######## block 1 ########
<file path="config.mk">
export PLATFORM = sky130hd
export DESIGN_NAME = uart_trx
export DESIGN_NICKNAME = d
export VERILOG_FILES = /design/src/rtl/uart_pkg.sv /design/src/rtl/uart_trx_bitcnt.sv /design/src/rtl/uart_trx.sv
export SDC_FILE = /design/constraint.sdc
export NUM_CORES = 1
export LEC_CHECK = 0
export ABC_AREA = 1
export CAP_MARGIN = 40
export CORE_MARGIN = 4
export CORE_UTILIZATION = 35
export CTS_CLUSTER_SIZE = 12
export DETAILED_ROUTE_END_ITERATION = 10
export MAX_ROUTING_LAYER = met4
export SYNTH_ARGS = -nofsm -noshare
export SYNTH_HDL_FRONTEND = slang
export SYNTH_SLANG_ARGS = --single-unit
</file>
<file path="constraint.sdc">
create_clock -name clk_i -period 1.45 [get_ports clk_i]
set_clock_uncertainty 0.05 [all_clocks]
set_input_delay 0.29 -clock clk_i [delete_from_list [all_inputs] [get_ports clk_i]]
set_output_delay 0.29 -clock clk_i [all_outputs]
set_load 0.005 [all_outputs]
</file>
<file path="src/rtl/uart_pkg.sv">
// Shared constants and FSM state type for the uart_trx transceiver.
package uart_pkg;

    localparam int unsigned FRAME_DATA_BITS = 8;

    typedef enum logic [1:0] {
        StIdle,
        StStart,
        StData,
        StStop
    } uart_state_e;

endpackage

</file>
<file path="src/rtl/uart_trx_bitcnt.sv">
// Bit-period counter: counts while run_i, wraps after BitCyc clocks, flags mid and last clock.
module uart_trx_bitcnt #(
    parameter int unsigned BitCyc = 434
) (
    input  logic clk_i,
    input  logic rst_i,
    input  logic load_i,
    input  logic run_i,
    output logic half_o,
    output logic full_o
);

    localparam int unsigned CntW = $clog2(BitCyc) + 1;
    localparam logic [CntW-1:0] HalfLast = CntW'(BitCyc / 2 - 1);
    localparam logic [CntW-1:0] FullLast = CntW'(BitCyc - 1);

    logic [CntW-1:0] cnt_q, cnt_d;

    assign half_o = run_i && (cnt_q == HalfLast);
    assign full_o = run_i && (cnt_q == FullLast);

    always_comb begin
        cnt_d = cnt_q;
        if (load_i) begin
            cnt_d = '0;
        end else if (run_i) begin
            cnt_d = full_o ? '0 : cnt_q + 1'b1;
        end
    end

    always_ff @(posedge clk_i) begin
        if (rst_i) begin
            cnt_q <= '0;
        end else begin
            cnt_q <= cnt_d;
        end
    end

endmodule

</file>
<file path="src/rtl/uart_trx.sv">
// Full-duplex 8N1 UART transceiver, one byte in flight per direction.
// Define UART_TRX_FRAME_ERR_EN to add the frame_err_o stop-bit error pulse.
module uart_trx
    import uart_pkg::*;
#(
    parameter int unsigned ClkFreq   = 50_000_000,
    parameter int unsigned BaudRatio = 115200
) (
    input  logic       clk_i,
    input  logic       rst_i,
    input  logic [7:0] tdata_i,
    input  logic       tvld_i,
    output logic       trdy_o,
    output logic       txd_o,
    input  logic       rxd_i,
    output logic       rvld_o,
    output logic [7:0] rdata_o
`ifdef UART_TRX_FRAME_ERR_EN
    ,
    output logic       frame_err_o
`endif
);

    localparam int unsigned BitCyc = ClkFreq / BaudRatio;
    localparam logic [2:0] LastBit = 3'(FRAME_DATA_BITS - 1);

    // ---------------- transmit ----------------
    uart_state_e tx_state_q, tx_state_d;
    logic [7:0]  tx_shift_q, tx_shift_d;
    logic [2:0]  tx_idx_q, tx_idx_d;
    logic        txd_q, txd_d;
    logic        tx_load, tx_full, tx_half_unused;

    uart_trx_bitcnt #(
        .BitCyc(BitCyc)
    ) u_tx_cnt (
        .clk_i (clk_i),
        .rst_i (rst_i),
        .load_i(tx_load),
        .run_i (tx_state_q != StIdle),
        .half_o(tx_half_unused),
        .full_o(tx_full)
    );

    always_comb begin
        tx_state_d = tx_state_q;
        tx_shift_d = tx_shift_q;
        tx_idx_d   = tx_idx_q;
        tx_load    = 1'b0;
        unique case (tx_state_q)
            StIdle: begin
                if (tvld_i) begin
                    tx_state_d = StStart;
                    tx_shift_d = tdata_i;
                    tx_idx_d   = '0;
                    tx_load    = 1'b1;
                end
            end
            StStart: if (tx_full) tx_state_d = StData;
            StData: begin
                if (tx_full) begin
                    tx_shift_d = {1'b0, tx_shift_q[7:1]};
                    tx_idx_d   = tx_idx_q + 3'd1;
                    if (tx_idx_q == LastBit) tx_state_d = StStop;
                end
            end
            StStop: if (tx_full) tx_state_d = StIdle;
            default: tx_state_d = StIdle;
        endcase
        // Line level is registered from the next state so the pin never glitches.
        unique case (tx_state_d)
            StStart: txd_d = 1'b0;
            StData:  txd_d = tx_shift_d[0];
            default: txd_d = 1'b1;
        endcase
    end

    always_ff @(posedge clk_i) begin
        if (rst_i) begin
            tx_state_q <= StIdle;
            tx_shift_q <= '0;
            tx_idx_q   <= '0;
            txd_q      <= 1'b1;
        end else begin
            tx_state_q <= tx_state_d;
            tx_shift_q <= tx_shift_d;
            tx_idx_q   <= tx_idx_d;
            txd_q      <= txd_d;
        end
    end

    assign trdy_o = (tx_state_q == StIdle);
    assign txd_o  = txd_q;

    // ---------------- receive ----------------
    uart_state_e rx_state_q, rx_state_d;
    logic [1:0]  rx_sync_q;
    logic        rx_prev_q;
    logic [7:0]  rx_shift_q, rx_shift_d;
    logic [2:0]  rx_idx_q, rx_idx_d;
    logic [7:0]  rdata_q, rdata_d;
    logic        rvld_q, rvld_d;
    logic        rx_load, rx_half, rx_full, rx_line, rx_fall;
`ifdef UART_TRX_FRAME_ERR_EN
    logic        ferr_q, ferr_d;
`endif

    assign rx_line = rx_sync_q[1];
    assign rx_fall = rx_prev_q && !rx_line;

    uart_trx_bitcnt #(
        .BitCyc(BitCyc)
    ) u_rx_cnt (
        .clk_i (clk_i),
        .rst_i (rst_i),
        .load_i(rx_load),
        .run_i (rx_state_q != StIdle),
        .half_o(rx_half),
        .full_o(rx_full)
    );

    always_comb begin
        rx_state_d = rx_state_q;
        rx_shift_d = rx_shift_q;
        rx_idx_d   = rx_idx_q;
        rdata_d    = rdata_q;
        rvld_d     = 1'b0;
        rx_load    = 1'b0;
`ifdef UART_TRX_FRAME_ERR_EN
        ferr_d     = 1'b0;
`endif
        unique case (rx_state_q)
            StIdle: begin
                if (rx_fall) begin
                    rx_state_d = StStart;
                    rx_load    = 1'b1;
                end
            end
            StStart: begin
                if (rx_half) begin
                    rx_state_d = rx_line ? StIdle : StData;
                    rx_idx_d   = '0;
                    rx_load    = 1'b1;
                end
            end
            StData: begin
                if (rx_full) begin
                    rx_shift_d = {rx_line, rx_shift_q[7:1]};
                    rx_idx_d   = rx_idx_q + 3'd1;
                    if (rx_idx_q == LastBit) rx_state_d = StStop;
                end
            end
            StStop: begin
                // A low stop bit returns to idle anyway: idle only starts on a 1->0
                // edge, so it implicitly waits for the line to go high first.
                if (rx_full) begin
                    rx_state_d = StIdle;
                    if (rx_line) begin
                        rdata_d = rx_shift_q;
                        rvld_d  = 1'b1;
                    end else begin
`ifdef UART_TRX_FRAME_ERR_EN
                        ferr_d = 1'b1;
`endif
                    end
                end
            end
            default: rx_state_d = StIdle;
        endcase
    end

    always_ff @(posedge clk_i) begin
        if (rst_i) begin
            rx_sync_q  <= 2'b11;
            rx_prev_q  <= 1'b1;
            rx_state_q <= StIdle;
            rx_shift_q <= '0;
            rx_idx_q   <= '0;
            rdata_q    <= '0;
            rvld_q     <= 1'b0;
`ifdef UART_TRX_FRAME_ERR_EN
            ferr_q     <= 1'b0;
`endif
        end else begin
            rx_sync_q  <= {rx_sync_q[0], rxd_i};
            rx_prev_q  <= rx_line;
            rx_state_q <= rx_state_d;
            rx_shift_q <= rx_shift_d;
            rx_idx_q   <= rx_idx_d;
            rdata_q    <= rdata_d;
            rvld_q     <= rvld_d;
`ifdef UART_TRX_FRAME_ERR_EN
            ferr_q     <= ferr_d;
`endif
        end
    end

    assign rvld_o  = rvld_q;
    assign rdata_o = rdata_q;
`ifdef UART_TRX_FRAME_ERR_EN
    assign frame_err_o = ferr_q;
`endif

endmodule

</file>
==> reports/metrics.yaml <==
path_common_cell: "nand3_4"
most_common_cell: "nand2_1"
startpoint: "u_rx_cnt.cnt_q[1]"
dieWidth_um: 98.8
cpPeakStageDelay_ns: 0.32
cp.arrival_ns: 1.68
max_freq_mhz: 663
postCtsHoldBufs: 0
stdcell_area_mm2: 0.00437
p_int_mw: 2.94
avgSynthCellArea_um2: 7.39
drt_iter0_markers: 69
fin_ws_ns: -0.0586
place_congestion: 0.851
hold_start: "rx_sync_q[0]"
cp_slowest_cell: "dfxtp_2"
p_total_mw: 3.84
finalSetupViolations: 20
antenna_found_initial: 0
violations: "negative setup slack"
syn2layout_area_growth_pct: 51.6
fin_util_pct: 55.7
status: "finished with violations"
r2r-start: "u_rx_cnt.cnt_q[1]"
wirelength_mm: 7.46
place_ws_ns: -0.146
largest_area_cell: "dfxtp_1"
ys_top_cells_by_area: "dfxtp_1, nand2_1, nor2_1"
postSynthSeqShare_pct: 41.0
seq_power_mw: 1.69
ir_drop_mv: 0.519
crit_family: "simple AND/OR/NAND/NOR gates"
cts_resized: 84
ys_area_mm2: 0.00288
powerDensity_mw_per_mm2: 878
hp-class: "reg -> reg"
pg_clk_mw: 1.71
viasPerCell: 4.81
grt_pass1_wl_mm: 12.5
-- cell type report --
| cell class | count | area [um^2] | area share [%] |
|---|---|---|---|
| multi-input combinational | 269 | 1790 | 41.0 |
| tap | 102 | 128 | 2.92 |
| clock buffer | 12 | 155 | 3.55 |
| sequential | 59 | 1210 | 27.6 |
| timing repair buffer | 95 | 825 | 18.9 |
| inverter | 49 | 191 | 4.38 |
| clock inverter | 4 | 72.6 | 1.66 |
-- per-layer routing --
layer / global-route usage (%) / share of wire (%)
met1: 18.2 / 44
met2: 27.3 / 52
met3: 3.96 / 3.3
met4: 5.99 / 0.99
met5: - / 0
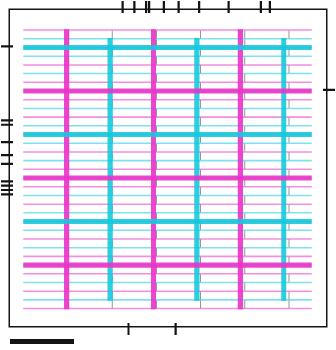
(block_1/floorplan.png)
The bar under the picture is 20 um long. Pins as bars on the die edge. Tap cells in grey.
cyan -> VDD
magenta -> VSS
met1 rails = 33
tap cells = 102
rows = 32

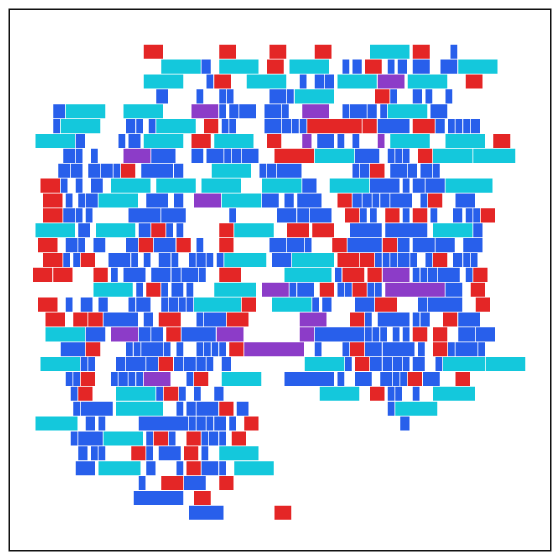
(block_1/class_map.png)
cyan -> registers  # cells 59, share of their area 28%
red -> remaining buffers and delay cells  # cells 95, share of their area 19%
purple -> clock drivers and dummy loads  # cells 16, share of their area 5.4%
blue -> remaining logic cells  # cells 318, share of their area 47%

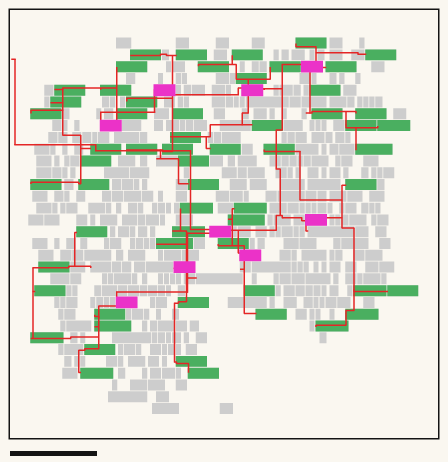
(block_1/clock_wires.png)
The bar under the picture is 20 um long.
red -> clock wires  # length 809 um
magenta -> clock-net drivers  # count 9
green -> flip-flops  # count 59
flops lie = all over the die
routed clock nets = 10


######## block 2 ########
==> src/rtl/uart_pkg.sv <==
// -----------------------------------------------------------------------------
// uart_pkg
// Shared definitions for the UART TX path (frame_gen, uart_piso).
//   - state encoding for the PISO sequencer
//   - parity_type codes
//   - default frame width
//   - frame_len(): active frame length derived from the line configuration
// -----------------------------------------------------------------------------
package uart_pkg;

  // Maximum frame length: start + 8 data + parity + 2 stop.
  localparam int FRAME_W_DEF = 12;

  // Sequencer state encoding.
  localparam logic [1:0] ST_IDLE_C  = 2'd0;
  localparam logic [1:0] ST_WAIT_C  = 2'd1;
  localparam logic [1:0] ST_TX_C    = 2'd2;
  localparam logic [1:0] ST_GUARD_C = 2'd3;

  typedef enum logic [1:0] {
    ST_IDLE  = ST_IDLE_C,
    ST_WAIT  = ST_WAIT_C,
    ST_TX    = ST_TX_C,
    ST_GUARD = ST_GUARD_C
  } piso_state_e;

  // parity_type codes; anything other than PAR_NONE adds one parity bit.
  localparam logic [1:0] PAR_NONE = 2'b00;
  localparam logic [1:0] PAR_ODD  = 2'b01;
  localparam logic [1:0] PAR_EVEN = 2'b10;
  localparam logic [1:0] PAR_EXT  = 2'b11;

  // Number of bits on the line for one frame (9..12).
  function automatic logic [3:0] frame_len(input logic [1:0] parity_type,
                                           input logic       stop_bits,
                                           input logic       data_length);
    logic [3:0] len;
    len = 4'd1;
    len = len + (data_length ? 4'd8 : 4'd7);
    len = len + ((parity_type != PAR_NONE) ? 4'd1 : 4'd0);
    len = len + (stop_bits ? 4'd2 : 4'd1);
    return len;
  endfunction

endpackage

==> src/rtl/uart_piso_if.sv <==
// -----------------------------------------------------------------------------
// uart_piso_if
// Handshake/config bundle between the TX controller side and uart_piso.
//   baud_tick    bit-period strobe (one clk wide)
//   send         load request for frame_in
//   frame_in     frame from frame_gen, bit0 = start bit, unused MSBs = 1
//   parity_type  00 none, otherwise a parity bit is present
//   stop_bits    0 = one stop bit, 1 = two
//   data_length  0 = 7 data bits, 1 = 8
//   data_tx      serial line (idle high)
//   active_flag  frame in progress
//   done_flag    one-clk end-of-frame pulse
// Modports: master = controller/testbench side, slave = uart_piso.
// -----------------------------------------------------------------------------
interface uart_piso_if
  import uart_pkg::*;
();

  logic                   baud_tick;
  logic                   send;
  logic [FRAME_W_DEF-1:0] frame_in;
  logic [1:0]             parity_type;
  logic                   stop_bits;
  logic                   data_length;
  logic                   data_tx;
  logic                   active_flag;
  logic                   done_flag;

  modport master (
    output baud_tick, send, frame_in, parity_type, stop_bits, data_length,
    input  data_tx, active_flag, done_flag
  );

  modport slave (
    input  baud_tick, send, frame_in, parity_type, stop_bits, data_length,
    output data_tx, active_flag, done_flag
  );

endinterface

==> src/rtl/uart_piso.sv <==
// -----------------------------------------------------------------------------
// uart_piso
// Parallel-in/serial-out stage of the UART TX path. On send (while idle) it
// captures the frame and its length; the start bit is launched on the next
// baud_tick so it lasts a full bit period, then one bit per tick, LSB first.
//
// Ports:
//   clk    system clock, rising edge
//   rst    asynchronous active-low reset
//   bus    uart_piso_if.slave (baud_tick, send, frame_in, config in;
//          data_tx, active_flag, done_flag out - all outputs registered)
//
// Optional feature macro: UART_PISO_IDLE_GUARD_EN
//   When defined, one extra high bit period (GUARD) follows the last stop
//   bit with active_flag still high; done_flag pulses at the end of GUARD.
// -----------------------------------------------------------------------------
module uart_piso
  import uart_pkg::*;
#(
  parameter int FRAME_W = FRAME_W_DEF,
  parameter int CNT_W   = 4
) (
  input  logic        clk,
  input  logic        rst,
  uart_piso_if.slave  bus
);

  piso_state_e        state_q;
  logic [FRAME_W-1:0] shift_q;
  logic [CNT_W-1:0]   bit_cnt_q;
  logic [CNT_W-1:0]   last_idx_q;
  logic               data_tx_q;
  logic               active_q;
  logic               done_q;
  logic [CNT_W-1:0]   last_idx_d;

  // Index of the final bit for the configuration presented at load time.
  always_comb begin
    last_idx_d = CNT_W'(frame_len(bus.parity_type, bus.stop_bits, bus.data_length))
                 - CNT_W'(1);
  end

  // Sequencer: load, start-bit alignment, bit shifting and status flags.
  always_ff @(posedge clk or negedge rst) begin
    if (!rst) begin
      state_q    <= ST_IDLE;
      shift_q    <= '1;
      bit_cnt_q  <= '0;
      last_idx_q <= '0;
      data_tx_q  <= 1'b1;
      active_q   <= 1'b0;
      done_q     <= 1'b0;
    end else begin
      // done_flag is a single-cycle pulse unless set below.
      done_q <= 1'b0;
      case (state_q)
        ST_IDLE: begin
          data_tx_q <= 1'b1;
          // A coincident baud_tick is deliberately ignored here so the
          // start bit always begins on a tick edge.
          if (bus.send) begin
            shift_q    <= bus.frame_in;
            last_idx_q <= last_idx_d;
            active_q   <= 1'b1;
            state_q    <= ST_WAIT;
          end
        end
        ST_WAIT: begin
          if (bus.baud_tick) begin
            data_tx_q <= shift_q[0];
            bit_cnt_q <= '0;
            state_q   <= ST_TX;
          end
        end
        ST_TX: begin
          if (bus.baud_tick) begin
            if (bit_cnt_q == last_idx_q) begin
              data_tx_q <= 1'b1;
              shift_q   <= '1;
`ifdef UART_PISO_IDLE_GUARD_EN
              state_q   <= ST_GUARD;
`else
              active_q  <= 1'b0;
              done_q    <= 1'b1;
              state_q   <= ST_IDLE;
`endif
            end else begin
              // Shift toward bit0 with 1-fill so stale bits read as idle.
              shift_q   <= {1'b1, shift_q[FRAME_W-1:1]};
              data_tx_q <= shift_q[1];
              bit_cnt_q <= bit_cnt_q + CNT_W'(1);
            end
          end
        end
`ifdef UART_PISO_IDLE_GUARD_EN
        ST_GUARD: begin
          data_tx_q <= 1'b1;
          if (bus.baud_tick) begin
            active_q <= 1'b0;
            done_q   <= 1'b1;
            state_q  <= ST_IDLE;
          end
        end
`endif
        default: begin
          state_q   <= ST_IDLE;
          shift_q   <= '1;
          data_tx_q <= 1'b1;
          active_q  <= 1'b0;
        end
      endcase
    end
  end

  assign bus.data_tx     = data_tx_q;
  assign bus.active_flag = active_q;
  assign bus.done_flag   = done_q;

endmodule
==> src/flat_wrapper.sv <==
// flat-port wrapper written by rule: the top's interface ports become plain ports
module uart_piso_flat import uart_pkg::*;
#(
  parameter int FRAME_W = FRAME_W_DEF,
  parameter int CNT_W   = 4
)
  (clk, rst, bus_baud_tick, bus_send, bus_frame_in, bus_parity_type, bus_stop_bits, bus_data_length, bus_data_tx, bus_active_flag, bus_done_flag);
  uart_piso_if bus_i ();
  input  logic clk;
  input  logic rst;
  input wire logic [$bits(bus_i.baud_tick)-1:0] bus_baud_tick;
  input wire logic [$bits(bus_i.send)-1:0] bus_send;
  input wire logic [$bits(bus_i.frame_in)-1:0] bus_frame_in;
  input wire logic [$bits(bus_i.parity_type)-1:0] bus_parity_type;
  input wire logic [$bits(bus_i.stop_bits)-1:0] bus_stop_bits;
  input wire logic [$bits(bus_i.data_length)-1:0] bus_data_length;
  output wire logic [$bits(bus_i.data_tx)-1:0] bus_data_tx;
  output wire logic [$bits(bus_i.active_flag)-1:0] bus_active_flag;
  output wire logic [$bits(bus_i.done_flag)-1:0] bus_done_flag;
  assign bus_i.baud_tick = bus_baud_tick;
  assign bus_i.send = bus_send;
  assign bus_i.frame_in = bus_frame_in;
  assign bus_i.parity_type = bus_parity_type;
  assign bus_i.stop_bits = bus_stop_bits;
  assign bus_i.data_length = bus_data_length;
  assign bus_data_tx = bus_i.data_tx;
  assign bus_active_flag = bus_i.active_flag;
  assign bus_done_flag = bus_i.done_flag;
  uart_piso #(.FRAME_W(FRAME_W), .CNT_W(CNT_W)) u_core (.clk(clk), .rst(rst), .bus(bus_i));
endmodule
==> config.mk <==
export PLATFORM = sky130hd
export DESIGN_NAME = uart_piso_flat
export DESIGN_NICKNAME = d
export VERILOG_FILES = /design/src/rtl/uart_pkg.sv /design/src/rtl/uart_piso_if.sv /design/src/rtl/uart_piso.sv /design/src/flat_wrapper.sv
export SDC_FILE = /design/constraint.sdc
export NUM_CORES = 1
export LEC_CHECK = 0
export ABC_AREA = 1
export CAP_MARGIN = 20
export CORE_MARGIN = 4
export CORE_UTILIZATION = 45
export CTS_BUF_LIST = sky130_fd_sc_hd__clkbuf_8
export DETAILED_ROUTE_END_ITERATION = 10
export PLACE_DENSITY = 0.68
export SLEW_MARGIN = 20
export SYNTH_ARGS = -nofsm -noshare
export SYNTH_HDL_FRONTEND = slang
export SYNTH_SLANG_ARGS = --single-unit
==> constraint.sdc <==
create_clock -name clk -period 1.8 [get_ports clk]
set_input_delay 0.18 -clock clk [delete_from_list [all_inputs] [get_ports clk]]
set_output_delay 0.18 -clock clk [all_outputs]
set_load 0.01 [all_outputs]
==> reports/metrics.yaml <==
status: "complete, no violations"
synth-edff-count: 0
regMostFlops: "u_core.shift_q"
firstDrtPassIters: 4
num_rows: 20
grt_pass1_vias: 1204
ff_type: "dfstp_2"
whs_ns: 0.268
postSynthSeqShare_pct: 42.0
htreeDepth: 1
fin_crit_ns: 1.54
synth_nets: 221
maxCapViolCount: 0
common_cells: "nand2_1, nor2_1, inv_1"
top_logic_kind: "simple AND/OR/NAND/NOR gates"
largest_reg_flops: 12
p_total_mw: 3.02
fp-utilization_pct: 48.5
antenna_found_initial: 0
top_regs: "u_core.shift_q: 12 flops, u_core.bit_cnt_q: 4 flops, u_core.last_idx_q: 4 flops"
endpoint_kind: "flop"
cp_num_buf_inv: 3
nNetsFinal: 246
critPathKind: "reg -> reg"
cp.depth: 7
crit_family: "buffers and inverters"
cpPeakStageDelay_ns: 0.40
wirelength_mm: 3.02
ys_warn_count: 0
most_common_cell: "nand2_1"
cp_slowest_cell: "dfrtp_1"
viasPerCell: 4.80
startpoint: "u_core.state_q[1]"
grt.total_usage_pct: 15.1
finClkSkew_ns: 0.00665
hp-class: "in -> async"
fin_ws_ns: 0.257
slew_headroom_pct: 79.2
setup_tns_ns: 0
cts_resized: 0
period_used_pct: 85.7
ff_count: 25
dp_cells: 257
r2r_cells: 7
stdcell_area_mm2: 0.00184
lay_top_count: "nand2_1"
worstSetupEndpoint: "u_core.shift_q[1]"
tightestPinTransition_ns: 0.312
avgSynthCellArea_um2: 7.92
logic_gate_count: 139
grt_max_degree: 26
seq_share_pct: 34.9
finalSetupViolations: 0
largest_class: "multi-input combinational cells"
nonClockInverterCount: 21
post_cts.repair.setup_buffers: 0
dpl_cell_area_mm2: 0.00179
## power by group
group          internal (mW)  switching [mW]  leakage (nW)
clock                  0.158           0.179        0.0260
sequential             0.892           0.163         0.291
combinational          0.700           0.925         0.569
total                   1.75            1.27         0.886
## per-layer routing
| metal | global-route usage (%) | routed length (um) | vias to the layer above |
|---|---|---|---|
| li1 | - | - | 659 |
| met1 | 21.4 | 1510 | 573 |
| met2 | 24.9 | 1400 | 20 |
| met3 | 1.70 | 93 | 2 |
| met4 | 2.28 | 22 | 0 |
| met5 | 0 | 0 | - |
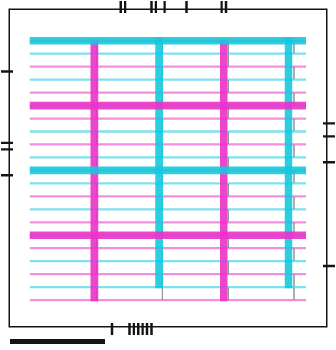
(block_2/floorplan.png)
The bar under the picture is 20 um long. Pins as bars on the die edge. Tap cells in grey.
cyan -> VDD
magenta -> VSS
rows = 20
met4 straps = 4
met5 straps = 4
signal pins = 23
tap cells = 44
core area: 0.00315 mm^2
die height: 66.3 um
Die X: 66.3 um
worst vdd ir: 0.913 mV

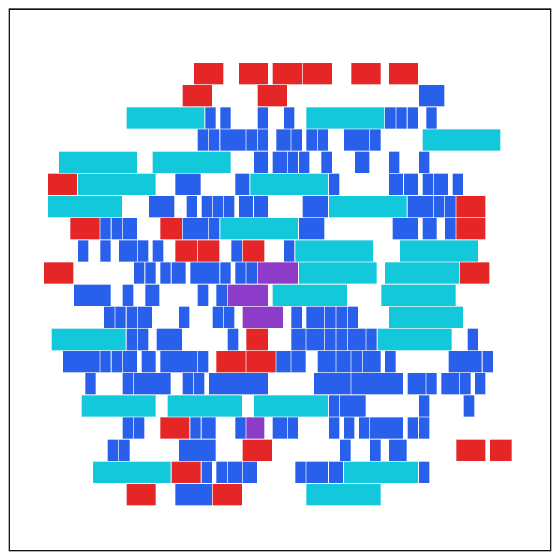
(block_2/class_map.png)
blue -> remaining logic cells  # cells 160, share of their area 47%
cyan -> registers  # cells 25, share of their area 36%
red -> remaining buffers and delay cells  # cells 28, share of their area 15%
purple -> clock drivers and dummy loads  # cells 4, share of their area 2.7%


######## block 3 ########
==> block_3/floorplan.png <==
The bar under the picture is 20 um long. Pins as bars on the die edge. Tap cells in grey.
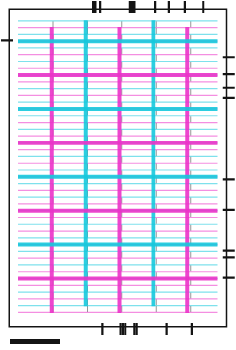
==> block_3/class_map.png <==
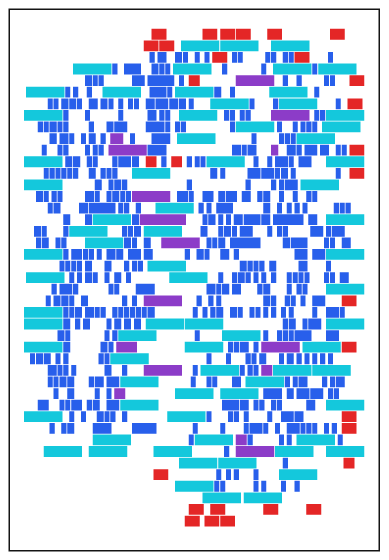
<file path="src/rtl/freq_gate_counter.sv">
// Gated edge counter for the frequency meter: counts Sig_In rising edges over GATE_CYCLES clocks,
// latches the count on Freq_Bin with a Do_Translate pulse, then waits for Conv_Done before re-arming.
module freq_gate_counter #(
  parameter int CLK_FREQ    = 50000000,
  parameter int GATE_CYCLES = 50000000,
  parameter int CNT_W       = 20
) (
  input  logic             Clk,
  input  logic             Rst_n,
  input  logic             Enable,
  input  logic             Sig_In,
  input  logic             Conv_Done,
  output logic [CNT_W-1:0] Freq_Bin,
  output logic             Do_Translate,
  output logic             Overflow,
  output logic             Busy
);

  localparam int GW = $clog2(GATE_CYCLES);
  localparam logic [GW-1:0] GATE_LAST = GW'(GATE_CYCLES - 1);

  generate
    if (GATE_CYCLES < 2 || CLK_FREQ < 1) begin : g_bad_param
      $error("freq_gate_counter: GATE_CYCLES must be >= 2 and CLK_FREQ positive");
    end
  endgenerate

  typedef enum logic [1:0] {
    S_IDLE,
    S_GATE,
    S_LATCH,
    S_WAIT_CONV
  } state_t;

  state_t           r_state;
  logic [GW-1:0]    r_gate_cnt;
  logic [CNT_W-1:0] r_edge_cnt;
  logic             r_sat;
  logic             r_s1, r_s2, r_s3;

  logic             w_edge;
  logic             w_cnt_max;
  logic [CNT_W-1:0] w_cnt_nxt;
  logic             w_sat_nxt;

  assign w_edge    = r_s2 & ~r_s3;
  assign w_cnt_max = &r_edge_cnt;
  assign w_cnt_nxt = (w_edge && !w_cnt_max) ? r_edge_cnt + CNT_W'(1) : r_edge_cnt;
  // Flag means an edge was actually lost at full scale, not merely that full scale was reached.
  assign w_sat_nxt = r_sat | (w_edge & w_cnt_max);

  assign Busy = (r_state != S_IDLE);

  always_ff @(posedge Clk or negedge Rst_n) begin
    if (!Rst_n) begin
      r_state      <= S_IDLE;
      r_gate_cnt   <= '0;
      r_edge_cnt   <= '0;
      r_sat        <= 1'b0;
      r_s1         <= 1'b0;
      r_s2         <= 1'b0;
      r_s3         <= 1'b0;
      Freq_Bin     <= '0;
      Do_Translate <= 1'b0;
      Overflow     <= 1'b0;
    end else begin
      r_s1         <= Sig_In;
      r_s2         <= r_s1;
      r_s3         <= r_s2;
      Do_Translate <= 1'b0;
      case (r_state)
        S_IDLE: begin
          r_edge_cnt <= '0;
          r_sat      <= 1'b0;
          r_gate_cnt <= '0;
          if (Enable) r_state <= S_GATE;
        end
        S_GATE: begin
          if (!Enable) begin
            r_state    <= S_IDLE;
            r_edge_cnt <= '0;
            r_sat      <= 1'b0;
          end else if (r_gate_cnt == GATE_LAST) begin
            // Result is loaded on entry to LATCH so it is already valid while Do_Translate is high.
            r_state      <= S_LATCH;
            r_gate_cnt   <= '0;
            Freq_Bin     <= w_cnt_nxt;
            Overflow     <= w_sat_nxt;
            Do_Translate <= 1'b1;
            r_edge_cnt   <= '0;
            r_sat        <= 1'b0;
          end else begin
            r_gate_cnt <= r_gate_cnt + GW'(1);
            r_edge_cnt <= w_cnt_nxt;
            r_sat      <= w_sat_nxt;
          end
        end
        S_LATCH: begin
          r_state <= S_WAIT_CONV;
        end
        S_WAIT_CONV: begin
          if (Conv_Done) begin
            r_gate_cnt <= '0;
            r_state    <= Enable ? S_GATE : S_IDLE;
          end
        end
        default: r_state <= S_IDLE;
      endcase
    end
  end

endmodule

</file>
<file path="config.mk">
export PLATFORM = sky130hd
export DESIGN_NAME = freq_gate_counter
export DESIGN_NICKNAME = d
export VERILOG_FILES = /design/src/rtl/freq_gate_counter.sv
export SDC_FILE = /design/constraint.sdc
export NUM_CORES = 1
export LEC_CHECK = 0
export ABC_AREA = 1
export CORE_ASPECT_RATIO = 1.5
export CORE_MARGIN = 3
export CORE_UTILIZATION = 45
export CTS_BUF_LIST = sky130_fd_sc_hd__clkbuf_4 sky130_fd_sc_hd__clkbuf_8 sky130_fd_sc_hd__clkbuf_16
export DETAILED_ROUTE_END_ITERATION = 10
export HOLD_SLACK_MARGIN = 0.08
export PLACE_DENSITY = 0.64
export SYNTH_ARGS = -nofsm -noshare
export SYNTH_HDL_FRONTEND = slang
export SYNTH_SLANG_ARGS = --single-unit
</file>
<file path="constraint.sdc">
create_clock -name Clk -period 2.95 [get_ports Clk]
set_input_delay 0.59 -clock Clk [delete_from_list [all_inputs] [get_ports Clk]]
set_output_delay 0.59 -clock Clk [all_outputs]
set_load 0.02 [all_outputs]
</file>
==> reports/metrics.yaml <==
avgSynthCellArea_um2: 7.44
grt-busiest-layer: "met2"
clk_pin_slew_ns: 0.06
largest_area_cell: "dfrtp_1"
remaining_drc_errors: 0
top_logic_kind: "simple AND/OR/NAND/NOR gates"
most_common_cell: "nand2_1"
final_cell_mix: "nand2_1, dfrtp_1, nor2_1"
hp-class: "reg -> reg"
top_cell_area_share_pct: 42.3
r2r_slack_ns: 0.96
grt_pass1_vias: 3858
cp_slowest_cell: "clkdlybuf4s50_1"
ys_cells: 588
hold_start: "r_s1"
fin_crit_ns: 2.37
top_regs: "r_gate_cnt: 26 flops, Freq_Bin: 20 flops, r_edge_cnt: 20 flops"
status: "complete, no violations"
logic_gate_count: 455
place_ws_ns: 0.593
grt_use_met3_pct: 3.51
grt_max_degree: 75
clock_cell_area_share_pct: 6.11
## Picture notes: block_3/floorplan.png
magenta -> VSS
cyan -> VDD
met4 straps = 5
met1 rails = 44

## Picture notes: block_3/class_map.png
purple -> clock drivers and dummy loads  # cells 16, share of their area 6.3%
blue -> remaining logic cells  # cells 502, share of their area 50%
cyan -> registers  # cells 74, share of their area 38%
red -> remaining buffers and delay cells  # cells 30, share of their area 6.0%
core area: 0.00936 mm^2
sequential share of cell area: 37.1%
fin util: 53.4%
Post-Layout Inst Area: 0.00500 mm^2

## metal layers
| metal | vias up | wire length (um) |
|---|---|---|
| met5 | - | 0 |
| met4 | 0 | 315 |
| met2 | 63 | 5420 |
| met3 | 25 | 244 |
| met1 | 1740 | 3750 |
| li1 | 1918 | - |
## through the flow
stage | hold WS (ns) | instance area, um^2
finish | 0.347 | 5000
global placement | 0.337 | 4690
floorplan | 0.294 | 4370
CTS | 0.348 | 5000
global route | 0.373 | 5000
detailed placement | 0.338 | 4690

######## block 4 ########
==> block_4/floorplan.png <==
The bar under the picture is 20 um long. Pins as bars on the die edge. Tap cells in grey.
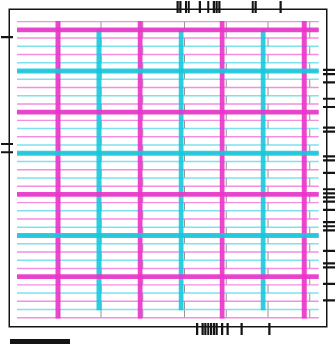
==> block_4/class_map.png <==
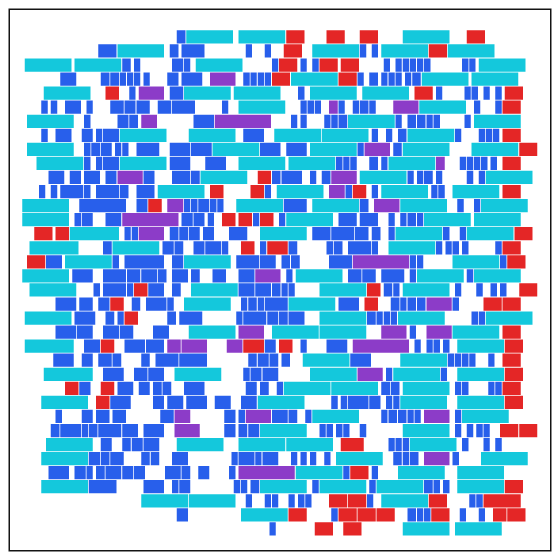
==> block_4/clock_wires.png <==
The bar under the picture is 20 um long.
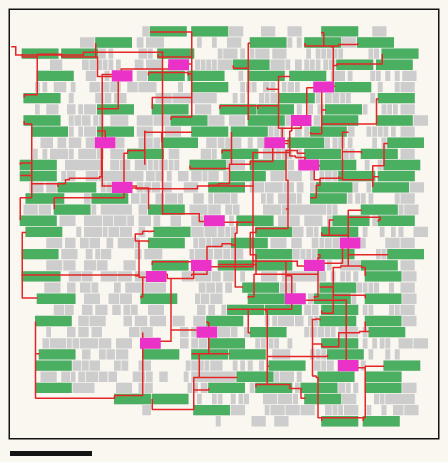
## config.mk

```make
export PLATFORM = sky130hd
export DESIGN_NAME = uart_boot_loader
export DESIGN_NICKNAME = d
export VERILOG_FILES = /design/src/rtl/uart_boot_loader.sv
export SDC_FILE = /design/constraint.sdc
export NUM_CORES = 1
export LEC_CHECK = 0
export CORE_MARGIN = 2
export CORE_UTILIZATION = 58
export CTS_BUF_LIST = sky130_fd_sc_hd__clkbuf_8
export DETAILED_ROUTE_END_ITERATION = 10
export PLACE_DENSITY_LB_ADDON = 0.15
export RECOVER_POWER = 25
export SETUP_SLACK_MARGIN = 0.3
export SYNTH_ARGS = -nofsm -noshare
export SYNTH_HDL_FRONTEND = slang
export SYNTH_SLANG_ARGS = --single-unit
```

## constraint.sdc

```tcl
create_clock -name sys_clk -period 2.6 [get_ports sys_clk]
set_input_delay 0.52 -clock sys_clk [delete_from_list [all_inputs] [get_ports sys_clk]]
set_output_delay 0.52 -clock sys_clk [all_outputs]
set_load 0.005 [all_outputs]
```

## src/rtl/uart_boot_loader.sv

```systemverilog
// UART boot loader: receives an image frame (MAGIC, len lo, len hi, len*4 bytes)
// over 8N1 UART, writes it word-by-word into instruction memory and holds the core
// in reset until the load completes.
// Optional macro BOOT_CHECKSUM_EN adds a trailing XOR checksum byte to the frame.
module uart_boot_loader #(
  parameter int unsigned CLK_FREQ = 100_000_000,
  parameter int unsigned BAUD     = 115200,
  parameter int unsigned ADDR_W   = 10,
  parameter logic [7:0]  MAGIC    = 8'hA5
) (
  input  logic              sys_clk,
  input  logic              rst,
  input  logic              uart_rx,
  output logic              imem_we,
  output logic [ADDR_W-1:0] imem_addr,
  output logic [31:0]       imem_wdata,
  output logic              cpu_hold,
  output logic              load_done,
  output logic              frame_err
);

  localparam int unsigned CLKS_PER_BIT = CLK_FREQ / BAUD;
  localparam int unsigned CNT_W        = $clog2(CLKS_PER_BIT);
  localparam logic [CNT_W-1:0] CntFull = CNT_W'(CLKS_PER_BIT - 1);
  localparam logic [CNT_W-1:0] CntHalf = CNT_W'(CLKS_PER_BIT / 2 - 1);
  localparam logic [31:0]      MaxLen  = 32'd1 << ADDR_W;

  typedef enum logic [1:0] {RxIdle, RxStart, RxData, RxStop} rx_state_e;

`ifdef BOOT_CHECKSUM_EN
  typedef enum logic [2:0] {
    LdWaitMagic, LdLenLo, LdLenHi, LdPayload, LdCheck, LdDone
  } ld_state_e;
  localparam ld_state_e LdAfterBody = LdCheck;
`else
  typedef enum logic [2:0] {
    LdWaitMagic, LdLenLo, LdLenHi, LdPayload, LdDone
  } ld_state_e;
  localparam ld_state_e LdAfterBody = LdDone;
`endif

  logic r_rx_meta, r_rx_sync;

  rx_state_e        r_rx_state, w_rx_state_nxt;
  logic [CNT_W-1:0] r_baud_cnt, w_baud_cnt_nxt;
  logic [2:0]       r_bit_cnt, w_bit_cnt_nxt;
  logic [7:0]       r_shift, w_shift_nxt;
  logic             w_byte_valid, w_rx_abort;

  ld_state_e        r_ld_state, w_ld_state_nxt;
  logic [15:0]      r_len, w_len_nxt, w_len_full;
  logic [ADDR_W-1:0] r_word_idx, w_word_idx_nxt;
  logic [1:0]       r_lane, w_lane_nxt;
  logic [31:0]      r_wbuf, w_wbuf_nxt;
  logic             r_we, w_we_nxt;
  logic [ADDR_W-1:0] r_addr, w_addr_nxt;
  logic [31:0]      r_wdata, w_wdata_nxt;
  logic             r_frame_err, w_err_set;
  logic             r_load_done;
  logic             w_last_word;
`ifdef BOOT_CHECKSUM_EN
  logic [7:0]       r_csum, w_csum_nxt;
`endif

  // Two-flop synchroniser for the asynchronous serial input; idles high.
  always_ff @(posedge sys_clk or negedge rst) begin
    if (!rst) begin
      r_rx_meta <= 1'b1;
      r_rx_sync <= 1'b1;
    end else begin
      r_rx_meta <= uart_rx;
      r_rx_sync <= r_rx_meta;
    end
  end

  // RX state and datapath registers.
  always_ff @(posedge sys_clk or negedge rst) begin
    if (!rst) begin
      r_rx_state <= RxIdle;
      r_baud_cnt <= '0;
      r_bit_cnt  <= '0;
      r_shift    <= '0;
    end else begin
      r_rx_state <= w_rx_state_nxt;
      r_baud_cnt <= w_baud_cnt_nxt;
      r_bit_cnt  <= w_bit_cnt_nxt;
      r_shift    <= w_shift_nxt;
    end
  end

  // RX next state: mid-bit sampling; byte_valid/rx_abort are single-cycle strobes in STOP.
  always_comb begin
    w_rx_state_nxt = r_rx_state;
    w_baud_cnt_nxt = r_baud_cnt + 1'b1;
    w_bit_cnt_nxt  = r_bit_cnt;
    w_shift_nxt    = r_shift;
    w_byte_valid   = 1'b0;
    w_rx_abort     = 1'b0;
    case (r_rx_state)
      RxIdle: begin
        w_baud_cnt_nxt = '0;
        if (!r_rx_sync) w_rx_state_nxt = RxStart;
      end
      RxStart: begin
        if (r_baud_cnt == CntHalf) begin
          w_baud_cnt_nxt = '0;
          w_bit_cnt_nxt  = '0;
          w_rx_state_nxt = r_rx_sync ? RxIdle : RxData;
        end
      end
      RxData: begin
        if (r_baud_cnt == CntFull) begin
          w_baud_cnt_nxt = '0;
          w_shift_nxt    = {r_rx_sync, r_shift[7:1]};
          w_bit_cnt_nxt  = r_bit_cnt + 3'd1;
          if (r_bit_cnt == 3'd7) w_rx_state_nxt = RxStop;
        end
      end
      RxStop: begin
        if (r_baud_cnt == CntFull) begin
          w_baud_cnt_nxt = '0;
          w_rx_state_nxt = RxIdle;
          if (r_rx_sync) w_byte_valid = 1'b1;
          else           w_rx_abort   = 1'b1;
        end
      end
      default: w_rx_state_nxt = RxIdle;
    endcase
  end

  // Loader state, write port and status registers.
  always_ff @(posedge sys_clk or negedge rst) begin
    if (!rst) begin
      r_ld_state  <= LdWaitMagic;
      r_len       <= '0;
      r_word_idx  <= '0;
      r_lane      <= '0;
      r_wbuf      <= '0;
      r_we        <= 1'b0;
      r_addr      <= '0;
      r_wdata     <= '0;
      r_frame_err <= 1'b0;
      r_load_done <= 1'b0;
`ifdef BOOT_CHECKSUM_EN
      r_csum      <= '0;
`endif
    end else begin
      r_ld_state  <= w_ld_state_nxt;
      r_len       <= w_len_nxt;
      r_word_idx  <= w_word_idx_nxt;
      r_lane      <= w_lane_nxt;
      r_wbuf      <= w_wbuf_nxt;
      r_we        <= w_we_nxt;
      r_addr      <= w_addr_nxt;
      r_wdata     <= w_wdata_nxt;
      r_frame_err <= r_frame_err | w_err_set;
      // One cycle behind DONE so the release lands the cycle after the final strobe.
      r_load_done <= (r_ld_state == LdDone);
`ifdef BOOT_CHECKSUM_EN
      r_csum      <= w_csum_nxt;
`endif
    end
  end

  assign w_len_full  = {r_shift, r_len[7:0]};
  assign w_last_word = ({{(32 - ADDR_W){1'b0}}, r_word_idx} == ({16'b0, r_len} - 32'd1));

  // Loader next state: frame parsing, word assembly and write strobe generation.
  always_comb begin
    w_ld_state_nxt = r_ld_state;
    w_len_nxt      = r_len;
    w_word_idx_nxt = r_word_idx;
    w_lane_nxt     = r_lane;
    w_wbuf_nxt     = r_wbuf;
    w_we_nxt       = 1'b0;
    w_addr_nxt     = r_addr;
    w_wdata_nxt    = r_wdata;
    w_err_set      = w_rx_abort;
`ifdef BOOT_CHECKSUM_EN
    w_csum_nxt     = r_csum;
`endif
    case (r_ld_state)
      LdWaitMagic: begin
        if (w_byte_valid && (r_shift == MAGIC)) w_ld_state_nxt = LdLenLo;
      end
      LdLenLo: begin
        if (w_rx_abort) begin
          w_ld_state_nxt = LdWaitMagic;
        end else if (w_byte_valid) begin
          w_len_nxt[7:0] = r_shift;
          w_ld_state_nxt = LdLenHi;
        end
      end
      LdLenHi: begin
        if (w_rx_abort) begin
          w_ld_state_nxt = LdWaitMagic;
        end else if (w_byte_valid) begin
          w_len_nxt      = w_len_full;
          w_word_idx_nxt = '0;
          w_lane_nxt     = '0;
`ifdef BOOT_CHECKSUM_EN
          w_csum_nxt     = '0;
`endif
          if (w_len_full == 16'd0) begin
            w_ld_state_nxt = LdAfterBody;
          end else if ({16'b0, w_len_full} > MaxLen) begin
            w_err_set      = 1'b1;
            w_ld_state_nxt = LdWaitMagic;
          end else begin
            w_ld_state_nxt = LdPayload;
          end
        end
      end
      LdPayload: begin
        if (w_rx_abort) begin
          w_ld_state_nxt = LdWaitMagic;
        end else if (w_byte_valid) begin
          w_wbuf_nxt[{r_lane, 3'b000} +: 8] = r_shift;
          w_lane_nxt = r_lane + 2'd1;
`ifdef BOOT_CHECKSUM_EN
          w_csum_nxt = r_csum ^ r_shift;
`endif
          if (r_lane == 2'd3) begin
            w_we_nxt       = 1'b1;
            w_addr_nxt     = r_word_idx;
            w_wdata_nxt    = {r_shift, r_wbuf[23:0]};
            w_word_idx_nxt = r_word_idx + 1'b1;
            if (w_last_word) w_ld_state_nxt = LdAfterBody;
          end
        end
      end
`ifdef BOOT_CHECKSUM_EN
      LdCheck: begin
        if (w_rx_abort) begin
          w_ld_state_nxt = LdWaitMagic;
        end else if (w_byte_valid) begin
          if (r_shift == r_csum) begin
            w_ld_state_nxt = LdDone;
          end else begin
            w_err_set      = 1'b1;
            w_ld_state_nxt = LdWaitMagic;
          end
        end
      end
`endif
      LdDone: ;
      default: w_ld_state_nxt = LdWaitMagic;
    endcase
  end

  assign imem_we    = r_we;
  assign imem_addr  = r_addr;
  assign imem_wdata = r_wdata;
  assign load_done  = r_load_done;
  assign cpu_hold   = ~r_load_done;
  assign frame_err  = r_frame_err;

endmodule

```

==> reports/metrics.yaml <==
status: "finished with violations"
violations: "max-capacitance violations, max-slew violations"
cts_tree: "yes"
largest_area_cell: "dfrtp_1"
use_met2_pct: 42.3
top_cell_area_share_pct: 52.6
cp_num_buf_inv: 0
clock_cell_area_share_pct: 6.65
maxCapViolCount: 1
hp-class: "in -> async"
final_max_slew_viol_count: 39
ff_type: "dfrtp_1"
viasPerCell: 5.71
tap_cells: 133
signal_buffers: 73
clk_path_buf_depth: 2
most_common_cell: "nand2_1"
wirelength_mm: 13.5
syn2layout_area_growth_pct: 21.4
crit_family: "simple AND/OR/NAND/NOR gates"
period_used_pct: 86.6
comb-cell-share_pct: 36.5
endpoint_kind: "flop"
grt.total_usage_pct: 25.4
grt_pass1_vias: 4392
antenna_found_initial: 0
nonClockInverterCount: 15
final_cell_mix: "nand2_1, dfrtp_1, clkdlybuf4s50_1"
top_logic_kind: "simple AND/OR/NAND/NOR gates"
async_flop_share_pct: 100
logic_gate_count: 443
n_fill_cell: 713
synthMuxAreaShare_pct: 4.59
ys_cells: 614
cp-start-kind: "flop"
compound_area_share_pct: 8.37
wl_met2_mm: 6.83
synth_area_mm2: 0.00586
seq_share_pct: 44.1
cts_resized: 6
drt_iter0_markers: 348
ys_types: 60
cp.depth: 7
fin_util_pct: 72.8
antennaDiodeCount: 0
ff_count: 125
critical_path_peak_fanout: 4
cts-buffers-inserted: 17
stdcell_area_mm2: 0.00711
p_sw_mw: 0.841
htreeDepth: 4
whs_ns: 0.0466
r2r_cells: 7
drtAntennaViolNets: 0
fin_ws_ns: 0.348
ys_area_mm2: 0.00586
place_congestion: 0.922
Notes on block_4/floorplan.png above:
cyan -> VDD
magenta -> VSS
signal pins = 49
rows = 36
core area: 0.00977 mm^2
worst vdd ir: 0.296 mV
Die X: 104 um
die height: 104 um

Notes on block_4/class_map.png above:
cyan -> registers  # cells 125, share of their area 45%
red -> remaining buffers and delay cells  # cells 73, share of their area 9.9%
blue -> remaining logic cells  # cells 458, share of their area 38%
purple -> clock drivers and dummy loads  # cells 32, share of their area 6.8%

Notes on block_4/clock_wires.png above:
green -> flip-flops  # count 125
magenta -> clock-net drivers  # count 17
red -> clock wires  # length 1,520 um
routed clock nets = 18
flops lie = all over the die
Late-Pin Clk Latency: 0.43 ns
clock network power: 2.00 mW
Clock Power Share: 50.1%
worst clock skew: 0.00878 ns

-- registers in the layout (all words and copies together), names as in the netlist, 2 cells and up, named ones only --
name        count
imem_addr      10
imem_wdata     32
r_baud_cnt     10
r_bit_cnt       3
r_lane          2
r_ld_state      3
r_len          16
r_shift         8
r_wbuf         24
r_word_idx     10
-- power groups by stage --
stage               Sequential (mW)  Clock [mW]  Combinational (mW)
floorplan                      1.99           0            0.000924
global placement               1.99           0              0.0484
detailed placement             1.99           0              0.0492
CTS                            1.95        2.02              0.0492
global route                   1.95        2.12              0.0523
finish                         1.95        2.00              0.0436

######## block 5 ########
==> block_5/floorplan.png <==
The bar under the picture is 100 um long. Pins as bars on the die edge. Tap cells in grey.
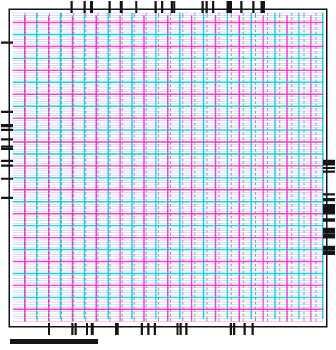
==> block_5/class_map.png <==
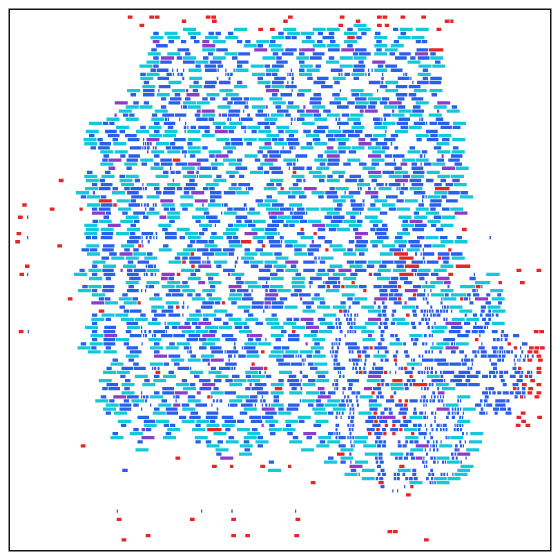
===== src/rtl/rob_sw_retire.sv =====
// Reorder buffer that retires up to RETIRE_W completed entries per cycle in order,
// accepts CDB_N completions per cycle and flushes younger entries behind a mispredicted branch.
module rob_sw_retire #(
    parameter int ROB_DEPTH = 32,
    parameter int IDX_W     = $clog2(ROB_DEPTH),
    parameter int PREG_W    = 6,
    parameter int RETIRE_W  = 2,
    parameter int CDB_N     = 2
) (
    input  logic                         clk,
    input  logic                         rst,
    input  logic                         dispatch_en_i,
    input  logic [PREG_W-1:0]            dispatch_T_i,
    input  logic [PREG_W-1:0]            dispatch_Told_i,
    input  logic [4:0]                   dispatch_areg_i,
    input  logic                         dispatch_br_i,
    output logic [IDX_W-1:0]             rob_tail_idx_o,
    output logic                         rob_full_o,
    output logic                         rob_empty_o,
    output logic [IDX_W:0]               rob_count_o,
    input  logic [CDB_N-1:0]             cdb_vld_i,
    input  logic [CDB_N*IDX_W-1:0]       cdb_idx_i,
    input  logic [CDB_N-1:0]             cdb_mispred_i,
    output logic [RETIRE_W-1:0]          retire_vld_o,
    output logic [RETIRE_W*PREG_W-1:0]   retire_T_o,
    output logic [RETIRE_W*PREG_W-1:0]   retire_Told_o,
    output logic [RETIRE_W*5-1:0]        retire_areg_o,
    output logic                         br_recover_o
);
    localparam int PTR_W = IDX_W + 1;

    logic [PTR_W-1:0]  head_q, head_d, tail_q, tail_d, count, n_ret;
    logic [PREG_W-1:0] t_q    [ROB_DEPTH];
    logic [PREG_W-1:0] t_d    [ROB_DEPTH];
    logic [PREG_W-1:0] told_q [ROB_DEPTH];
    logic [PREG_W-1:0] told_d [ROB_DEPTH];
    logic [4:0]        areg_q [ROB_DEPTH];
    logic [4:0]        areg_d [ROB_DEPTH];
    logic [ROB_DEPTH-1:0] br_q, br_d, done_q, done_d, mispred_q, mispred_d;

    logic [IDX_W-1:0]     cdb_idx  [CDB_N];
    logic [CDB_N-1:0]     port_ok;
    logic [ROB_DEPTH-1:0] cdb_hit, cdb_mp;
    logic [IDX_W-1:0]     slot_idx [RETIRE_W];
    logic [RETIRE_W-1:0]  slot_rdy, slot_bad;
    logic                 retire_chain;
    logic                 dispatch_ok;

    assign count          = tail_q - head_q;
    assign rob_count_o    = count;
    assign rob_full_o     = (count == PTR_W'(ROB_DEPTH));
    assign rob_empty_o    = (count == '0);
    assign rob_tail_idx_o = tail_q[IDX_W-1:0];

    // A port only counts if its index lies inside the occupied window [head, tail).
    genvar gi;
    generate
        for (gi = 0; gi < CDB_N; gi++) begin : g_port
            logic [IDX_W-1:0] offset;
            assign cdb_idx[gi]  = cdb_idx_i[gi*IDX_W +: IDX_W];
            assign offset       = cdb_idx[gi] - head_q[IDX_W-1:0];
            assign port_ok[gi]  = cdb_vld_i[gi] && ({1'b0, offset} < count);
        end

        for (gi = 0; gi < ROB_DEPTH; gi++) begin : g_entry
            logic [CDB_N-1:0] match;
            for (genvar gp = 0; gp < CDB_N; gp++) begin : g_match
                assign match[gp] = port_ok[gp] && (cdb_idx[gp] == IDX_W'(gi));
            end
            assign cdb_hit[gi] = |match;
            assign cdb_mp[gi]  = |(match & cdb_mispred_i);
        end

        for (gi = 0; gi < RETIRE_W; gi++) begin : g_slot
            assign slot_idx[gi] = head_q[IDX_W-1:0] + IDX_W'(gi);
            assign slot_rdy[gi] = (PTR_W'(gi) < count) && done_q[slot_idx[gi]];
            assign slot_bad[gi] = br_q[slot_idx[gi]] && mispred_q[slot_idx[gi]];
            assign retire_T_o[gi*PREG_W +: PREG_W]    = retire_vld_o[gi] ? t_q[slot_idx[gi]]    : '0;
            assign retire_Told_o[gi*PREG_W +: PREG_W] = retire_vld_o[gi] ? told_q[slot_idx[gi]] : '0;
            assign retire_areg_o[gi*5 +: 5]           = retire_vld_o[gi] ? areg_q[slot_idx[gi]] : '0;
        end
    endgenerate

    // Retire group stops at the first not-done slot or right after a mispredicted branch.
    always_comb begin
        retire_vld_o = '0;
        br_recover_o = 1'b0;
        n_ret        = '0;
        retire_chain = 1'b1;
        for (int k = 0; k < RETIRE_W; k++) begin
            if (retire_chain && slot_rdy[k]) begin
                retire_vld_o[k] = 1'b1;
                n_ret           = n_ret + 1'b1;
                if (slot_bad[k]) begin
                    br_recover_o = 1'b1;
                    retire_chain = 1'b0;
                end
            end else begin
                retire_chain = 1'b0;
            end
        end
    end

    always_comb begin
        head_d      = head_q + n_ret;
        tail_d      = tail_q;
        t_d         = t_q;
        told_d      = told_q;
        areg_d      = areg_q;
        br_d        = br_q;
        done_d      = done_q;
        mispred_d   = mispred_q;
        dispatch_ok = dispatch_en_i && !rob_full_o && !br_recover_o;
        if (br_recover_o) begin
            tail_d    = head_d;
            done_d    = '0;
            mispred_d = '0;
        end else begin
            for (int e = 0; e < ROB_DEPTH; e++) begin
                if (cdb_hit[e]) begin
                    done_d[e]    = 1'b1;
                    mispred_d[e] = cdb_mp[e];
                end
            end
            if (dispatch_ok) begin
                t_d[tail_q[IDX_W-1:0]]       = dispatch_T_i;
                told_d[tail_q[IDX_W-1:0]]    = dispatch_Told_i;
                areg_d[tail_q[IDX_W-1:0]]    = dispatch_areg_i;
                br_d[tail_q[IDX_W-1:0]]      = dispatch_br_i;
                done_d[tail_q[IDX_W-1:0]]    = 1'b0;
                mispred_d[tail_q[IDX_W-1:0]] = 1'b0;
                tail_d                       = tail_q + 1'b1;
            end
        end
    end

    always_ff @(posedge clk or posedge rst) begin
        if (rst) begin
            head_q    <= '0;
            tail_q    <= '0;
            br_q      <= '0;
            done_q    <= '0;
            mispred_q <= '0;
            for (int e = 0; e < ROB_DEPTH; e++) begin
                t_q[e]    <= '0;
                told_q[e] <= '0;
                areg_q[e] <= '0;
            end
        end else begin
            head_q    <= head_d;
            tail_q    <= tail_d;
            t_q       <= t_d;
            told_q    <= told_d;
            areg_q    <= areg_d;
            br_q      <= br_d;
            done_q    <= done_d;
            mispred_q <= mispred_d;
        end
    end
endmodule


===== config.mk =====
export PLATFORM = sky130hd
export DESIGN_NAME = rob_sw_retire
export DESIGN_NICKNAME = d
export VERILOG_FILES = /design/src/rtl/rob_sw_retire.sv
export SDC_FILE = /design/constraint.sdc
export NUM_CORES = 2
export LEC_CHECK = 0
export CAP_MARGIN = 20
export CORE_MARGIN = 3
export CORE_UTILIZATION = 30
export DETAILED_ROUTE_END_ITERATION = 8
export PLACE_DENSITY = 0.53
export REMOVE_ABC_BUFFERS = 1
export SYNTH_ARGS = -nofsm -noshare
export SYNTH_HDL_FRONTEND = slang
export SYNTH_SLANG_ARGS = --single-unit
export TNS_END_PERCENT = 10

===== constraint.sdc =====
create_clock -name clk -period 23.8 [get_ports clk]
set_input_delay 4.76 -clock clk [delete_from_list [all_inputs] [get_ports clk]]
set_output_delay 4.76 -clock clk [all_outputs]
set_load 0.01 [all_outputs]

==> reports/metrics.yaml <==
fin_crit_ns: 10.78
largest_class: "multi-input combinational cells"
syn2layout_area_growth_pct: 13.4
fp-utilization_pct: 30.3
ys_types: 61
power.leakage_nw: 17.5
dieWidth_um: 360
adder_share_pct: 1.18
xor_area_share_pct: 0.603
synthMuxAreaShare_pct: 39.1
grt_pass1_wl_mm: 179
cp_num_buf_inv: 6
firstDrtPassIters: 6
status: "complete, no violations"
top_logic_kind: "multiplexers"
post_cts.repair.setup_buffers: 0
grt_overflow: 0
ir_drop_mv: 0.160
nNetsFinal: 2742
largest_area_cell: "dfrtp_1"
cp.arrival_ns: 6.02
p_int_mw: 3.81
antennaDiodeCount: 0
final_layout_size_suffix_gt1_share_pct: 38.2
common_cells: "dfrtp_1, mux4_2, mux2_2"
p_comb_mw: 3.17
pg_clk_mw: 1.15
critical_path_peak_fanout: 37
synth-edff-count: 0
num_rows: 129
cts-buffers-inserted: 76
cp-start-kind: "flop"
ys_warn_count: 0
maxCapViolCount: 0
use_met2_pct: 28.9
endpoint_kind: "output port"
powerDensity_mw_per_mm2: 147
wl_met2_mm: 55.6
syn_inst: 2671
setup_tns_ns: 0
fin_ws_ns: 13.02
grt-busiest-layer: "met2"
wl_met1_mm: 51.9
netSwitchingFraction_pct: 39.2
wl_per_cell_um: 27.4
log.warning_count: 34
final_max_slew_viol_count: 0
synthSimpleGateAreaFrac_pct: 7.21
final_cell_mix: "dfrtp_1, mux4_2, mux2_2"
whs_ns: 0.485
numSynthFlops: 652
ys_cells: 2671
wirelength_mm: 119
most_common_cell: "dfrtp_1"
synth_area_mm2: 0.0375
comb_area_mm2: 0.0199
met3_length_mm: 7.76
compound_area_share_pct: 4.68
signal_buffers: 173
clkbuf_count: 117
clk_latency_ns: 0.62
grt_use_met1_pct: 25.2
boundaryPins: 85
## Picture notes: block_5/floorplan.png
magenta -> VSS
cyan -> VDD
met5 straps = 25
met1 rails = 130
signal pins = 85
met4 straps = 26

## Picture notes: block_5/class_map.png
purple -> clock drivers and dummy loads  # cells 133, share of their area 6.0%
red -> remaining buffers and delay cells  # cells 173, share of their area 4.4%
blue -> remaining logic cells  # cells 1,771, share of their area 49%
cyan -> registers  # cells 652, share of their area 40%
sequential share of cell area: 38.4%
fin util: 34.3%
core area: 0.124 mm^2

==> flip-flops by register name (all words and copies together), names as in the netlist <==
signal,cells
done_q,32
areg_q,160
tail_q,6
told_q,192
br_q,32
t_q,192
head_q,6
mispred_q,32
==> worst reg2reg max path, stage by stage, from the launching register on <==
cell	delay (ns)
dfrtp_2	0.34
buf_4	0.51
inv_2	0.56
ha_1	0.53
xor2_1	0.23
nor4_1	0.73
a21o_2	0.85
inv_1	0.24
ha_1	0.38
ha_1	0.18
inv_1	0.07
fa_1	0.45
or3_1	0.36
xnor2_1	0.17
mux2_2	0.30

######## block 6 ########
==> block_6/floorplan.png <==
The bar under the picture is 20 um long. Pins as bars on the die edge. Tap cells in grey.
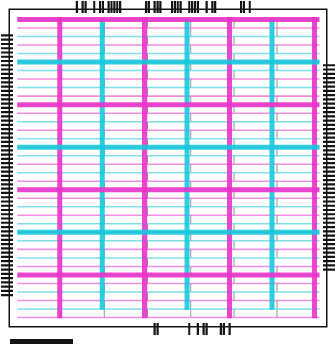
==> block_6/class_map.png <==
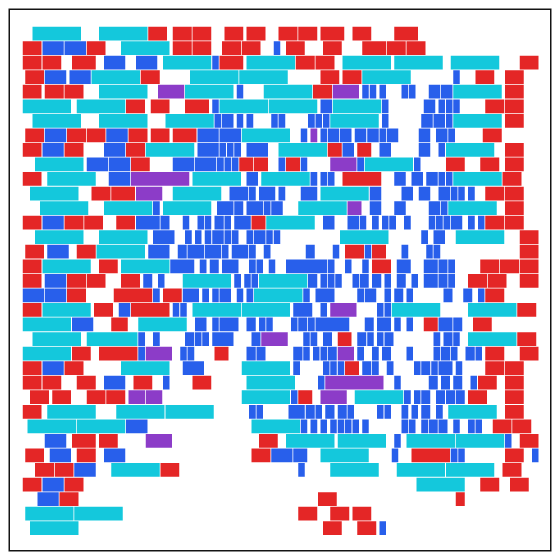
==> block_6/clock_wires.png <==
The bar under the picture is 20 um long.
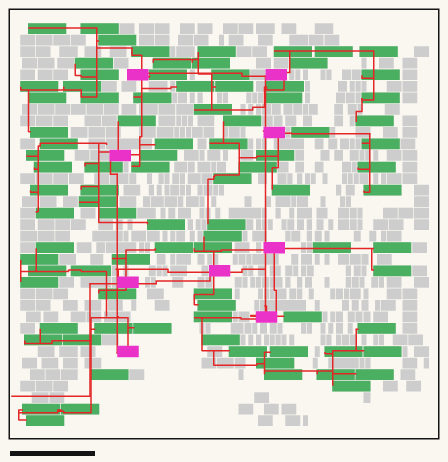
**src/rtl/load_ext_ctrl.sv**
```systemverilog
// -----------------------------------------------------------------------------
// load_ext_ctrl
//   Multi-cycle load-extension sequencer for the MEM stage. The block accepts one
//   load (LB/LBU/LH/LHU/LW) and issues a word-aligned read on the data-memory
//   port. It then selects the addressed byte or halfword lane from the returned
//   word and sign- or zero-extends it to a 32-bit writeback result.
//
//   Optional feature macro: MISALIGN_TRAP_EN
//     Defined     : a misaligned half (addr[0]=1) or word (addr[1:0]!=0) skips
//                   the memory access. The block goes straight to the response
//                   with wb_err=1 and wb_data=0.
//     Not defined : the offending low address bits are ignored.
//
// Parameters
//   BIG_ENDIAN  : 1 -> byte lane 0 is rdata[31:24]; 0 -> byte lane 0 is rdata[7:0]
//   TIMEOUT_CYC : maximum WAIT cycles before aborting with wb_err; 0 disables it
//
// Ports
//   clk        : system clock, rising edge
//   rst        : asynchronous, active-low reset
//   ld_req     : load request, accepted when ld_req && ld_ready
//   ld_ready   : high only while idle
//   ld_addr    : byte address
//   ld_size    : 00 byte, 01 half, 10/11 word
//   ld_ext     : 1 (EXT_SIGNED) sign-extends, 0 zero-extends
//   ld_rd      : destination register tag
//   mem_req    : read request, held until mem_gnt
//   mem_addr   : word-aligned read address
//   mem_gnt    : memory accepts the request this cycle
//   mem_rvalid : read data valid
//   mem_rdata  : read data word
//   wb_valid   : one-cycle result pulse
//   wb_data    : extended result
//   wb_rd      : tag of the result
//   wb_err     : qualified by wb_valid; timeout or misalign trap
// -----------------------------------------------------------------------------
module load_ext_ctrl #(
    parameter int BIG_ENDIAN  = 0,
    parameter int TIMEOUT_CYC = 255
) (
    input  logic        clk,
    input  logic        rst,
    input  logic        ld_req,
    output logic        ld_ready,
    input  logic [31:0] ld_addr,
    input  logic [1:0]  ld_size,
    input  logic        ld_ext,
    input  logic [4:0]  ld_rd,
    output logic        mem_req,
    output logic [31:0] mem_addr,
    input  logic        mem_gnt,
    input  logic        mem_rvalid,
    input  logic [31:0] mem_rdata,
    output logic        wb_valid,
    output logic [31:0] wb_data,
    output logic [4:0]  wb_rd,
    output logic        wb_err
);

    localparam logic       EXT_SIGNED = 1'b1;
    localparam logic       BE         = (BIG_ENDIAN != 0);
    localparam logic       TO_EN      = (TIMEOUT_CYC != 0);
    localparam logic [7:0] TO_LAST    = 8'(TIMEOUT_CYC - 1);

    typedef enum logic [1:0] {S_IDLE, S_REQ, S_WAIT, S_RESP} state_t;

    state_t      state_q, state_d;
    logic [7:0]  cnt_q, cnt_d;
    logic [1:0]  addr_q;
    logic [1:0]  size_q;
    logic        ext_q;
    logic [4:0]  rd_q;

    logic        accept;
    logic        misalign;
    logic [1:0]  byte_sel;
    logic        half_hi;
    logic [7:0]  lane_b;
    logic [15:0] lane_h;
    logic [31:0] ext_data;

    logic        ld_ready_d, mem_req_d, wb_valid_d, wb_err_d;
    logic [31:0] mem_addr_d, wb_data_d;
    logic [4:0]  wb_rd_d;

    assign accept = (state_q == S_IDLE) && ld_req;

`ifdef MISALIGN_TRAP_EN
    assign misalign = ((ld_size == 2'b01) && ld_addr[0]) ||
                      (ld_size[1] && (ld_addr[1:0] != 2'b00));
`else
    assign misalign = 1'b0;
`endif

    // Lane select and extension of the returned word. The logic uses the fields
    // captured at accept time. Big-endian mode mirrors the lane index.
    always_comb begin
        byte_sel = addr_q ^ {2{BE}};
        half_hi  = addr_q[1] ^ BE;
        lane_b   = 8'(mem_rdata >> {byte_sel, 3'b000});
        lane_h   = half_hi ? mem_rdata[31:16] : mem_rdata[15:0];
        case (size_q)
            2'b00:   ext_data = (ext_q == EXT_SIGNED) ? {{24{lane_b[7]}}, lane_b}
                                                      : {24'd0, lane_b};
            2'b01:   ext_data = (ext_q == EXT_SIGNED) ? {{16{lane_h[15]}}, lane_h}
                                                      : {16'd0, lane_h};
            default: ext_data = mem_rdata;
        endcase
    end

    // State register plus the registers that carry the captured load fields.
    // NOTE: sequential state uses non-blocking assignments only. All readers
    // therefore see the pre-edge value, and simulation matches the flops.
    always_ff @(posedge clk or negedge rst) begin
        if (!rst) begin
            state_q <= S_IDLE;
            cnt_q   <= 8'd0;
            addr_q  <= 2'b00;
            size_q  <= 2'b00;
            ext_q   <= 1'b0;
            rd_q    <= 5'd0;
        end else begin
            state_q <= state_d;
            cnt_q   <= cnt_d;
            if (accept) begin
                addr_q <= ld_addr[1:0];
                size_q <= ld_size;
                ext_q  <= ld_ext;
                rd_q   <= ld_rd;
            end
        end
    end

    // Next-state logic. The block ignores rvalid outside WAIT. A grant seen
    // together with rvalid in REQ moves to WAIT, and that rvalid is dropped.
    // NOTE: every signal gets a default at the top of a combinational block, so
    // no path leaves it unassigned and no latch is inferred.
    always_comb begin
        state_d = state_q;
        cnt_d   = cnt_q;
        case (state_q)
            S_IDLE: if (ld_req) state_d = misalign ? S_RESP : S_REQ;
            S_REQ: begin
                if (mem_gnt) begin
                    state_d = S_WAIT;
                    cnt_d   = 8'd0;
                end
            end
            S_WAIT: begin
                if (mem_rvalid)
                    state_d = S_RESP;
                else if (TO_EN && (cnt_q == TO_LAST))
                    state_d = S_RESP;
                else if (cnt_q != 8'hFF)
                    cnt_d = cnt_q + 8'd1;
            end
            default: state_d = S_IDLE;
        endcase
    end

    // Output logic: computes the next value of each registered output.
    always_comb begin
        ld_ready_d = (state_d == S_IDLE);
        mem_req_d  = (state_d == S_REQ);
        wb_valid_d = (state_d == S_RESP);
        mem_addr_d = mem_addr;
        wb_data_d  = wb_data;
        wb_rd_d    = wb_rd;
        wb_err_d   = wb_err;
        if (accept && !misalign)
            mem_addr_d = {ld_addr[31:2], 2'b00};
        if (accept && misalign) begin
            wb_data_d = 32'd0;
            wb_rd_d   = ld_rd;
            wb_err_d  = 1'b1;
        end
        if ((state_q == S_WAIT) && (state_d == S_RESP)) begin
            wb_rd_d   = rd_q;
            wb_data_d = mem_rvalid ? ext_data : 32'd0;
            wb_err_d  = !mem_rvalid;
        end
    end

    always_ff @(posedge clk or negedge rst) begin
        if (!rst) begin
            ld_ready <= 1'b1;
            mem_req  <= 1'b0;
            mem_addr <= 32'd0;
            wb_valid <= 1'b0;
            wb_data  <= 32'd0;
            wb_rd    <= 5'd0;
            wb_err   <= 1'b0;
        end else begin
            ld_ready <= ld_ready_d;
            mem_req  <= mem_req_d;
            mem_addr <= mem_addr_d;
            wb_valid <= wb_valid_d;
            wb_data  <= wb_data_d;
            wb_rd    <= wb_rd_d;
            wb_err   <= wb_err_d;
        end
    end

endmodule

```
**config.mk**
```make
export PLATFORM = sky130hd
export DESIGN_NAME = load_ext_ctrl
export DESIGN_NICKNAME = d
export VERILOG_FILES = /design/src/rtl/load_ext_ctrl.sv
export SDC_FILE = /design/constraint.sdc
export NUM_CORES = 1
export LEC_CHECK = 0
export ABC_AREA = 1
export ABC_CLOCK_PERIOD_IN_PS = 2000
export CAP_MARGIN = 20
export CORE_MARGIN = 2
export CORE_UTILIZATION = 46
export CTS_CLUSTER_DIAMETER = 30
export DETAILED_ROUTE_END_ITERATION = 8
export PLACE_DENSITY = 0.8
export RECOVER_POWER = 25
export SLEW_MARGIN = 30
export SYNTH_ARGS = -nofsm -noshare
export SYNTH_HDL_FRONTEND = slang
export SYNTH_SLANG_ARGS = --single-unit
```
**constraint.sdc**
```tcl
create_clock -name clk -period 2 [get_ports clk]
set_clock_uncertainty 0.2 [all_clocks]
set_input_delay 0.4 -clock clk [delete_from_list [all_inputs] [get_ports clk]]
set_output_delay 0.4 -clock clk [all_outputs]
set_load 0.02 [all_outputs]
```
==> reports/metrics.yaml <==
period_used_pct: 99.3
use_met2_pct: 41.0
comb-cell-share_pct: 29.2
drt_iter0_markers: 157
critical_path_peak_fanout: 2
met3_length_mm: 1.20
grt_max_degree: 33
combPwrFrac_pct: 51.6
cts_tree: "yes"
startpoint: "mem_addr[10]"
endpoint_kind: "output port"
cpPeakStageDelay_ns: 0.62
tightestPinTransition_ns: 0.871
status: "complete, no violations"
r2r-start: "cnt_q[0]"
portBuffers: 147
fin_crit_ns: 1.99
grt_pass1_wl_mm: 19.1
top_power_group: "combinational cells"
clock_cell_area_share_pct: 3.56
place_hpwl_mm: 8.85
max_freq_mhz: 504
r2r_cells: 10
largest_class: "sequential cells"
p_int_mw: 5.68
final_layout_size_suffix_gt1_share_pct: 17.3
regMostFlops: "wb_data"
synthSimpleGateAreaFrac_pct: 24.5
adder_share_pct: 0.579
hold_violations: 0
whs_ns: 0.285
clock-root-buffer: "clkbuf_8"
numSynthFlops: 91
ff_type: "dfrtp_1"
viasPerCell: 5.28
worstSetupEndpoint: "mem_addr[10]"
finalSetupViolations: 0
wl_per_cell_um: 16.6
remaining_drc_errors: 0
chip_area_mm2: 0.0102
power.leakage_nw: 2.98
final_cell_mix: "nand2_1, clkdlybuf4s50_1, dfrtp_1"
nonClockInverterCount: 20
ys_types: 36
top_regs: "wb_data: 32 flops, mem_addr: 30 flops, cnt_q: 8 flops"
drtAntennaViolNets: 0
dpl_cell_area_mm2: 0.00594
post_cts.repair.setup_buffers: 0
fin_ws_ns: 0.0148
place_ws_ns: -0.00959
antennaDiodeCount: 0
grt_use_met1_pct: 29.3
clkbuf_count: 10
largest_reg_flops: 32
cp_num_buf_inv: 1
rr_endpoint: "cnt_q[5]"
grt-busiest-layer: "met2"
avgSynthCellArea_um2: 9.44
tap_cells: 111
## Picture notes: block_6/floorplan.png
magenta -> VSS
cyan -> VDD
tap cells = 111
met4 straps = 7
signal pins = 150
rows = 35
die height: 101 um
Die X: 101 um

## Picture notes: block_6/class_map.png
purple -> clock drivers and dummy loads  # cells 16, share of their area 3.6%
blue -> remaining logic cells  # cells 345, share of their area 31%
red -> remaining buffers and delay cells  # cells 165, share of their area 28%
cyan -> registers  # cells 91, share of their area 37%
Post-Layout Inst Area: 0.00623 mm^2
# rows: 35

## Picture notes: block_6/clock_wires.png
magenta -> clock-net drivers  # count 9
red -> clock wires  # length 1,070 um
green -> flip-flops  # count 91
routed clock nets = 10
clock network power: 1.40 mW
Clock Power Share: 14.8%
Late-Pin Clk Latency: 0.37 ns

-- cells by family after synthesis --
group | Yosys count
other | 1
xor gates and xnor gates | 6
AOI/OAI and AO/OA | 45
DFF | 91
buffers and inverters | 44
adders and majority gates | 2
and+or+nand+nor | 233
muxes | 36
-- worst min-delay path by stage --
stage,cells past startpoint,slack [ns],startpoint,end
after floorplan,0,-0.1,rst,addr_q[0]
after global placement,1,0.17,rst,wb_data[6]
after detailed placement,1,0.18,rst,wb_data[6]
after CTS,2,0.28,rd_q[2],wb_rd[2]
after global routing,2,0.30,rd_q[0],wb_rd[0]
final,2,0.29,rd_q[0],wb_rd[0]

######## block 7 ########
==> config.mk <==
export PLATFORM = sky130hd
export DESIGN_NAME = reg_writeback_ctrl
export DESIGN_NICKNAME = d
export VERILOG_FILES = /design/src/rtl/reg_writeback_ctrl.sv
export SDC_FILE = /design/constraint.sdc
export NUM_CORES = 1
export LEC_CHECK = 0
export CAP_MARGIN = 40
export CORE_MARGIN = 4
export CORE_UTILIZATION = 30
export DETAILED_ROUTE_END_ITERATION = 8
export PLACE_DENSITY_LB_ADDON = 0.2
export SYNTH_ARGS = -nofsm -noshare
export SYNTH_HDL_FRONTEND = slang
export SYNTH_SLANG_ARGS = --single-unit
==> constraint.sdc <==
create_clock -name CLK -period 2.6 [get_ports CLK]
set_clock_uncertainty 0.05 [all_clocks]
set_input_delay 0.26 -clock CLK [delete_from_list [all_inputs] [get_ports CLK]]
set_output_delay 0.26 -clock CLK [all_outputs]
set_load 0.05 [all_outputs]
==> src/rtl/reg_writeback_ctrl.sv <==
// -----------------------------------------------------------------------------
// reg_writeback_ctrl
//
// Write-back buffer sitting between an execution pipeline and a register
// file. Requests are queued in a DEPTH-entry circular FIFO of {idx, data} and
// retired to the register file in push order, one per cycle, whenever the
// register file is not stalled. A drain handshake lets the pipeline stop new
// requests and wait until every queued write has landed.
//
// Optional feature (compile-time macro REG_WRITEBACK_BYPASS_EN):
//   When defined, a combinational bypass reports whether any pending entry
//   targets RD_IDX and returns the newest pending value for it. When not
//   defined, RD_HIT/RD_DATA are tied to zero and no compare logic exists.
//
// Parameters
//   DEPTH  buffer entry count, power of two in 2..16
//   DW     data width
//
// Ports
//   CLK       clock, all state changes on the rising edge
//   CLR       asynchronous active-low reset
//   WR_VALID  write-back request valid
//   WR_IDX    destination register R0..R15
//   WR_DATA   write-back value
//   WR_READY  buffer can accept a request (registered state only)
//   DRAIN     stop accepting and empty the buffer
//   DRAINED   one-cycle pulse when a drain completes
//   RF_STALL  register file cannot take a write this cycle
//   RF_WE_N   active-low register-file write enable
//   RF_REGEN  register index for the register-file enable decoder
//   RF_DATA   data to the register-file D inputs
//   RD_IDX    bypass lookup index
//   RD_HIT    a pending entry matches RD_IDX
//   RD_DATA   newest pending value for RD_IDX
// -----------------------------------------------------------------------------
module reg_writeback_ctrl #(
    parameter int DEPTH = 4,
    parameter int DW    = 32
) (
    input  logic          CLK,
    input  logic          CLR,
    input  logic          WR_VALID,
    input  logic [3:0]    WR_IDX,
    input  logic [DW-1:0] WR_DATA,
    output logic          WR_READY,
    input  logic          DRAIN,
    output logic          DRAINED,
    input  logic          RF_STALL,
    output logic          RF_WE_N,
    output logic [3:0]    RF_REGEN,
    output logic [DW-1:0] RF_DATA,
    input  logic [3:0]    RD_IDX,
    output logic          RD_HIT,
    output logic [DW-1:0] RD_DATA
);

    localparam int AW = (DEPTH > 1) ? $clog2(DEPTH) : 1;
    localparam int CW = $clog2(DEPTH + 1);
    localparam logic [CW-1:0] FULL_COUNT = CW'(DEPTH);

    typedef enum logic [1:0] {
        ST_RUN   = 2'd0,
        ST_DRAIN = 2'd1,
        ST_DONE  = 2'd2
    } state_t;

    state_t        state;
    state_t        state_next;

    logic [AW-1:0] head;
    logic [AW-1:0] tail;
    logic [CW-1:0] count;

    logic [3:0]    idx_mem  [DEPTH];
    logic [DW-1:0] data_mem [DEPTH];

    logic          push;
    logic          pop;
    logic          accept;

    // -------------------------------------------------------------------------
    // FSM: state register
    // -------------------------------------------------------------------------
    // NOTE: sequential state uses non-blocking assignments so every register
    // samples its inputs from before the edge, independent of block order.
    always_ff @(posedge CLK or negedge CLR) begin
        if (!CLR) begin
            state <= ST_RUN;
        end else begin
            state <= state_next;
        end
    end

    // -------------------------------------------------------------------------
    // FSM: next-state logic
    // -------------------------------------------------------------------------
    // NOTE: every combinational output gets a default first so no path leaves
    // it unassigned, which would otherwise infer a latch.
    always_comb begin
        state_next = state;
        unique case (state)
            ST_RUN:   if (DRAIN) state_next = ST_DRAIN;
            // Exit once the buffer is observed empty; an empty buffer on entry
            // still spends exactly one cycle here.
            ST_DRAIN: if (count == '0) state_next = ST_DONE;
            ST_DONE:  state_next = ST_RUN;
            default:  state_next = ST_RUN;
        endcase
    end

    // -------------------------------------------------------------------------
    // FSM: outputs (registered state only, so WR_READY never depends on inputs)
    // -------------------------------------------------------------------------
    always_comb begin
        accept  = 1'b0;
        DRAINED = 1'b0;
        unique case (state)
            ST_RUN:   accept  = 1'b1;
            ST_DRAIN: accept  = 1'b0;
            ST_DONE:  DRAINED = 1'b1;
            default:  accept  = 1'b0;
        endcase
    end

    assign WR_READY = accept && (count < FULL_COUNT);

    // -------------------------------------------------------------------------
    // Push / pop qualification
    // -------------------------------------------------------------------------
    // A pushed entry is only visible to commit after the edge that stores it,
    // giving the one-cycle minimum latency from an empty buffer.
    assign push = WR_VALID && WR_READY;
    assign pop  = (count != '0) && !RF_STALL;

    // -------------------------------------------------------------------------
    // Pointers and occupancy
    // -------------------------------------------------------------------------
    // DEPTH is a power of two, so the pointers wrap by natural overflow.
    always_ff @(posedge CLK or negedge CLR) begin
        if (!CLR) begin
            head  <= '0;
            tail  <= '0;
            count <= '0;
        end else begin
            if (push) tail <= tail + AW'(1);
            if (pop)  head <= head + AW'(1);
            unique case ({push, pop})
                2'b10:   count <= count + CW'(1);
                2'b01:   count <= count - CW'(1);
                default: count <= count;
            endcase
        end
    end

    // -------------------------------------------------------------------------
    // Entry storage
    // -------------------------------------------------------------------------
    // NOTE: the storage array has no reset; occupancy alone decides which
    // slots are meaningful, so clearing the contents would buy nothing.
    always_ff @(posedge CLK) begin
        if (push) begin
            idx_mem[tail]  <= WR_IDX;
            data_mem[tail] <= WR_DATA;
        end
    end

    // -------------------------------------------------------------------------
    // Register-file commit port
    // -------------------------------------------------------------------------
    // pop depends on count, which reset clears asynchronously, so a reset
    // mid-commit drops RF_WE_N without waiting for a clock.
    always_comb begin
        RF_WE_N  = 1'b1;
        RF_REGEN = 4'd0;
        RF_DATA  = '0;
        if (pop) begin
            RF_WE_N  = 1'b0;
            RF_REGEN = idx_mem[head];
            RF_DATA  = data_mem[head];
        end
    end

    // -------------------------------------------------------------------------
    // Bypass lookup
    // -------------------------------------------------------------------------
`ifdef REG_WRITEBACK_BYPASS_EN
    // Walk from oldest (head) to newest; a later match overrides an earlier
    // one, so the newest pending value wins. The head entry is included even
    // while it is being committed.
    always_comb begin
        RD_HIT  = 1'b0;
        RD_DATA = '0;
        for (int i = 0; i < DEPTH; i++) begin
            if ((CW'(i) < count) && (idx_mem[head + AW'(i)] == RD_IDX)) begin
                RD_HIT  = 1'b1;
                RD_DATA = data_mem[head + AW'(i)];
            end
        end
    end
`else
    logic unused_rd_idx;

    assign unused_rd_idx = ^RD_IDX;
    assign RD_HIT        = 1'b0;
    assign RD_DATA       = '0;
`endif

endmodule

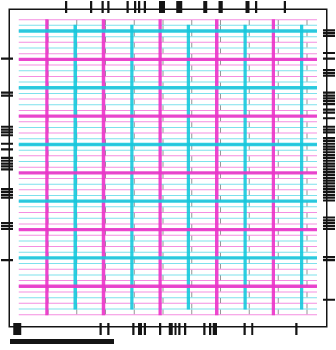
(block_7/floorplan.png)
The bar under the picture is 50 um long. Pins as bars on the die edge. Tap cells in grey.
cyan -> VDD
magenta -> VSS
met1 rails = 53
tap cells = 270
rows = 52
core area: 0.0202 mm^2
die height: 152 um

==> reports/metrics.yaml <==
syn2layout_area_growth_pct: 33.2
ir_drop_mv: 0.459
cts-buffers-inserted: 17
drtAntennaViolNets: 0
final_cell_mix: "edfxtp_1, buf_12, clkdlybuf4s50_1"
cp-start-kind: "flop"
cp_num_buf_inv: 3
ys_area_mm2: 0.00618
worstSetupEndpoint: "RF_DATA[30]"
avgSynthCellArea_um2: 20.2
p_total_mw: 8.79
rr_endpoint: "count[2]"
place_congestion: 0.693
ys_cells: 306
ff_type: "edfxtp_1"
largest_class: "sequential cells"
whs_ns: 0.0954
fin_ws_ns: 0.203
largest_area_cell: "edfxtp_1"
r2r_cells: 9
r2r-start: "count[2]"
seq_share_pct: 55.4
rsz0062_at_grt: "no"
finalSetupViolations: 0
status: "complete, no violations"
setup_tns_ns: 0
drt_iter0_markers: 119
pg_clk_mw: 2.21
final_layout_size_suffix_gt1_share_pct: 30.3
signal_buffers: 94
p_comb_mw: 3.56
chip_area_mm2: 0.0230
ys_top_cells_by_area: "edfxtp_1, mux4_2, buf_4"
logic_gate_count: 134
p_clk_share_pct: 25.1
synth-edff-count: 144
grt.total_usage_pct: 10.7
flop_area_mm2: 0.00455
top_cell_area_share_pct: 70.0
cp_slowest_cell: "dfrtp_1"
async_flop_share_pct: 5.88
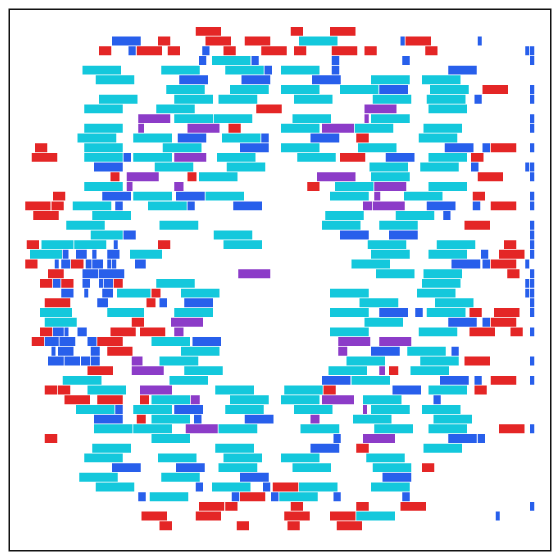
(block_7/class_map.png)
blue -> remaining logic cells  # cells 141, share of their area 18%
purple -> clock drivers and dummy loads  # cells 31, share of their area 6.8%
red -> remaining buffers and delay cells  # cells 94, share of their area 17%
cyan -> registers  # cells 153, share of their area 58%
# rows: 52
fin util: 40.7%

Yosys cell counts, drive strengths merged (2+ instances only):
master / instances
edfxtp: 144
buf: 42
and2: 37
mux4: 36
dfrtp: 9
inv: 7
ha: 5
and3: 4
nor3: 3
xnor2: 3
xor2: 3
clkbuf: 2
nor2: 2
registers in the layout, indices dropped and copies added, names as in the netlist:
name      count
head          2
tail          2
state         2
count         3
idx_mem      16
data_mem    128
metal layers:
metal	part of all wire, %	track usage [%]	vias up
li1	-	-	1326
met1	42	12.9	1508
met2	50	17.8	90
met3	5.5	3.39	16
met4	1.8	4.45	0
met5	0	0	-

######## block 8 ########
==> block_8/floorplan.png <==
The bar under the picture is 50 um long. Pins as bars on the die edge. Tap cells in grey.
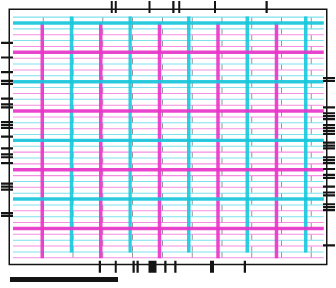
<file path="config.mk">
export PLATFORM = sky130hd
export DESIGN_NAME = alu_issue_ctrl
export DESIGN_NICKNAME = d
export VERILOG_FILES = /design/src/rtl/alu_issue_ctrl.sv
export SDC_FILE = /design/constraint.sdc
export NUM_CORES = 1
export LEC_CHECK = 0
export CORE_ASPECT_RATIO = 0.8
export CORE_UTILIZATION = 35
export CTS_CLUSTER_DIAMETER = 80
export DETAILED_ROUTE_END_ITERATION = 12
export GPL_TIMING_DRIVEN = 1
export PLACE_DENSITY = 0.54
export REMOVE_ABC_BUFFERS = 1
export SYNTH_ARGS = -nofsm -noshare
export SYNTH_HDL_FRONTEND = slang
export SYNTH_SLANG_ARGS = --single-unit
export TNS_END_PERCENT = 100
</file>
<file path="constraint.sdc">
create_clock -name clk -period 4.3 [get_ports clk]
set_input_delay 1.075 -clock clk [delete_from_list [all_inputs] [get_ports clk]]
set_output_delay 1.075 -clock clk [all_outputs]
set_load 0.02 [all_outputs]
</file>
<file path="src/rtl/alu_issue_ctrl.sv">
// alu_issue_ctrl: command front-end for the 1-cycle registered 8-bit ALU.
// Commands are buffered in a DEPTH-entry FIFO and issued to the ALU only when
// the result buffer is guaranteed to have room. Each ALU answer is captured
// with its opcode and presented in order on a back-pressured result port.
// Optional build macro: ILLEGAL_OP_TRAP_EN (drop illegal opcodes at the FIFO
// input and raise the sticky err_illegal flag).
module alu_issue_ctrl #(
    parameter int DEPTH     = 4,
    parameter int RES_DEPTH = 2
) (
    input  logic       clk,
    input  logic       reset,
    input  logic       in_valid,
    output logic       in_ready,
    input  logic [3:0] in_opcode,
    input  logic [7:0] in_num_1,
    input  logic [7:0] in_num_2,
    output logic [3:0] alu_opcode,
    output logic [7:0] alu_num_1,
    output logic [7:0] alu_num_2,
    input  logic [7:0] alu_ans,
    output logic       res_valid,
    input  logic       res_ready,
    output logic [7:0] res_data,
    output logic [3:0] res_opcode,
    output logic       err_illegal
);
    localparam int PTR_W  = $clog2(DEPTH);
    localparam int CNT_W  = PTR_W + 1;
    localparam int RPTR_W = $clog2(RES_DEPTH);
    localparam int RCNT_W = RPTR_W + 1;
    localparam int OCC_W  = RCNT_W + 1;
    localparam logic [CNT_W-1:0] FIFO_FULL = CNT_W'(DEPTH);

    typedef struct packed {
        logic [3:0] op;
        logic [7:0] a;
        logic [7:0] b;
    } cmd_t;

    // Command FIFO
    cmd_t              fifo_q [DEPTH];
    logic [PTR_W-1:0]  wr_ptr_q, wr_ptr_d;
    logic [PTR_W-1:0]  rd_ptr_q, rd_ptr_d;
    logic [CNT_W-1:0]  cnt_q, cnt_d;

    // Issue tracking
    logic              inflight_q;
    logic [3:0]        inflight_op_q;
    logic [7:0]        num_1_q, num_2_q;

    // Result buffer
    logic [7:0]        res_data_q [RES_DEPTH];
    logic [3:0]        res_op_q   [RES_DEPTH];
    logic [RPTR_W-1:0] res_wr_q, res_wr_d;
    logic [RPTR_W-1:0] res_rd_q, res_rd_d;
    logic [RCNT_W-1:0] res_cnt_q, res_cnt_d;

    logic              push, store, issue, pop;
    logic [OCC_W-1:0]  occ;
    cmd_t              head, in_cmd;

    // in_ready is held low during reset so nothing is accepted that reset would discard.
    assign in_ready = ~reset & (cnt_q != FIFO_FULL);
    assign push     = in_valid & in_ready;
    assign in_cmd   = '{op: in_opcode, a: in_num_1, b: in_num_2};
    assign head     = fifo_q[rd_ptr_q];
    assign pop      = res_valid & res_ready;

    // Slots already committed (in flight + buffered), less the one leaving this cycle.
    assign occ   = OCC_W'(inflight_q) + OCC_W'(res_cnt_q) - OCC_W'(pop);
    assign issue = ~reset & (cnt_q != '0) & (occ < OCC_W'(RES_DEPTH));

`ifdef ILLEGAL_OP_TRAP_EN
    logic legal;
    logic err_q;

    assign legal       = in_opcode inside {4'h1, 4'h2, 4'h4, 4'h8};
    assign store       = push & legal;
    assign err_illegal = err_q;

    // Sticky flag for any accepted command carrying an unsupported opcode
    always_ff @(posedge clk) begin
        if (reset) begin
            err_q <= 1'b0;
        end else if (push & ~legal) begin
            err_q <= 1'b1;
        end
    end
`else
    assign store       = push;
    assign err_illegal = 1'b0;
`endif

    // Next-state for FIFO and result-buffer pointers/counts
    always_comb begin
        wr_ptr_d  = wr_ptr_q;
        rd_ptr_d  = rd_ptr_q;
        cnt_d     = cnt_q + CNT_W'(store) - CNT_W'(issue);
        res_wr_d  = res_wr_q;
        res_rd_d  = res_rd_q;
        res_cnt_d = res_cnt_q + RCNT_W'(inflight_q) - RCNT_W'(pop);
        if (store)      wr_ptr_d = wr_ptr_q + 1'b1;
        if (issue)      rd_ptr_d = rd_ptr_q + 1'b1;
        if (inflight_q) res_wr_d = res_wr_q + 1'b1;
        if (pop)        res_rd_d = res_rd_q + 1'b1;
    end

    // Drive the ALU from the FIFO head on issue; idle opcode otherwise
    always_comb begin
        alu_opcode = 4'h0;
        alu_num_1  = num_1_q;
        alu_num_2  = num_2_q;
        if (issue) begin
            alu_opcode = head.op;
            alu_num_1  = head.a;
            alu_num_2  = head.b;
        end
    end

    // Command FIFO storage and pointers
    always_ff @(posedge clk) begin
        if (reset) begin
            wr_ptr_q <= '0;
            rd_ptr_q <= '0;
            cnt_q    <= '0;
        end else begin
            if (store) fifo_q[wr_ptr_q] <= in_cmd;
            wr_ptr_q <= wr_ptr_d;
            rd_ptr_q <= rd_ptr_d;
            cnt_q    <= cnt_d;
        end
    end

    // Track the ALU's one-cycle latency and hold the last operands
    always_ff @(posedge clk) begin
        if (reset) begin
            inflight_q    <= 1'b0;
            inflight_op_q <= 4'h0;
            num_1_q       <= '0;
            num_2_q       <= '0;
        end else begin
            inflight_q <= issue;
            if (issue) begin
                inflight_op_q <= head.op;
                num_1_q       <= head.a;
                num_2_q       <= head.b;
            end
        end
    end

    // Result buffer: capture the ALU answer while a command is in flight
    always_ff @(posedge clk) begin
        if (reset) begin
            for (int unsigned i = 0; i < RES_DEPTH; i++) begin
                res_data_q[i] <= '0;
                res_op_q[i]   <= '0;
            end
            res_wr_q  <= '0;
            res_rd_q  <= '0;
            res_cnt_q <= '0;
        end else begin
            if (inflight_q) begin
                res_data_q[res_wr_q] <= alu_ans;
                res_op_q[res_wr_q]   <= inflight_op_q;
            end
            res_wr_q  <= res_wr_d;
            res_rd_q  <= res_rd_d;
            res_cnt_q <= res_cnt_d;
        end
    end

    assign res_valid  = (res_cnt_q != '0);
    assign res_data   = res_data_q[res_rd_q];
    assign res_opcode = res_op_q[res_rd_q];

endmodule
</file>
==> reports/metrics.yaml <==
worstSetupEndpoint: "alu_num_1[5]"
rr_endpoint: "cnt_q[1]"
comb-cell-share_pct: 24.8
buffer_area_share_pct: 12.3
whs_ns: 0.470
largest_class: "sequential cells"
cts_resized: 137
viasPerCell: 4.92
hold_start: "num_2_q[7]"
fp.dieH_um: 118
fin_ws_ns: -0.185
startpoint: "res_ready"
ir_drop_mv: 0.435
vias: 3348
signal_buffers: 91
ys_warn_count: 0
dp_cells: 641
holdPathStages: 2
chip_area_mm2: 0.0172
antenna_found_initial: 0
status: "finished with violations"
p_comb_mw: 2.06
violations: "negative setup slack"
portBuffers: 65
rsz0062_at_grt: "yes"
clock-root-buffer: "clkbuf_16"
powerDensity_mw_per_mm2: 700
wl_met1_mm: 5.78
finalSetupViolations: 18
hold_end: "num_2_q[7]"
final_cell_mix: "edfxtp_1, clkdlybuf4s50_1, dfxtp_1"
slew_headroom_pct: 19.5
drtAntennaViolNets: 0
pg_clk_mw: 1.51
firstDrtPassIters: 4
log.warning_count: 30
n_fill_cell: 1396
place_ws_ns: -1.01
path_common_cell: "buf_6"
## Picture notes: block_8/floorplan.png
cyan -> VDD
magenta -> VSS
met1 rails = 42
rows = 41
met4 straps = 10
met5 straps = 8
tap cells = 215

## cells by family (layout without fill, tap and decap cells)
logic type / Yosys count / after routing / synth area share, %
AND-OR/OR-AND: 44 / 44 / 4.71
XOR/XNOR: 6 / 6 / 1.03
adder cells (fa/ha/maj): 10 / 10 / 2.40
buffers and inverters: 37 / 134 / 2.98
flip-flops: 139 / 139 / 65.5
multiplexers: 52 / 52 / 14.8
other: 1 / 1 / 0.0642
AND/OR/NAND/NOR: 80 / 80 / 8.50
## tightest hold or removal path: stages, from the launching register on
cell	delay [ns]
dfxtp_1	0.31
o31ai_1	0.06
a21oi_1	0.06

######## block 9 ########
==> block_9/floorplan.png <==
The bar under the picture is 20 um long. Pins as bars on the die edge. Tap cells in grey.
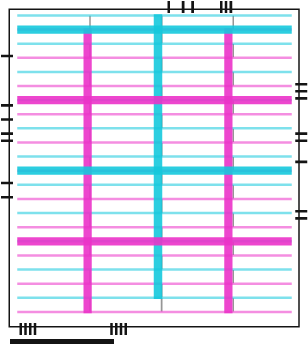
==> block_9/class_map.png <==
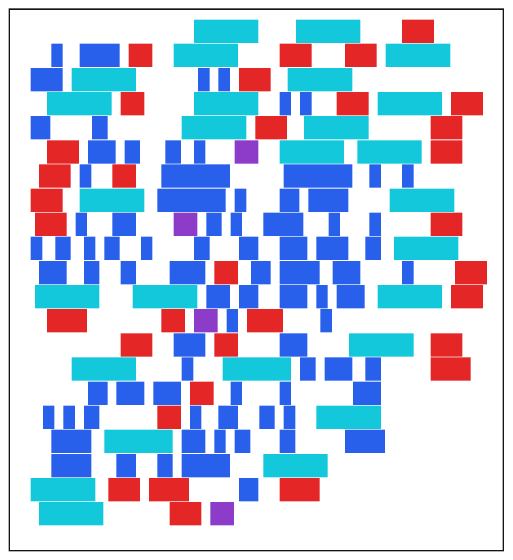
## src/rtl/traffic_pkg.sv

```systemverilog
// Shared types and default timing constants for the traffic phase controller.
package traffic_pkg;

  typedef enum logic [1:0] {
    S_GREEN  = 2'd0,
    S_YELLOW = 2'd1,
    S_ALLRED = 2'd2
  } state_t;

  localparam int unsigned DEF_NUM_PHASES   = 4;
  localparam int unsigned DEF_CLK_DIV      = 4;
  localparam int unsigned DEF_GREEN_TICKS  = 5;
  localparam int unsigned DEF_YELLOW_TICKS = 2;
  localparam int unsigned DEF_ALLRED_TICKS = 1;
  localparam int unsigned DEF_CNT_W        = 8;

endpackage

```

## src/rtl/traffic_phase_ctrl_tick_gen.sv

```systemverilog
// Timing-tick prescaler: counts 0..CLK_DIV-1 and flags the terminal count.
module tick_gen #(
  parameter int unsigned CLK_DIV = 4
) (
  input  logic clk,
  input  logic rst,
  output logic tick
);

  localparam int unsigned PRE_W = (CLK_DIV > 1) ? $clog2(CLK_DIV) : 1;
  localparam logic [PRE_W-1:0] LAST = PRE_W'(CLK_DIV - 1);

  logic [PRE_W-1:0] cnt;
  logic [PRE_W-1:0] cnt_d;

  // Next prescaler value with wrap at the terminal count.
  always_comb begin
    cnt_d = cnt + PRE_W'(1);
    if (cnt == LAST) cnt_d = '0;
  end

  // Counter and registered tick; tick tracks cnt == LAST cycle for cycle.
  always_ff @(posedge clk) begin
    if (rst) begin
      cnt  <= '0;
      tick <= (CLK_DIV == 1);
    end else begin
      cnt  <= cnt_d;
      tick <= (cnt_d == LAST);
    end
  end

endmodule

```

## src/rtl/traffic_phase_ctrl.sv

```systemverilog
// Traffic phase controller: green/yellow/all-red sequencing over NUM_PHASES
// approaches with sticky per-approach demand tracking.
// Optional demand-actuated skipping/resting: define TRAFFIC_DEMAND_SKIP_EN.
module traffic_phase_ctrl
  import traffic_pkg::*;
#(
  parameter int unsigned NUM_PHASES   = DEF_NUM_PHASES,
  parameter int unsigned CLK_DIV      = DEF_CLK_DIV,
  parameter int unsigned GREEN_TICKS  = DEF_GREEN_TICKS,
  parameter int unsigned YELLOW_TICKS = DEF_YELLOW_TICKS,
  parameter int unsigned ALLRED_TICKS = DEF_ALLRED_TICKS,
  parameter int unsigned CNT_W        = DEF_CNT_W
) (
  input  logic                          clk,
  input  logic                          rst,
  input  logic [NUM_PHASES-1:0]         request,
  output logic [NUM_PHASES-1:0]         green,
  output logic [NUM_PHASES-1:0]         yellow,
  output logic [NUM_PHASES-1:0]         red,
  output logic [$clog2(NUM_PHASES)-1:0] phase_idx,
  output logic [CNT_W-1:0]              remaining,
  output logic                          tick
);

  localparam int unsigned NP = NUM_PHASES;
  localparam int unsigned PW = $clog2(NUM_PHASES);

  state_t          state;
  state_t          state_d;
  logic [PW-1:0]   phase_d;
  logic [PW-1:0]   next_phase;
  logic [CNT_W-1:0] timer_d;
  logic [NP-1:0]   demand;
  logic [NP-1:0]   demand_d;
  logic [NP-1:0]   nxt_mask;
  logic [NP-1:0]   green_d;
  logic [NP-1:0]   yellow_d;

  tick_gen #(
    .CLK_DIV(CLK_DIV)
  ) u_tick_gen (
    .clk (clk),
    .rst (rst),
    .tick(tick)
  );

`ifdef TRAFFIC_DEMAND_SKIP_EN
  logic [NP-1:0] cur_mask;
  logic          other_demand;

  // Demand from any approach other than the one being served.
  always_comb begin
    cur_mask     = NP'(1) << phase_idx;
    other_demand = |(demand & ~cur_mask);
  end

  // Nearest following phase with demand; plain successor when none pending.
  always_comb begin
    next_phase = (phase_idx == PW'(NP - 1)) ? '0 : phase_idx + PW'(1);
    for (int unsigned k = NP; k >= 1; k--) begin
      if (demand[PW'((32'(phase_idx) + k) % NP)]) begin
        next_phase = PW'((32'(phase_idx) + k) % NP);
      end
    end
  end
`else
  logic unused_demand;

  // Demand is tracked but sequencing is fixed round-robin.
  always_comb begin
    unused_demand = ^demand;
    next_phase    = (phase_idx == PW'(NP - 1)) ? '0 : phase_idx + PW'(1);
  end
`endif

  // State register: FSM state, served phase and phase timer.
  always_ff @(posedge clk) begin
    if (rst) begin
      state     <= S_ALLRED;
      phase_idx <= PW'(NP - 1);
      remaining <= CNT_W'(ALLRED_TICKS - 1);
    end else begin
      state     <= state_d;
      phase_idx <= phase_d;
      remaining <= timer_d;
    end
  end

  // Next state: timer counts down on tick, state changes only at tick with timer 0.
  always_comb begin
    state_d = state;
    phase_d = phase_idx;
    timer_d = remaining;
    if (tick) begin
      if (remaining != '0) begin
        timer_d = remaining - CNT_W'(1);
      end else begin
        case (state)
          S_GREEN: begin
`ifdef TRAFFIC_DEMAND_SKIP_EN
            if (other_demand) begin
              state_d = S_YELLOW;
              timer_d = CNT_W'(YELLOW_TICKS - 1);
            end else begin
              timer_d = CNT_W'(GREEN_TICKS - 1);
            end
`else
            state_d = S_YELLOW;
            timer_d = CNT_W'(YELLOW_TICKS - 1);
`endif
          end
          S_YELLOW: begin
            state_d = S_ALLRED;
            timer_d = CNT_W'(ALLRED_TICKS - 1);
          end
          S_ALLRED: begin
            state_d = S_GREEN;
            phase_d = next_phase;
            timer_d = CNT_W'(GREEN_TICKS - 1);
          end
          default: begin
            state_d = S_ALLRED;
            timer_d = CNT_W'(ALLRED_TICKS - 1);
          end
        endcase
      end
    end
  end

  // Output decode of the upcoming state so lamps register alongside it.
  always_comb begin
    nxt_mask = NP'(1) << phase_d;
    green_d  = '0;
    yellow_d = '0;
    case (state_d)
      S_GREEN:  green_d  = nxt_mask;
      S_YELLOW: yellow_d = nxt_mask;
      default:  ;
    endcase
  end

  // Sticky demand; the phase in (or entering) green has its bit held clear.
  always_comb begin
    demand_d = demand | request;
    if (state_d == S_GREEN) demand_d = demand_d & ~nxt_mask;
  end

  // Lamp and demand registers.
  always_ff @(posedge clk) begin
    if (rst) begin
      green  <= '0;
      yellow <= '0;
      red    <= '1;
      demand <= '0;
    end else begin
      green  <= green_d;
      yellow <= yellow_d;
      red    <= ~(green_d | yellow_d);
      demand <= demand_d;
    end
  end

endmodule

```

## config.mk

```make
export PLATFORM = sky130hd
export DESIGN_NAME = traffic_phase_ctrl
export DESIGN_NICKNAME = d
export VERILOG_FILES = /design/src/rtl/traffic_pkg.sv /design/src/rtl/traffic_phase_ctrl_tick_gen.sv /design/src/rtl/traffic_phase_ctrl.sv
export SDC_FILE = /design/constraint.sdc
export NUM_CORES = 1
export LEC_CHECK = 0
export CAP_MARGIN = 20
export CELL_PAD_IN_SITES_DETAIL_PLACEMENT = 1
export CELL_PAD_IN_SITES_GLOBAL_PLACEMENT = 1
export CORE_ASPECT_RATIO = 1.1
export CORE_UTILIZATION = 36
export DETAILED_ROUTE_END_ITERATION = 7
export PLACE_DENSITY = 0.76
export SLEW_MARGIN = 20
export SYNTH_ARGS = -nofsm -noshare
export SYNTH_HDL_FRONTEND = slang
export SYNTH_SLANG_ARGS = --single-unit
```

## constraint.sdc

```tcl
create_clock -name clk -period 1.99 [get_ports clk]
set_input_delay 0.398 -clock clk [delete_from_list [all_inputs] [get_ports clk]]
set_output_delay 0.398 -clock clk [all_outputs]
set_load 0.03 [all_outputs]
```

==> reports/metrics.yaml <==
status: "complete, no violations"
critPathKind: "reg -> out"
synth_area_mm2: 0.00113
ys_types: 33
max_freq_mhz: 519
buffer_area_share_pct: 21.2
ys_warn_count: 0
top_logic_kind: "simple AND/OR/NAND/NOR gates"
r2r-start: "remaining[0]"
nNetsFinal: 159
place_ws_ns: 0.0456
combPwrFrac_pct: 20.7
ir_drop_mv: 0.472
wirelength_mm: 2.65
grt_overflow: 0
fp.coreArea_mm2: 0.00302
cp_slowest_cell: "clkdlybuf4s50_1"
instances_no_fill: 182
final_cell_mix: "dfxtp_1, clkdlybuf4s50_1, nor2_1"
synthSimpleGateAreaFrac_pct: 27.7
whs_ns: 0.475
crit_family: "buffers and inverters"
finClkSkew_ns: 0.00493
drt_iter0_markers: 9
grt_pass1_vias: 931
netSwitchingFraction_pct: 31.5
seq_share_pct: 35.9
fin_crit_ns: 1.93
portBuffers: 24
syn2layout_area_growth_pct: 33.4
Notes on block_9/floorplan.png above:
magenta -> VSS
cyan -> VDD
tap cells = 34
met4 straps = 3

Notes on block_9/class_map.png above:
blue -> remaining logic cells  # cells 84, share of their area 39%
red -> remaining buffers and delay cells  # cells 33, share of their area 22%
purple -> clock drivers and dummy loads  # cells 4, share of their area 2.0%
cyan -> registers  # cells 27, share of their area 37%

-- power groups by stage --
stage               registers [mW]  logic (mW)  clock network [mW]
CTS                          0.591       0.223               0.258
floorplan                    0.629       0.119                   0
finish                       0.591       0.221               0.255
detailed placement           0.603       0.218                   0
global placement             0.600       0.211                   0
global route                 0.597       0.243               0.289
-- registers in the layout (all words and copies together) (netlist names) --
signal	flops
green	4
phase_idx	2
red	4
remaining	8
state	2
u_tick_gen.cnt	2
u_tick_gen.tick	1
yellow	4

######## block 10 ########
<file path="src/rtl/trb_in_dispatch.sv">
// Input-side frame scheduler for the turbo decoder bank: routes whole fixed-length frames
// round-robin to decoders with free credit and tracks frames in flight per decoder.
//
// state | meaning
// IDLE  | waiting for a sop beat; pick a decoder, drop stray non-sop beats
// XFER  | zero-latency passthrough of FRAME_LEN beats to the selected decoder
module trb_in_dispatch #(
  parameter int NUM_TURBO  = 4,
  parameter int FRAME_LEN  = 128,
  parameter int MAX_CREDIT = 2
) (
  input  logic                 clk,
  input  logic                 rst_n,
  input  logic [7:0]           st_data_in,
  input  logic                 st_valid_in,
  input  logic                 st_sop_in,
  input  logic                 st_eop_in,
  output logic                 st_ready_out,
  output logic [7:0]           dec_data_out,
  output logic [NUM_TURBO-1:0] dec_valid_out,
  output logic                 dec_sop_out,
  output logic                 dec_eop_out,
  input  logic [NUM_TURBO-1:0] dec_ready_in,
  input  logic [NUM_TURBO-1:0] dec_done_in,
  output logic [3:0]           sel_idx,
  output logic                 err_len,
  output logic                 err_sop,
  output logic                 err_credit
);

  localparam int BW = (FRAME_LEN > 1) ? $clog2(FRAME_LEN) : 1;
  localparam logic [BW-1:0] LAST_BEAT = BW'(FRAME_LEN - 1);
  localparam logic [3:0]    MAX_CR    = 4'(MAX_CREDIT);
  localparam logic [3:0]    LAST_IDX  = 4'(NUM_TURBO - 1);
  localparam logic [4:0]    NUM_T5    = 5'(NUM_TURBO);

  typedef enum logic {IDLE, XFER} state_t;

  state_t         state, state_nxt;
  logic [3:0]     rr_ptr;
  logic [3:0]     sel_q;
  logic [BW-1:0]  beat_cnt;
  logic [3:0]     credit [NUM_TURBO];

  logic [15:0]          elig16;
  logic [15:0]          ready16;
  logic                 found;
  logic [3:0]           winner;
  logic [4:0]           idx;
  logic                 start;
  logic                 accept;
  logic                 last_beat;
  logic                 frame_done;
  logic [NUM_TURBO-1:0] inc_vec;
  logic [NUM_TURBO-1:0] zero_vec;
  logic                 credit_err;

  // Index vectors are padded to 16 entries so a 4-bit selector addresses them cleanly.
  always_comb begin
    elig16   = '0;
    zero_vec = '0;
    for (int i = 0; i < NUM_TURBO; i++) begin
      elig16[i]   = (credit[i] < MAX_CR);
      zero_vec[i] = (credit[i] == 4'd0);
    end
  end

  assign ready16 = 16'(dec_ready_in);

  always_comb begin
    found  = 1'b0;
    winner = '0;
    idx    = '0;
    for (int k = 0; k < NUM_TURBO; k++) begin
      idx = {1'b0, rr_ptr} + 5'(k);
      if (idx >= NUM_T5) idx = idx - NUM_T5;
      if (!found && elig16[idx[3:0]]) begin
        found  = 1'b1;
        winner = idx[3:0];
      end
    end
  end

  assign start      = (state == IDLE) && st_valid_in && st_sop_in && found;
  assign accept     = (state == XFER) && st_valid_in && ready16[sel_q];
  assign last_beat  = (beat_cnt == LAST_BEAT);
  assign frame_done = accept && last_beat;

  // FSM: state register
  always_ff @(posedge clk) begin
    if (!rst_n) state <= IDLE;
    else        state <= state_nxt;
  end

  // FSM: next state
  always_comb begin
    state_nxt = state;
    case (state)
      IDLE: if (start) state_nxt = XFER;
      XFER: if (frame_done) state_nxt = IDLE;
      default: state_nxt = IDLE;
    endcase
  end

  // FSM: outputs
  always_comb begin
    st_ready_out  = 1'b0;
    dec_valid_out = '0;
    dec_sop_out   = 1'b0;
    dec_eop_out   = 1'b0;
    case (state)
      IDLE: st_ready_out = st_valid_in && !st_sop_in;
      XFER: begin
        st_ready_out = ready16[sel_q];
        for (int i = 0; i < NUM_TURBO; i++)
          dec_valid_out[i] = st_valid_in && (sel_q == 4'(i));
        dec_sop_out = (beat_cnt == '0);
        dec_eop_out = last_beat;
      end
      default: st_ready_out = 1'b0;
    endcase
  end

  assign dec_data_out = st_data_in;
  assign sel_idx      = sel_q;

  // Frame length comes from beat_cnt alone; input sop/eop only feed the error flags.
  always_ff @(posedge clk) begin
    if (!rst_n) begin
      sel_q    <= '0;
      rr_ptr   <= '0;
      beat_cnt <= '0;
      err_len  <= 1'b0;
      err_sop  <= 1'b0;
    end else begin
      err_len <= accept && ((st_eop_in != last_beat) || (st_sop_in && (beat_cnt != '0)));
      err_sop <= (state == IDLE) && st_valid_in && !st_sop_in;
      if (start) begin
        sel_q    <= winner;
        beat_cnt <= '0;
      end
      if (accept) begin
        if (last_beat) begin
          beat_cnt <= '0;
          rr_ptr   <= (sel_q == LAST_IDX) ? 4'd0 : sel_q + 4'd1;
        end else begin
          beat_cnt <= beat_cnt + 1'b1;
        end
      end
    end
  end

  always_comb begin
    inc_vec = '0;
    for (int i = 0; i < NUM_TURBO; i++)
      inc_vec[i] = frame_done && (sel_q == 4'(i));
  end

  assign credit_err = |(dec_done_in & ~inc_vec & zero_vec);

  // A completion and a return on the same decoder in one cycle cancel out.
  always_ff @(posedge clk) begin
    if (!rst_n) begin
      for (int i = 0; i < NUM_TURBO; i++) credit[i] <= '0;
      err_credit <= 1'b0;
    end else begin
      err_credit <= credit_err;
      for (int i = 0; i < NUM_TURBO; i++) begin
        if (inc_vec[i] && !dec_done_in[i])
          credit[i] <= credit[i] + 4'd1;
        else if (!inc_vec[i] && dec_done_in[i] && !zero_vec[i])
          credit[i] <= credit[i] - 4'd1;
      end
    end
  end

endmodule
</file>
<file path="config.mk">
export PLATFORM = sky130hd
export DESIGN_NAME = trb_in_dispatch
export DESIGN_NICKNAME = d
export VERILOG_FILES = /design/src/rtl/trb_in_dispatch.sv
export SDC_FILE = /design/constraint.sdc
export NUM_CORES = 1
export LEC_CHECK = 0
export ABC_AREA = 1
export CAP_MARGIN = 30
export CELL_PAD_IN_SITES_DETAIL_PLACEMENT = 1
export CELL_PAD_IN_SITES_GLOBAL_PLACEMENT = 1
export CORE_MARGIN = 5
export CORE_UTILIZATION = 36
export CTS_BUF_LIST = sky130_fd_sc_hd__clkbuf_16
export CTS_CLUSTER_DIAMETER = 80
export DETAILED_ROUTE_END_ITERATION = 10
export MAX_ROUTING_LAYER = met4
export PLACE_DENSITY = 0.75
export RECOVER_POWER = 100
export SETUP_SLACK_MARGIN = 0.5
export SLEW_MARGIN = 5
export SYNTH_ARGS = -nofsm -noshare
export SYNTH_HDL_FRONTEND = slang
export SYNTH_SLANG_ARGS = --single-unit
export TNS_END_PERCENT = 5
</file>
<file path="constraint.sdc">
create_clock -name clk -period 2.6 [get_ports clk]
set_input_delay 0.26 -clock clk [delete_from_list [all_inputs] [get_ports clk]]
set_output_delay 0.26 -clock clk [all_outputs]
set_load 0.05 [all_outputs]
</file>
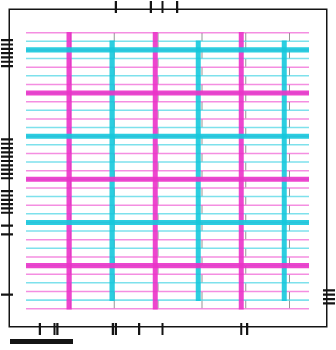
(block_10/floorplan.png)
The bar under the picture is 20 um long. Pins as bars on the die edge. Tap cells in grey.
magenta -> VSS
cyan -> VDD
met4 straps = 6
met1 rails = 33
tap cells = 102
die height: 99.6 um
Die X: 99.6 um
core area: 0.00777 mm^2
worst vdd ir: 0.267 mV

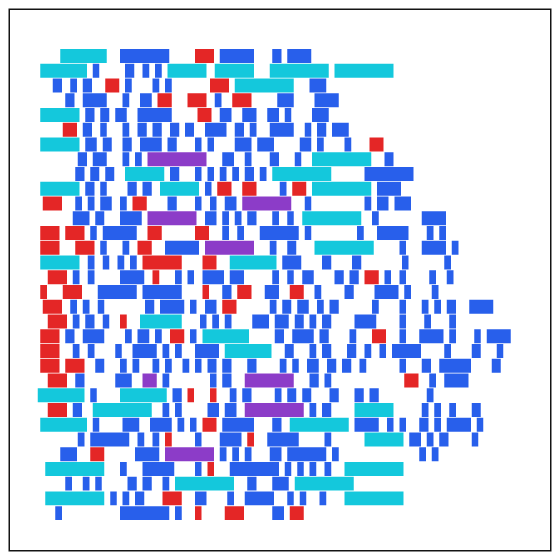
(block_10/class_map.png)
purple -> clock drivers and dummy loads  # cells 8, share of their area 5.4%
red -> remaining buffers and delay cells  # cells 55, share of their area 12%
cyan -> registers  # cells 35, share of their area 25%
blue -> remaining logic cells  # cells 340, share of their area 57%

-- metal layers --
metal	part of all wire (%)	GRT usage, %	up-vias
met5	0	-	-
met4	1.7	4.94	0
met3	4.2	2.66	14
met2	51	29.6	66
met1	43	21.2	1258
li1	-	-	1338
-- kinds of logic after synthesis --
| logic type | share of synthesized area [%] |
|---|---|
| flip-flops | 29.8 |
| adder cells (fa/ha/maj) | 12.5 |
| AND/OR/NAND/NOR | 34.4 |
| buffers and inverters | 12.3 |
| XOR/XNOR | 3.89 |
| AND-OR/OR-AND | 7.18 |
==> reports/metrics.yaml <==
status: "complete, no violations"
final_cell_mix: "nand2_1, inv_1, nand3_1"
r2r_cells: 19
cp-start-kind: "flop"
final_layout_size_suffix_gt1_share_pct: 22.4
firstDrtPassIters: 4
slew_headroom_pct: 57.6
wirelength_mm: 7.97
stdcell_area_mm2: 0.00371
async_flop_share_pct: 0
largest_area_cell: "edfxtp_1"
largest_class: "multi-input combinational cells"
grt_pass1_vias: 2847
comb-cell-share_pct: 48.4
log.warning_count: 39
nonClockInverterCount: 68
hp-class: "reg -> reg"
seq_share_pct: 24.0
logic_gate_count: 272
syn2layout_area_growth_pct: 28.5
comb_area_mm2: 0.00180
cpPeakStageDelay_ns: 0.36
endpoint_kind: "flop"
buffer_area_share_pct: 11.9
ff_type: "dfxtp_1"
setup_tns_ns: 0
remaining_drc_errors: 0
cts_tree: "yes"
clk_path_buf_depth: 2
seq_power_mw: 0.649
clkbuf_count: 5
top_power_group: "clock"
finalSetupViolations: 0
ff_count: 35
synth-edff-count: 16
critical_path_peak_fanout: 5
avgSynthCellArea_um2: 7.47
dp_cells: 519
boundaryPins: 43
clk_latency_ns: 0.28
cp.arrival_ns: 2.48
p_comb_mw: 0.433
antennaDiodeCount: 0

######## block 11 ########
[src/rtl/sop_pkg.sv]
// sop_pkg
//   Shared definitions for the programmable sum-of-products evaluator:
//   FSM state encoding, default input width, the legacy minterm mask and a
//   depth helper.
package sop_pkg;

    // FSM states of the truth-table walker.
    typedef enum logic [1:0] {
        IDLE  = 2'd0,
        SWEEP = 2'd1,
        DONE  = 2'd2
    } sop_state_e;

    // Default number of function inputs.
    localparam int SOP_N_IN_DEFAULT = 3;

    // Largest supported number of inputs and the matching table depth.
    localparam int SOP_N_IN_MAX  = 8;
    localparam int SOP_MAX_DEPTH = 256;

    // Minterms 0, 2, 4 and 5: the function of the fixed legacy gate.
    localparam logic [7:0] SOP_LEGACY_MASK = 8'h35;

    // Number of minterms of an n-input function.
    function automatic int sop_depth(input int n);
        return 32'sd1 << n;
    endfunction

endpackage : sop_pkg

[src/rtl/sop_lut_eval.sv]
// sop_lut_eval
//   Minterm mask register with two independent read ports.
//   Ports:
//     clk        - clock, rising edge
//     rst        - synchronous active-high reset, loads RESET_MASK
//     we_i       - load wdata_i into the mask
//     wdata_i    - new minterm mask (DEPTH bits)
//     raddr_a_i  - read address A (direct-mode input vector)
//     raddr_b_i  - read address B (sweep index)
//     rdata_a_o  - mask bit at raddr_a_i (pre-write value on a write edge)
//     rdata_b_o  - mask bit at raddr_b_i
module sop_lut_eval
    import sop_pkg::*;
#(
    parameter int                         N_IN       = SOP_N_IN_DEFAULT,
    parameter int                         DEPTH      = sop_depth(N_IN),
    parameter logic [SOP_MAX_DEPTH-1:0]   RESET_MASK = SOP_MAX_DEPTH'(SOP_LEGACY_MASK)
) (
    input  logic              clk,
    input  logic              rst,
    input  logic              we_i,
    input  logic [DEPTH-1:0]  wdata_i,
    input  logic [N_IN-1:0]   raddr_a_i,
    input  logic [N_IN-1:0]   raddr_b_i,
    output logic              rdata_a_o,
    output logic              rdata_b_o
);

    logic [DEPTH-1:0] mask_q;
    logic [DEPTH-1:0] mask_d;

    // Next mask value: take the write data when enabled.
    always_comb begin
        mask_d = mask_q;
        if (we_i) begin
            mask_d = wdata_i;
        end else begin
            mask_d = mask_q;
        end
    end

    // Mask register.
    always_ff @(posedge clk) begin
        if (rst) begin
            mask_q <= RESET_MASK[DEPTH-1:0];
        end else begin
            mask_q <= mask_d;
        end
    end

    // Both read ports see the registered mask, so a same-edge write is not visible yet.
    assign rdata_a_o = mask_q[raddr_a_i];
    assign rdata_b_o = mask_q[raddr_b_i];

endmodule : sop_lut_eval

[src/rtl/sop_lut_sweeper.sv]
// sop_lut_sweeper
//   Programmable N_IN-input sum-of-products evaluator. Direct mode registers
//   F(in_vec) every cycle; sweep mode walks the whole truth table, streaming
//   (index, F) beats over valid/ready and counting accepted ones.
//   Optional feature: define SOP_ABORT_EN to add the 'abort' input, which
//   returns a running sweep to IDLE without a done pulse.
//   Ports:
//     clk, rst             - clock and synchronous active-high reset
//     cfg_we, cfg_mask     - mask load (accepted in IDLE and DONE only)
//     in_vec, f_q          - direct-mode input and registered result
//     start, busy          - sweep launch and FSM-not-idle flag
//     out_valid, out_ready - sweep beat handshake
//     out_idx, out_f       - minterm index and its mask bit
//     done                 - one-cycle pulse at sweep completion
//     ones_count           - accepted beats with out_f=1 in the last/current sweep
//     abort                - (SOP_ABORT_EN only) cancel a running sweep
module sop_lut_sweeper
    import sop_pkg::*;
#(
    parameter int                         N_IN       = SOP_N_IN_DEFAULT,
    parameter logic [SOP_MAX_DEPTH-1:0]   RESET_MASK = SOP_MAX_DEPTH'(SOP_LEGACY_MASK)
) (
    input  logic                          clk,
    input  logic                          rst,
    input  logic                          cfg_we,
    input  logic [sop_depth(N_IN)-1:0]    cfg_mask,
    input  logic [N_IN-1:0]               in_vec,
    output logic                          f_q,
    input  logic                          start,
`ifdef SOP_ABORT_EN
    input  logic                          abort,
`endif
    output logic                          busy,
    output logic                          out_valid,
    input  logic                          out_ready,
    output logic [N_IN-1:0]               out_idx,
    output logic                          out_f,
    output logic                          done,
    output logic [N_IN:0]                 ones_count
);

    localparam int              DEPTH    = sop_depth(N_IN);
    localparam logic [N_IN-1:0] IDX_LAST = N_IN'(DEPTH - 1);

    sop_state_e       state_q;
    sop_state_e       state_d;
    logic [N_IN-1:0]  idx_q;
    logic [N_IN-1:0]  idx_d;
    logic [N_IN:0]    cnt_q;
    logic [N_IN:0]    cnt_d;
    logic             f_d;

    logic             mask_we_s;
    logic             lut_a_s;
    logic             lut_b_s;
    logic             in_sweep_s;
    logic             beat_s;
    logic             abort_s;

`ifdef SOP_ABORT_EN
    assign abort_s = abort;
`else
    assign abort_s = 1'b0;
`endif

    // The mask is frozen while a sweep is running.
    assign mask_we_s  = cfg_we && ((state_q == IDLE) || (state_q == DONE));
    assign in_sweep_s = (state_q == SWEEP);
    assign beat_s     = in_sweep_s && out_ready;

    sop_lut_eval #(
        .N_IN       (N_IN),
        .DEPTH      (DEPTH),
        .RESET_MASK (RESET_MASK)
    ) u_lut (
        .clk       (clk),
        .rst       (rst),
        .we_i      (mask_we_s),
        .wdata_i   (cfg_mask),
        .raddr_a_i (in_vec),
        .raddr_b_i (idx_q),
        .rdata_a_o (lut_a_s),
        .rdata_b_o (lut_b_s)
    );

    // Next-state logic for the sweep FSM, index and ones counter.
    always_comb begin
        state_d = state_q;
        idx_d   = idx_q;
        cnt_d   = cnt_q;
        f_d     = lut_a_s;
        case (state_q)
            IDLE: begin
                if (start) begin
                    state_d = SWEEP;
                    idx_d   = {N_IN{1'b0}};
                    cnt_d   = {(N_IN+1){1'b0}};
                end else begin
                    state_d = IDLE;
                end
            end
            SWEEP: begin
                // A beat accepted on the abort edge still counts.
                if (beat_s) begin
                    cnt_d = cnt_q + (N_IN+1)'(lut_b_s);
                end else begin
                    cnt_d = cnt_q;
                end
                if (abort_s) begin
                    state_d = IDLE;
                    idx_d   = {N_IN{1'b0}};
                end else if (beat_s) begin
                    // Terminal beat ends the sweep; idx never wraps.
                    if (idx_q == IDX_LAST) begin
                        state_d = DONE;
                    end else begin
                        idx_d = idx_q + N_IN'(1);
                    end
                end else begin
                    state_d = SWEEP;
                end
            end
            DONE: begin
                state_d = IDLE;
                idx_d   = {N_IN{1'b0}};
            end
            default: begin
                state_d = IDLE;
                idx_d   = {N_IN{1'b0}};
            end
        endcase
    end

    // State, index, counter and direct-mode result registers.
    always_ff @(posedge clk) begin
        if (rst) begin
            state_q <= IDLE;
            idx_q   <= {N_IN{1'b0}};
            cnt_q   <= {(N_IN+1){1'b0}};
            f_q     <= 1'b0;
        end else begin
            state_q <= state_d;
            idx_q   <= idx_d;
            cnt_q   <= cnt_d;
            f_q     <= f_d;
        end
    end

    assign busy       = (state_q != IDLE);
    assign out_valid  = in_sweep_s;
    assign out_idx    = in_sweep_s ? idx_q : {N_IN{1'b0}};
    assign out_f      = in_sweep_s ? lut_b_s : 1'b0;
    assign done       = (state_q == DONE);
    assign ones_count = cnt_q;

endmodule : sop_lut_sweeper

[config.mk]
export PLATFORM = sky130hd
export DESIGN_NAME = sop_lut_sweeper
export DESIGN_NICKNAME = d
export VERILOG_FILES = /design/src/rtl/sop_pkg.sv /design/src/rtl/sop_lut_eval.sv /design/src/rtl/sop_lut_sweeper.sv
export SDC_FILE = /design/constraint.sdc
export NUM_CORES = 1
export LEC_CHECK = 0
export CAP_MARGIN = 15
export CORE_MARGIN = 2
export CORE_UTILIZATION = 44
export CTS_BUF_LIST = sky130_fd_sc_hd__clkbuf_2
export CTS_CLUSTER_SIZE = 40
export DETAILED_ROUTE_END_ITERATION = 8
export GPL_TIMING_DRIVEN = 0
export PLACE_DENSITY = 0.78
export SLEW_MARGIN = 20
export SYNTH_ARGS = -nofsm -noshare
export SYNTH_HDL_FRONTEND = slang
export SYNTH_HIERARCHICAL = 1
export SYNTH_SLANG_ARGS = --single-unit
[constraint.sdc]
create_clock -name clk -period 2.2 [get_ports clk]
set_input_delay 0.22 -clock clk [delete_from_list [all_inputs] [get_ports clk]]
set_output_delay 0.22 -clock clk [all_outputs]
set_load 0.05 [all_outputs]
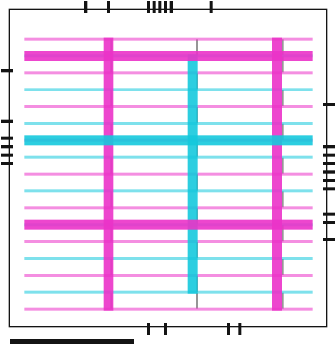
(block_11/floorplan.png)
The bar under the picture is 20 um long. Pins as bars on the die edge. Tap cells in grey.
magenta -> VSS
cyan -> VDD
tap cells = 27
signal pins = 28
rows = 16
met1 rails = 17
die height: 50.9 um
Die X: 50.9 um
worst vdd ir: 0.387 mV

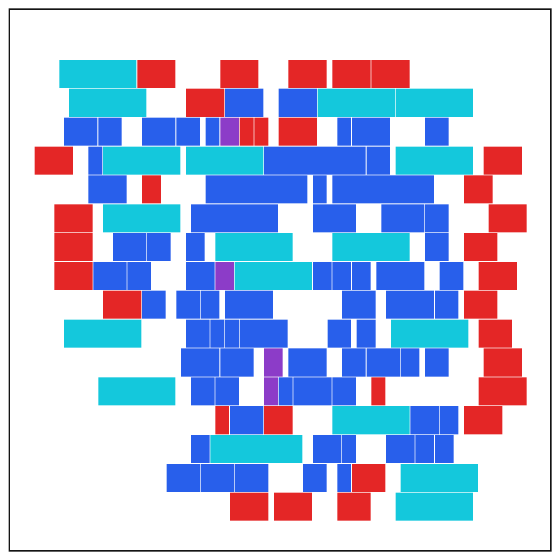
(block_11/class_map.png)
blue -> remaining logic cells  # cells 72, share of their area 47%
red -> remaining buffers and delay cells  # cells 32, share of their area 23%
cyan -> registers  # cells 18, share of their area 29%
purple -> clock drivers and dummy loads  # cells 4, share of their area 1.5%
core area: 0.00202 mm^2
# rows: 16
Post-Layout Inst Area: 0.00128 mm^2
sequential share of cell area: 28.4%
fin util: 63.4%

==> reports/metrics.yaml <==
status: "complete, no violations"
setup_tns_ns: 0
postCtsHoldBufs: 0
tightestPinTransition_ns: 0.499
grt_pass1_vias: 801
async_flop_share_pct: 0
ff_type: "dfxtp_1"
lay_top_count: "clkdlybuf4s50_1"
flop_area_um2: 364
pwr-share-seq_pct: 54.8
final_max_slew_viol_count: 0
period_used_pct: 95.7
grt_use_met1_pct: 22.4
wl_per_cell_um: 13.2
top_layer: "met4"
clk_latency_ns: 0.30
synth-edff-count: 0
post_cts.repair.setup_buffers: 0
log.warning_count: 27
netSwitchingFraction_pct: 29.4
pg_clk_mw: 0.144
whs_ns: 0.238
startpoint: "idx_q[0]"
largest_area_cell: "dfxtp_1"
r2r_slack_ns: 0.11
rr_endpoint: "ones_count[1]"
grt_overflow: 0
ys_top_cells_by_area: "dfxtp_1, mux4_1, nor2b_1"
ys_warn_count: 6
cp-start-kind: "flop"
final_cell_mix: "clkdlybuf4s50_1, dfxtp_1, nor2b_1"
holdPathStages: 2
ys_types: 31
fin_crit_ns: 2.10
final_layout_size_suffix_gt1_share_pct: 8.73
hold_violations: 0
## Yosys cell counts (2+ instances only)
master	instances
nand3_1	2
o21ai_0	3
a211o_1	4
nand2b_1	3
mux4_1	4
nor2_1	6
ha_1	4
nand2_1	2
and2_1	4
mux2_2	2
a32oi_1	2
a21oi_1	6
mux2i_1	5
nor2b_1	10
clkbuf_1	4
nand4b_1	2
dfxtp_1	18
## final cells by class
type                            count  area share (%)
Multi-Input combinational cell     71            45.3
Inverter                            1           0.293
Clock inverter                      1           0.293
Tap cell                           27            2.63
Clock buffer                        3            1.17
Timing Repair Buffer               27            20.4
Sequential cell                    18            28.4
Buffer                              5            1.56


## Gallery

Routed metal, one colour a layer.
image #1
The bar under the picture is 20 um long. Two of the layers only.
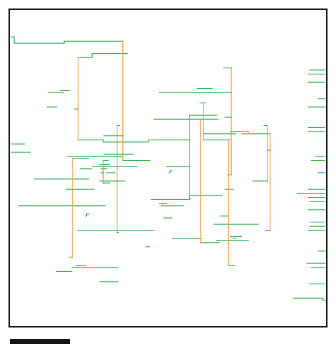
image #2
The bar under the picture is 50 um long. Two of the layers only.
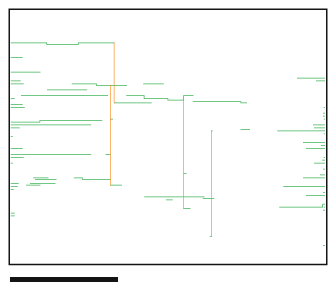
image #3
The bar under the picture is 20 um long. Two of the layers only.
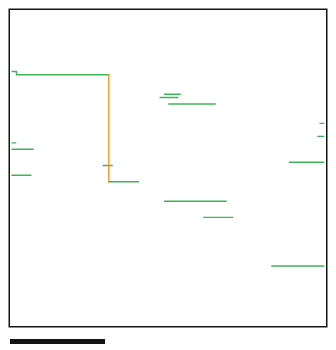
image #4
The bar under the picture is 100 um long. Two of the layers only.
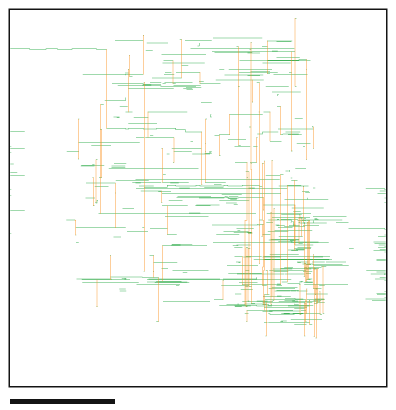
image #5
The bar under the picture is 20 um long. Two of the layers only.
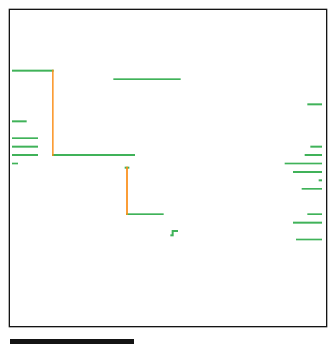
image #6
The bar under the picture is 20 um long. Two of the layers only.
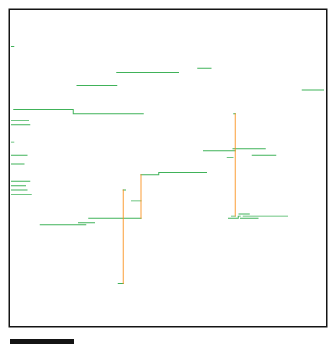
Image #4 is block 5.
Image #1 is block 4.
Image #3 is block 2.
Image #5 is block 11.
Image #2 is block 8.
Image #6 is block 1.
Of these, least wire: image #5


==> notes/layouts.md <==
Pictures saved along the way, in no particular order.

The clock network.
Plate I
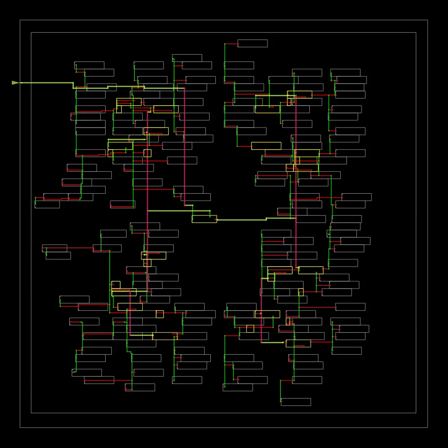
Plate II
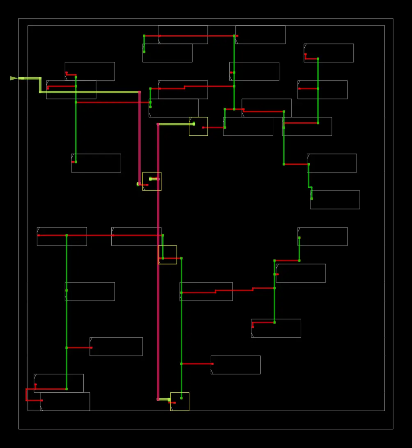
Plate III
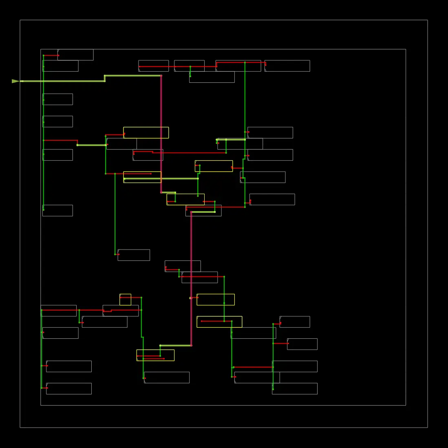
Plate IV
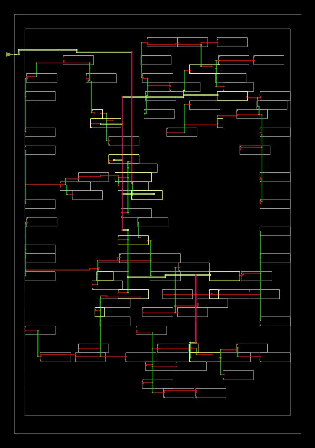
Plate V
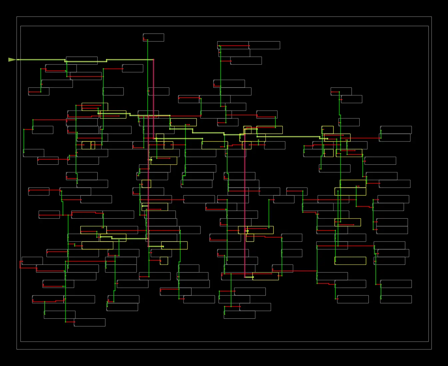
Plate VI
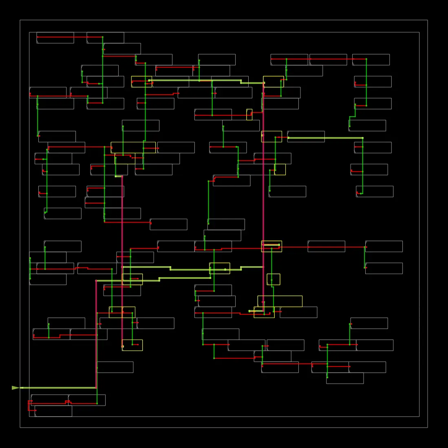
The one with the fewest sequential cells is Plate II.
Plate VI comes from block 6.
Plate II comes from block 9.
Plate IV comes from block 3.
Plate I comes from block 7.
Plate III comes from block 10.
Plate V comes from block 8.

Power and IR drop assume default switching activity.
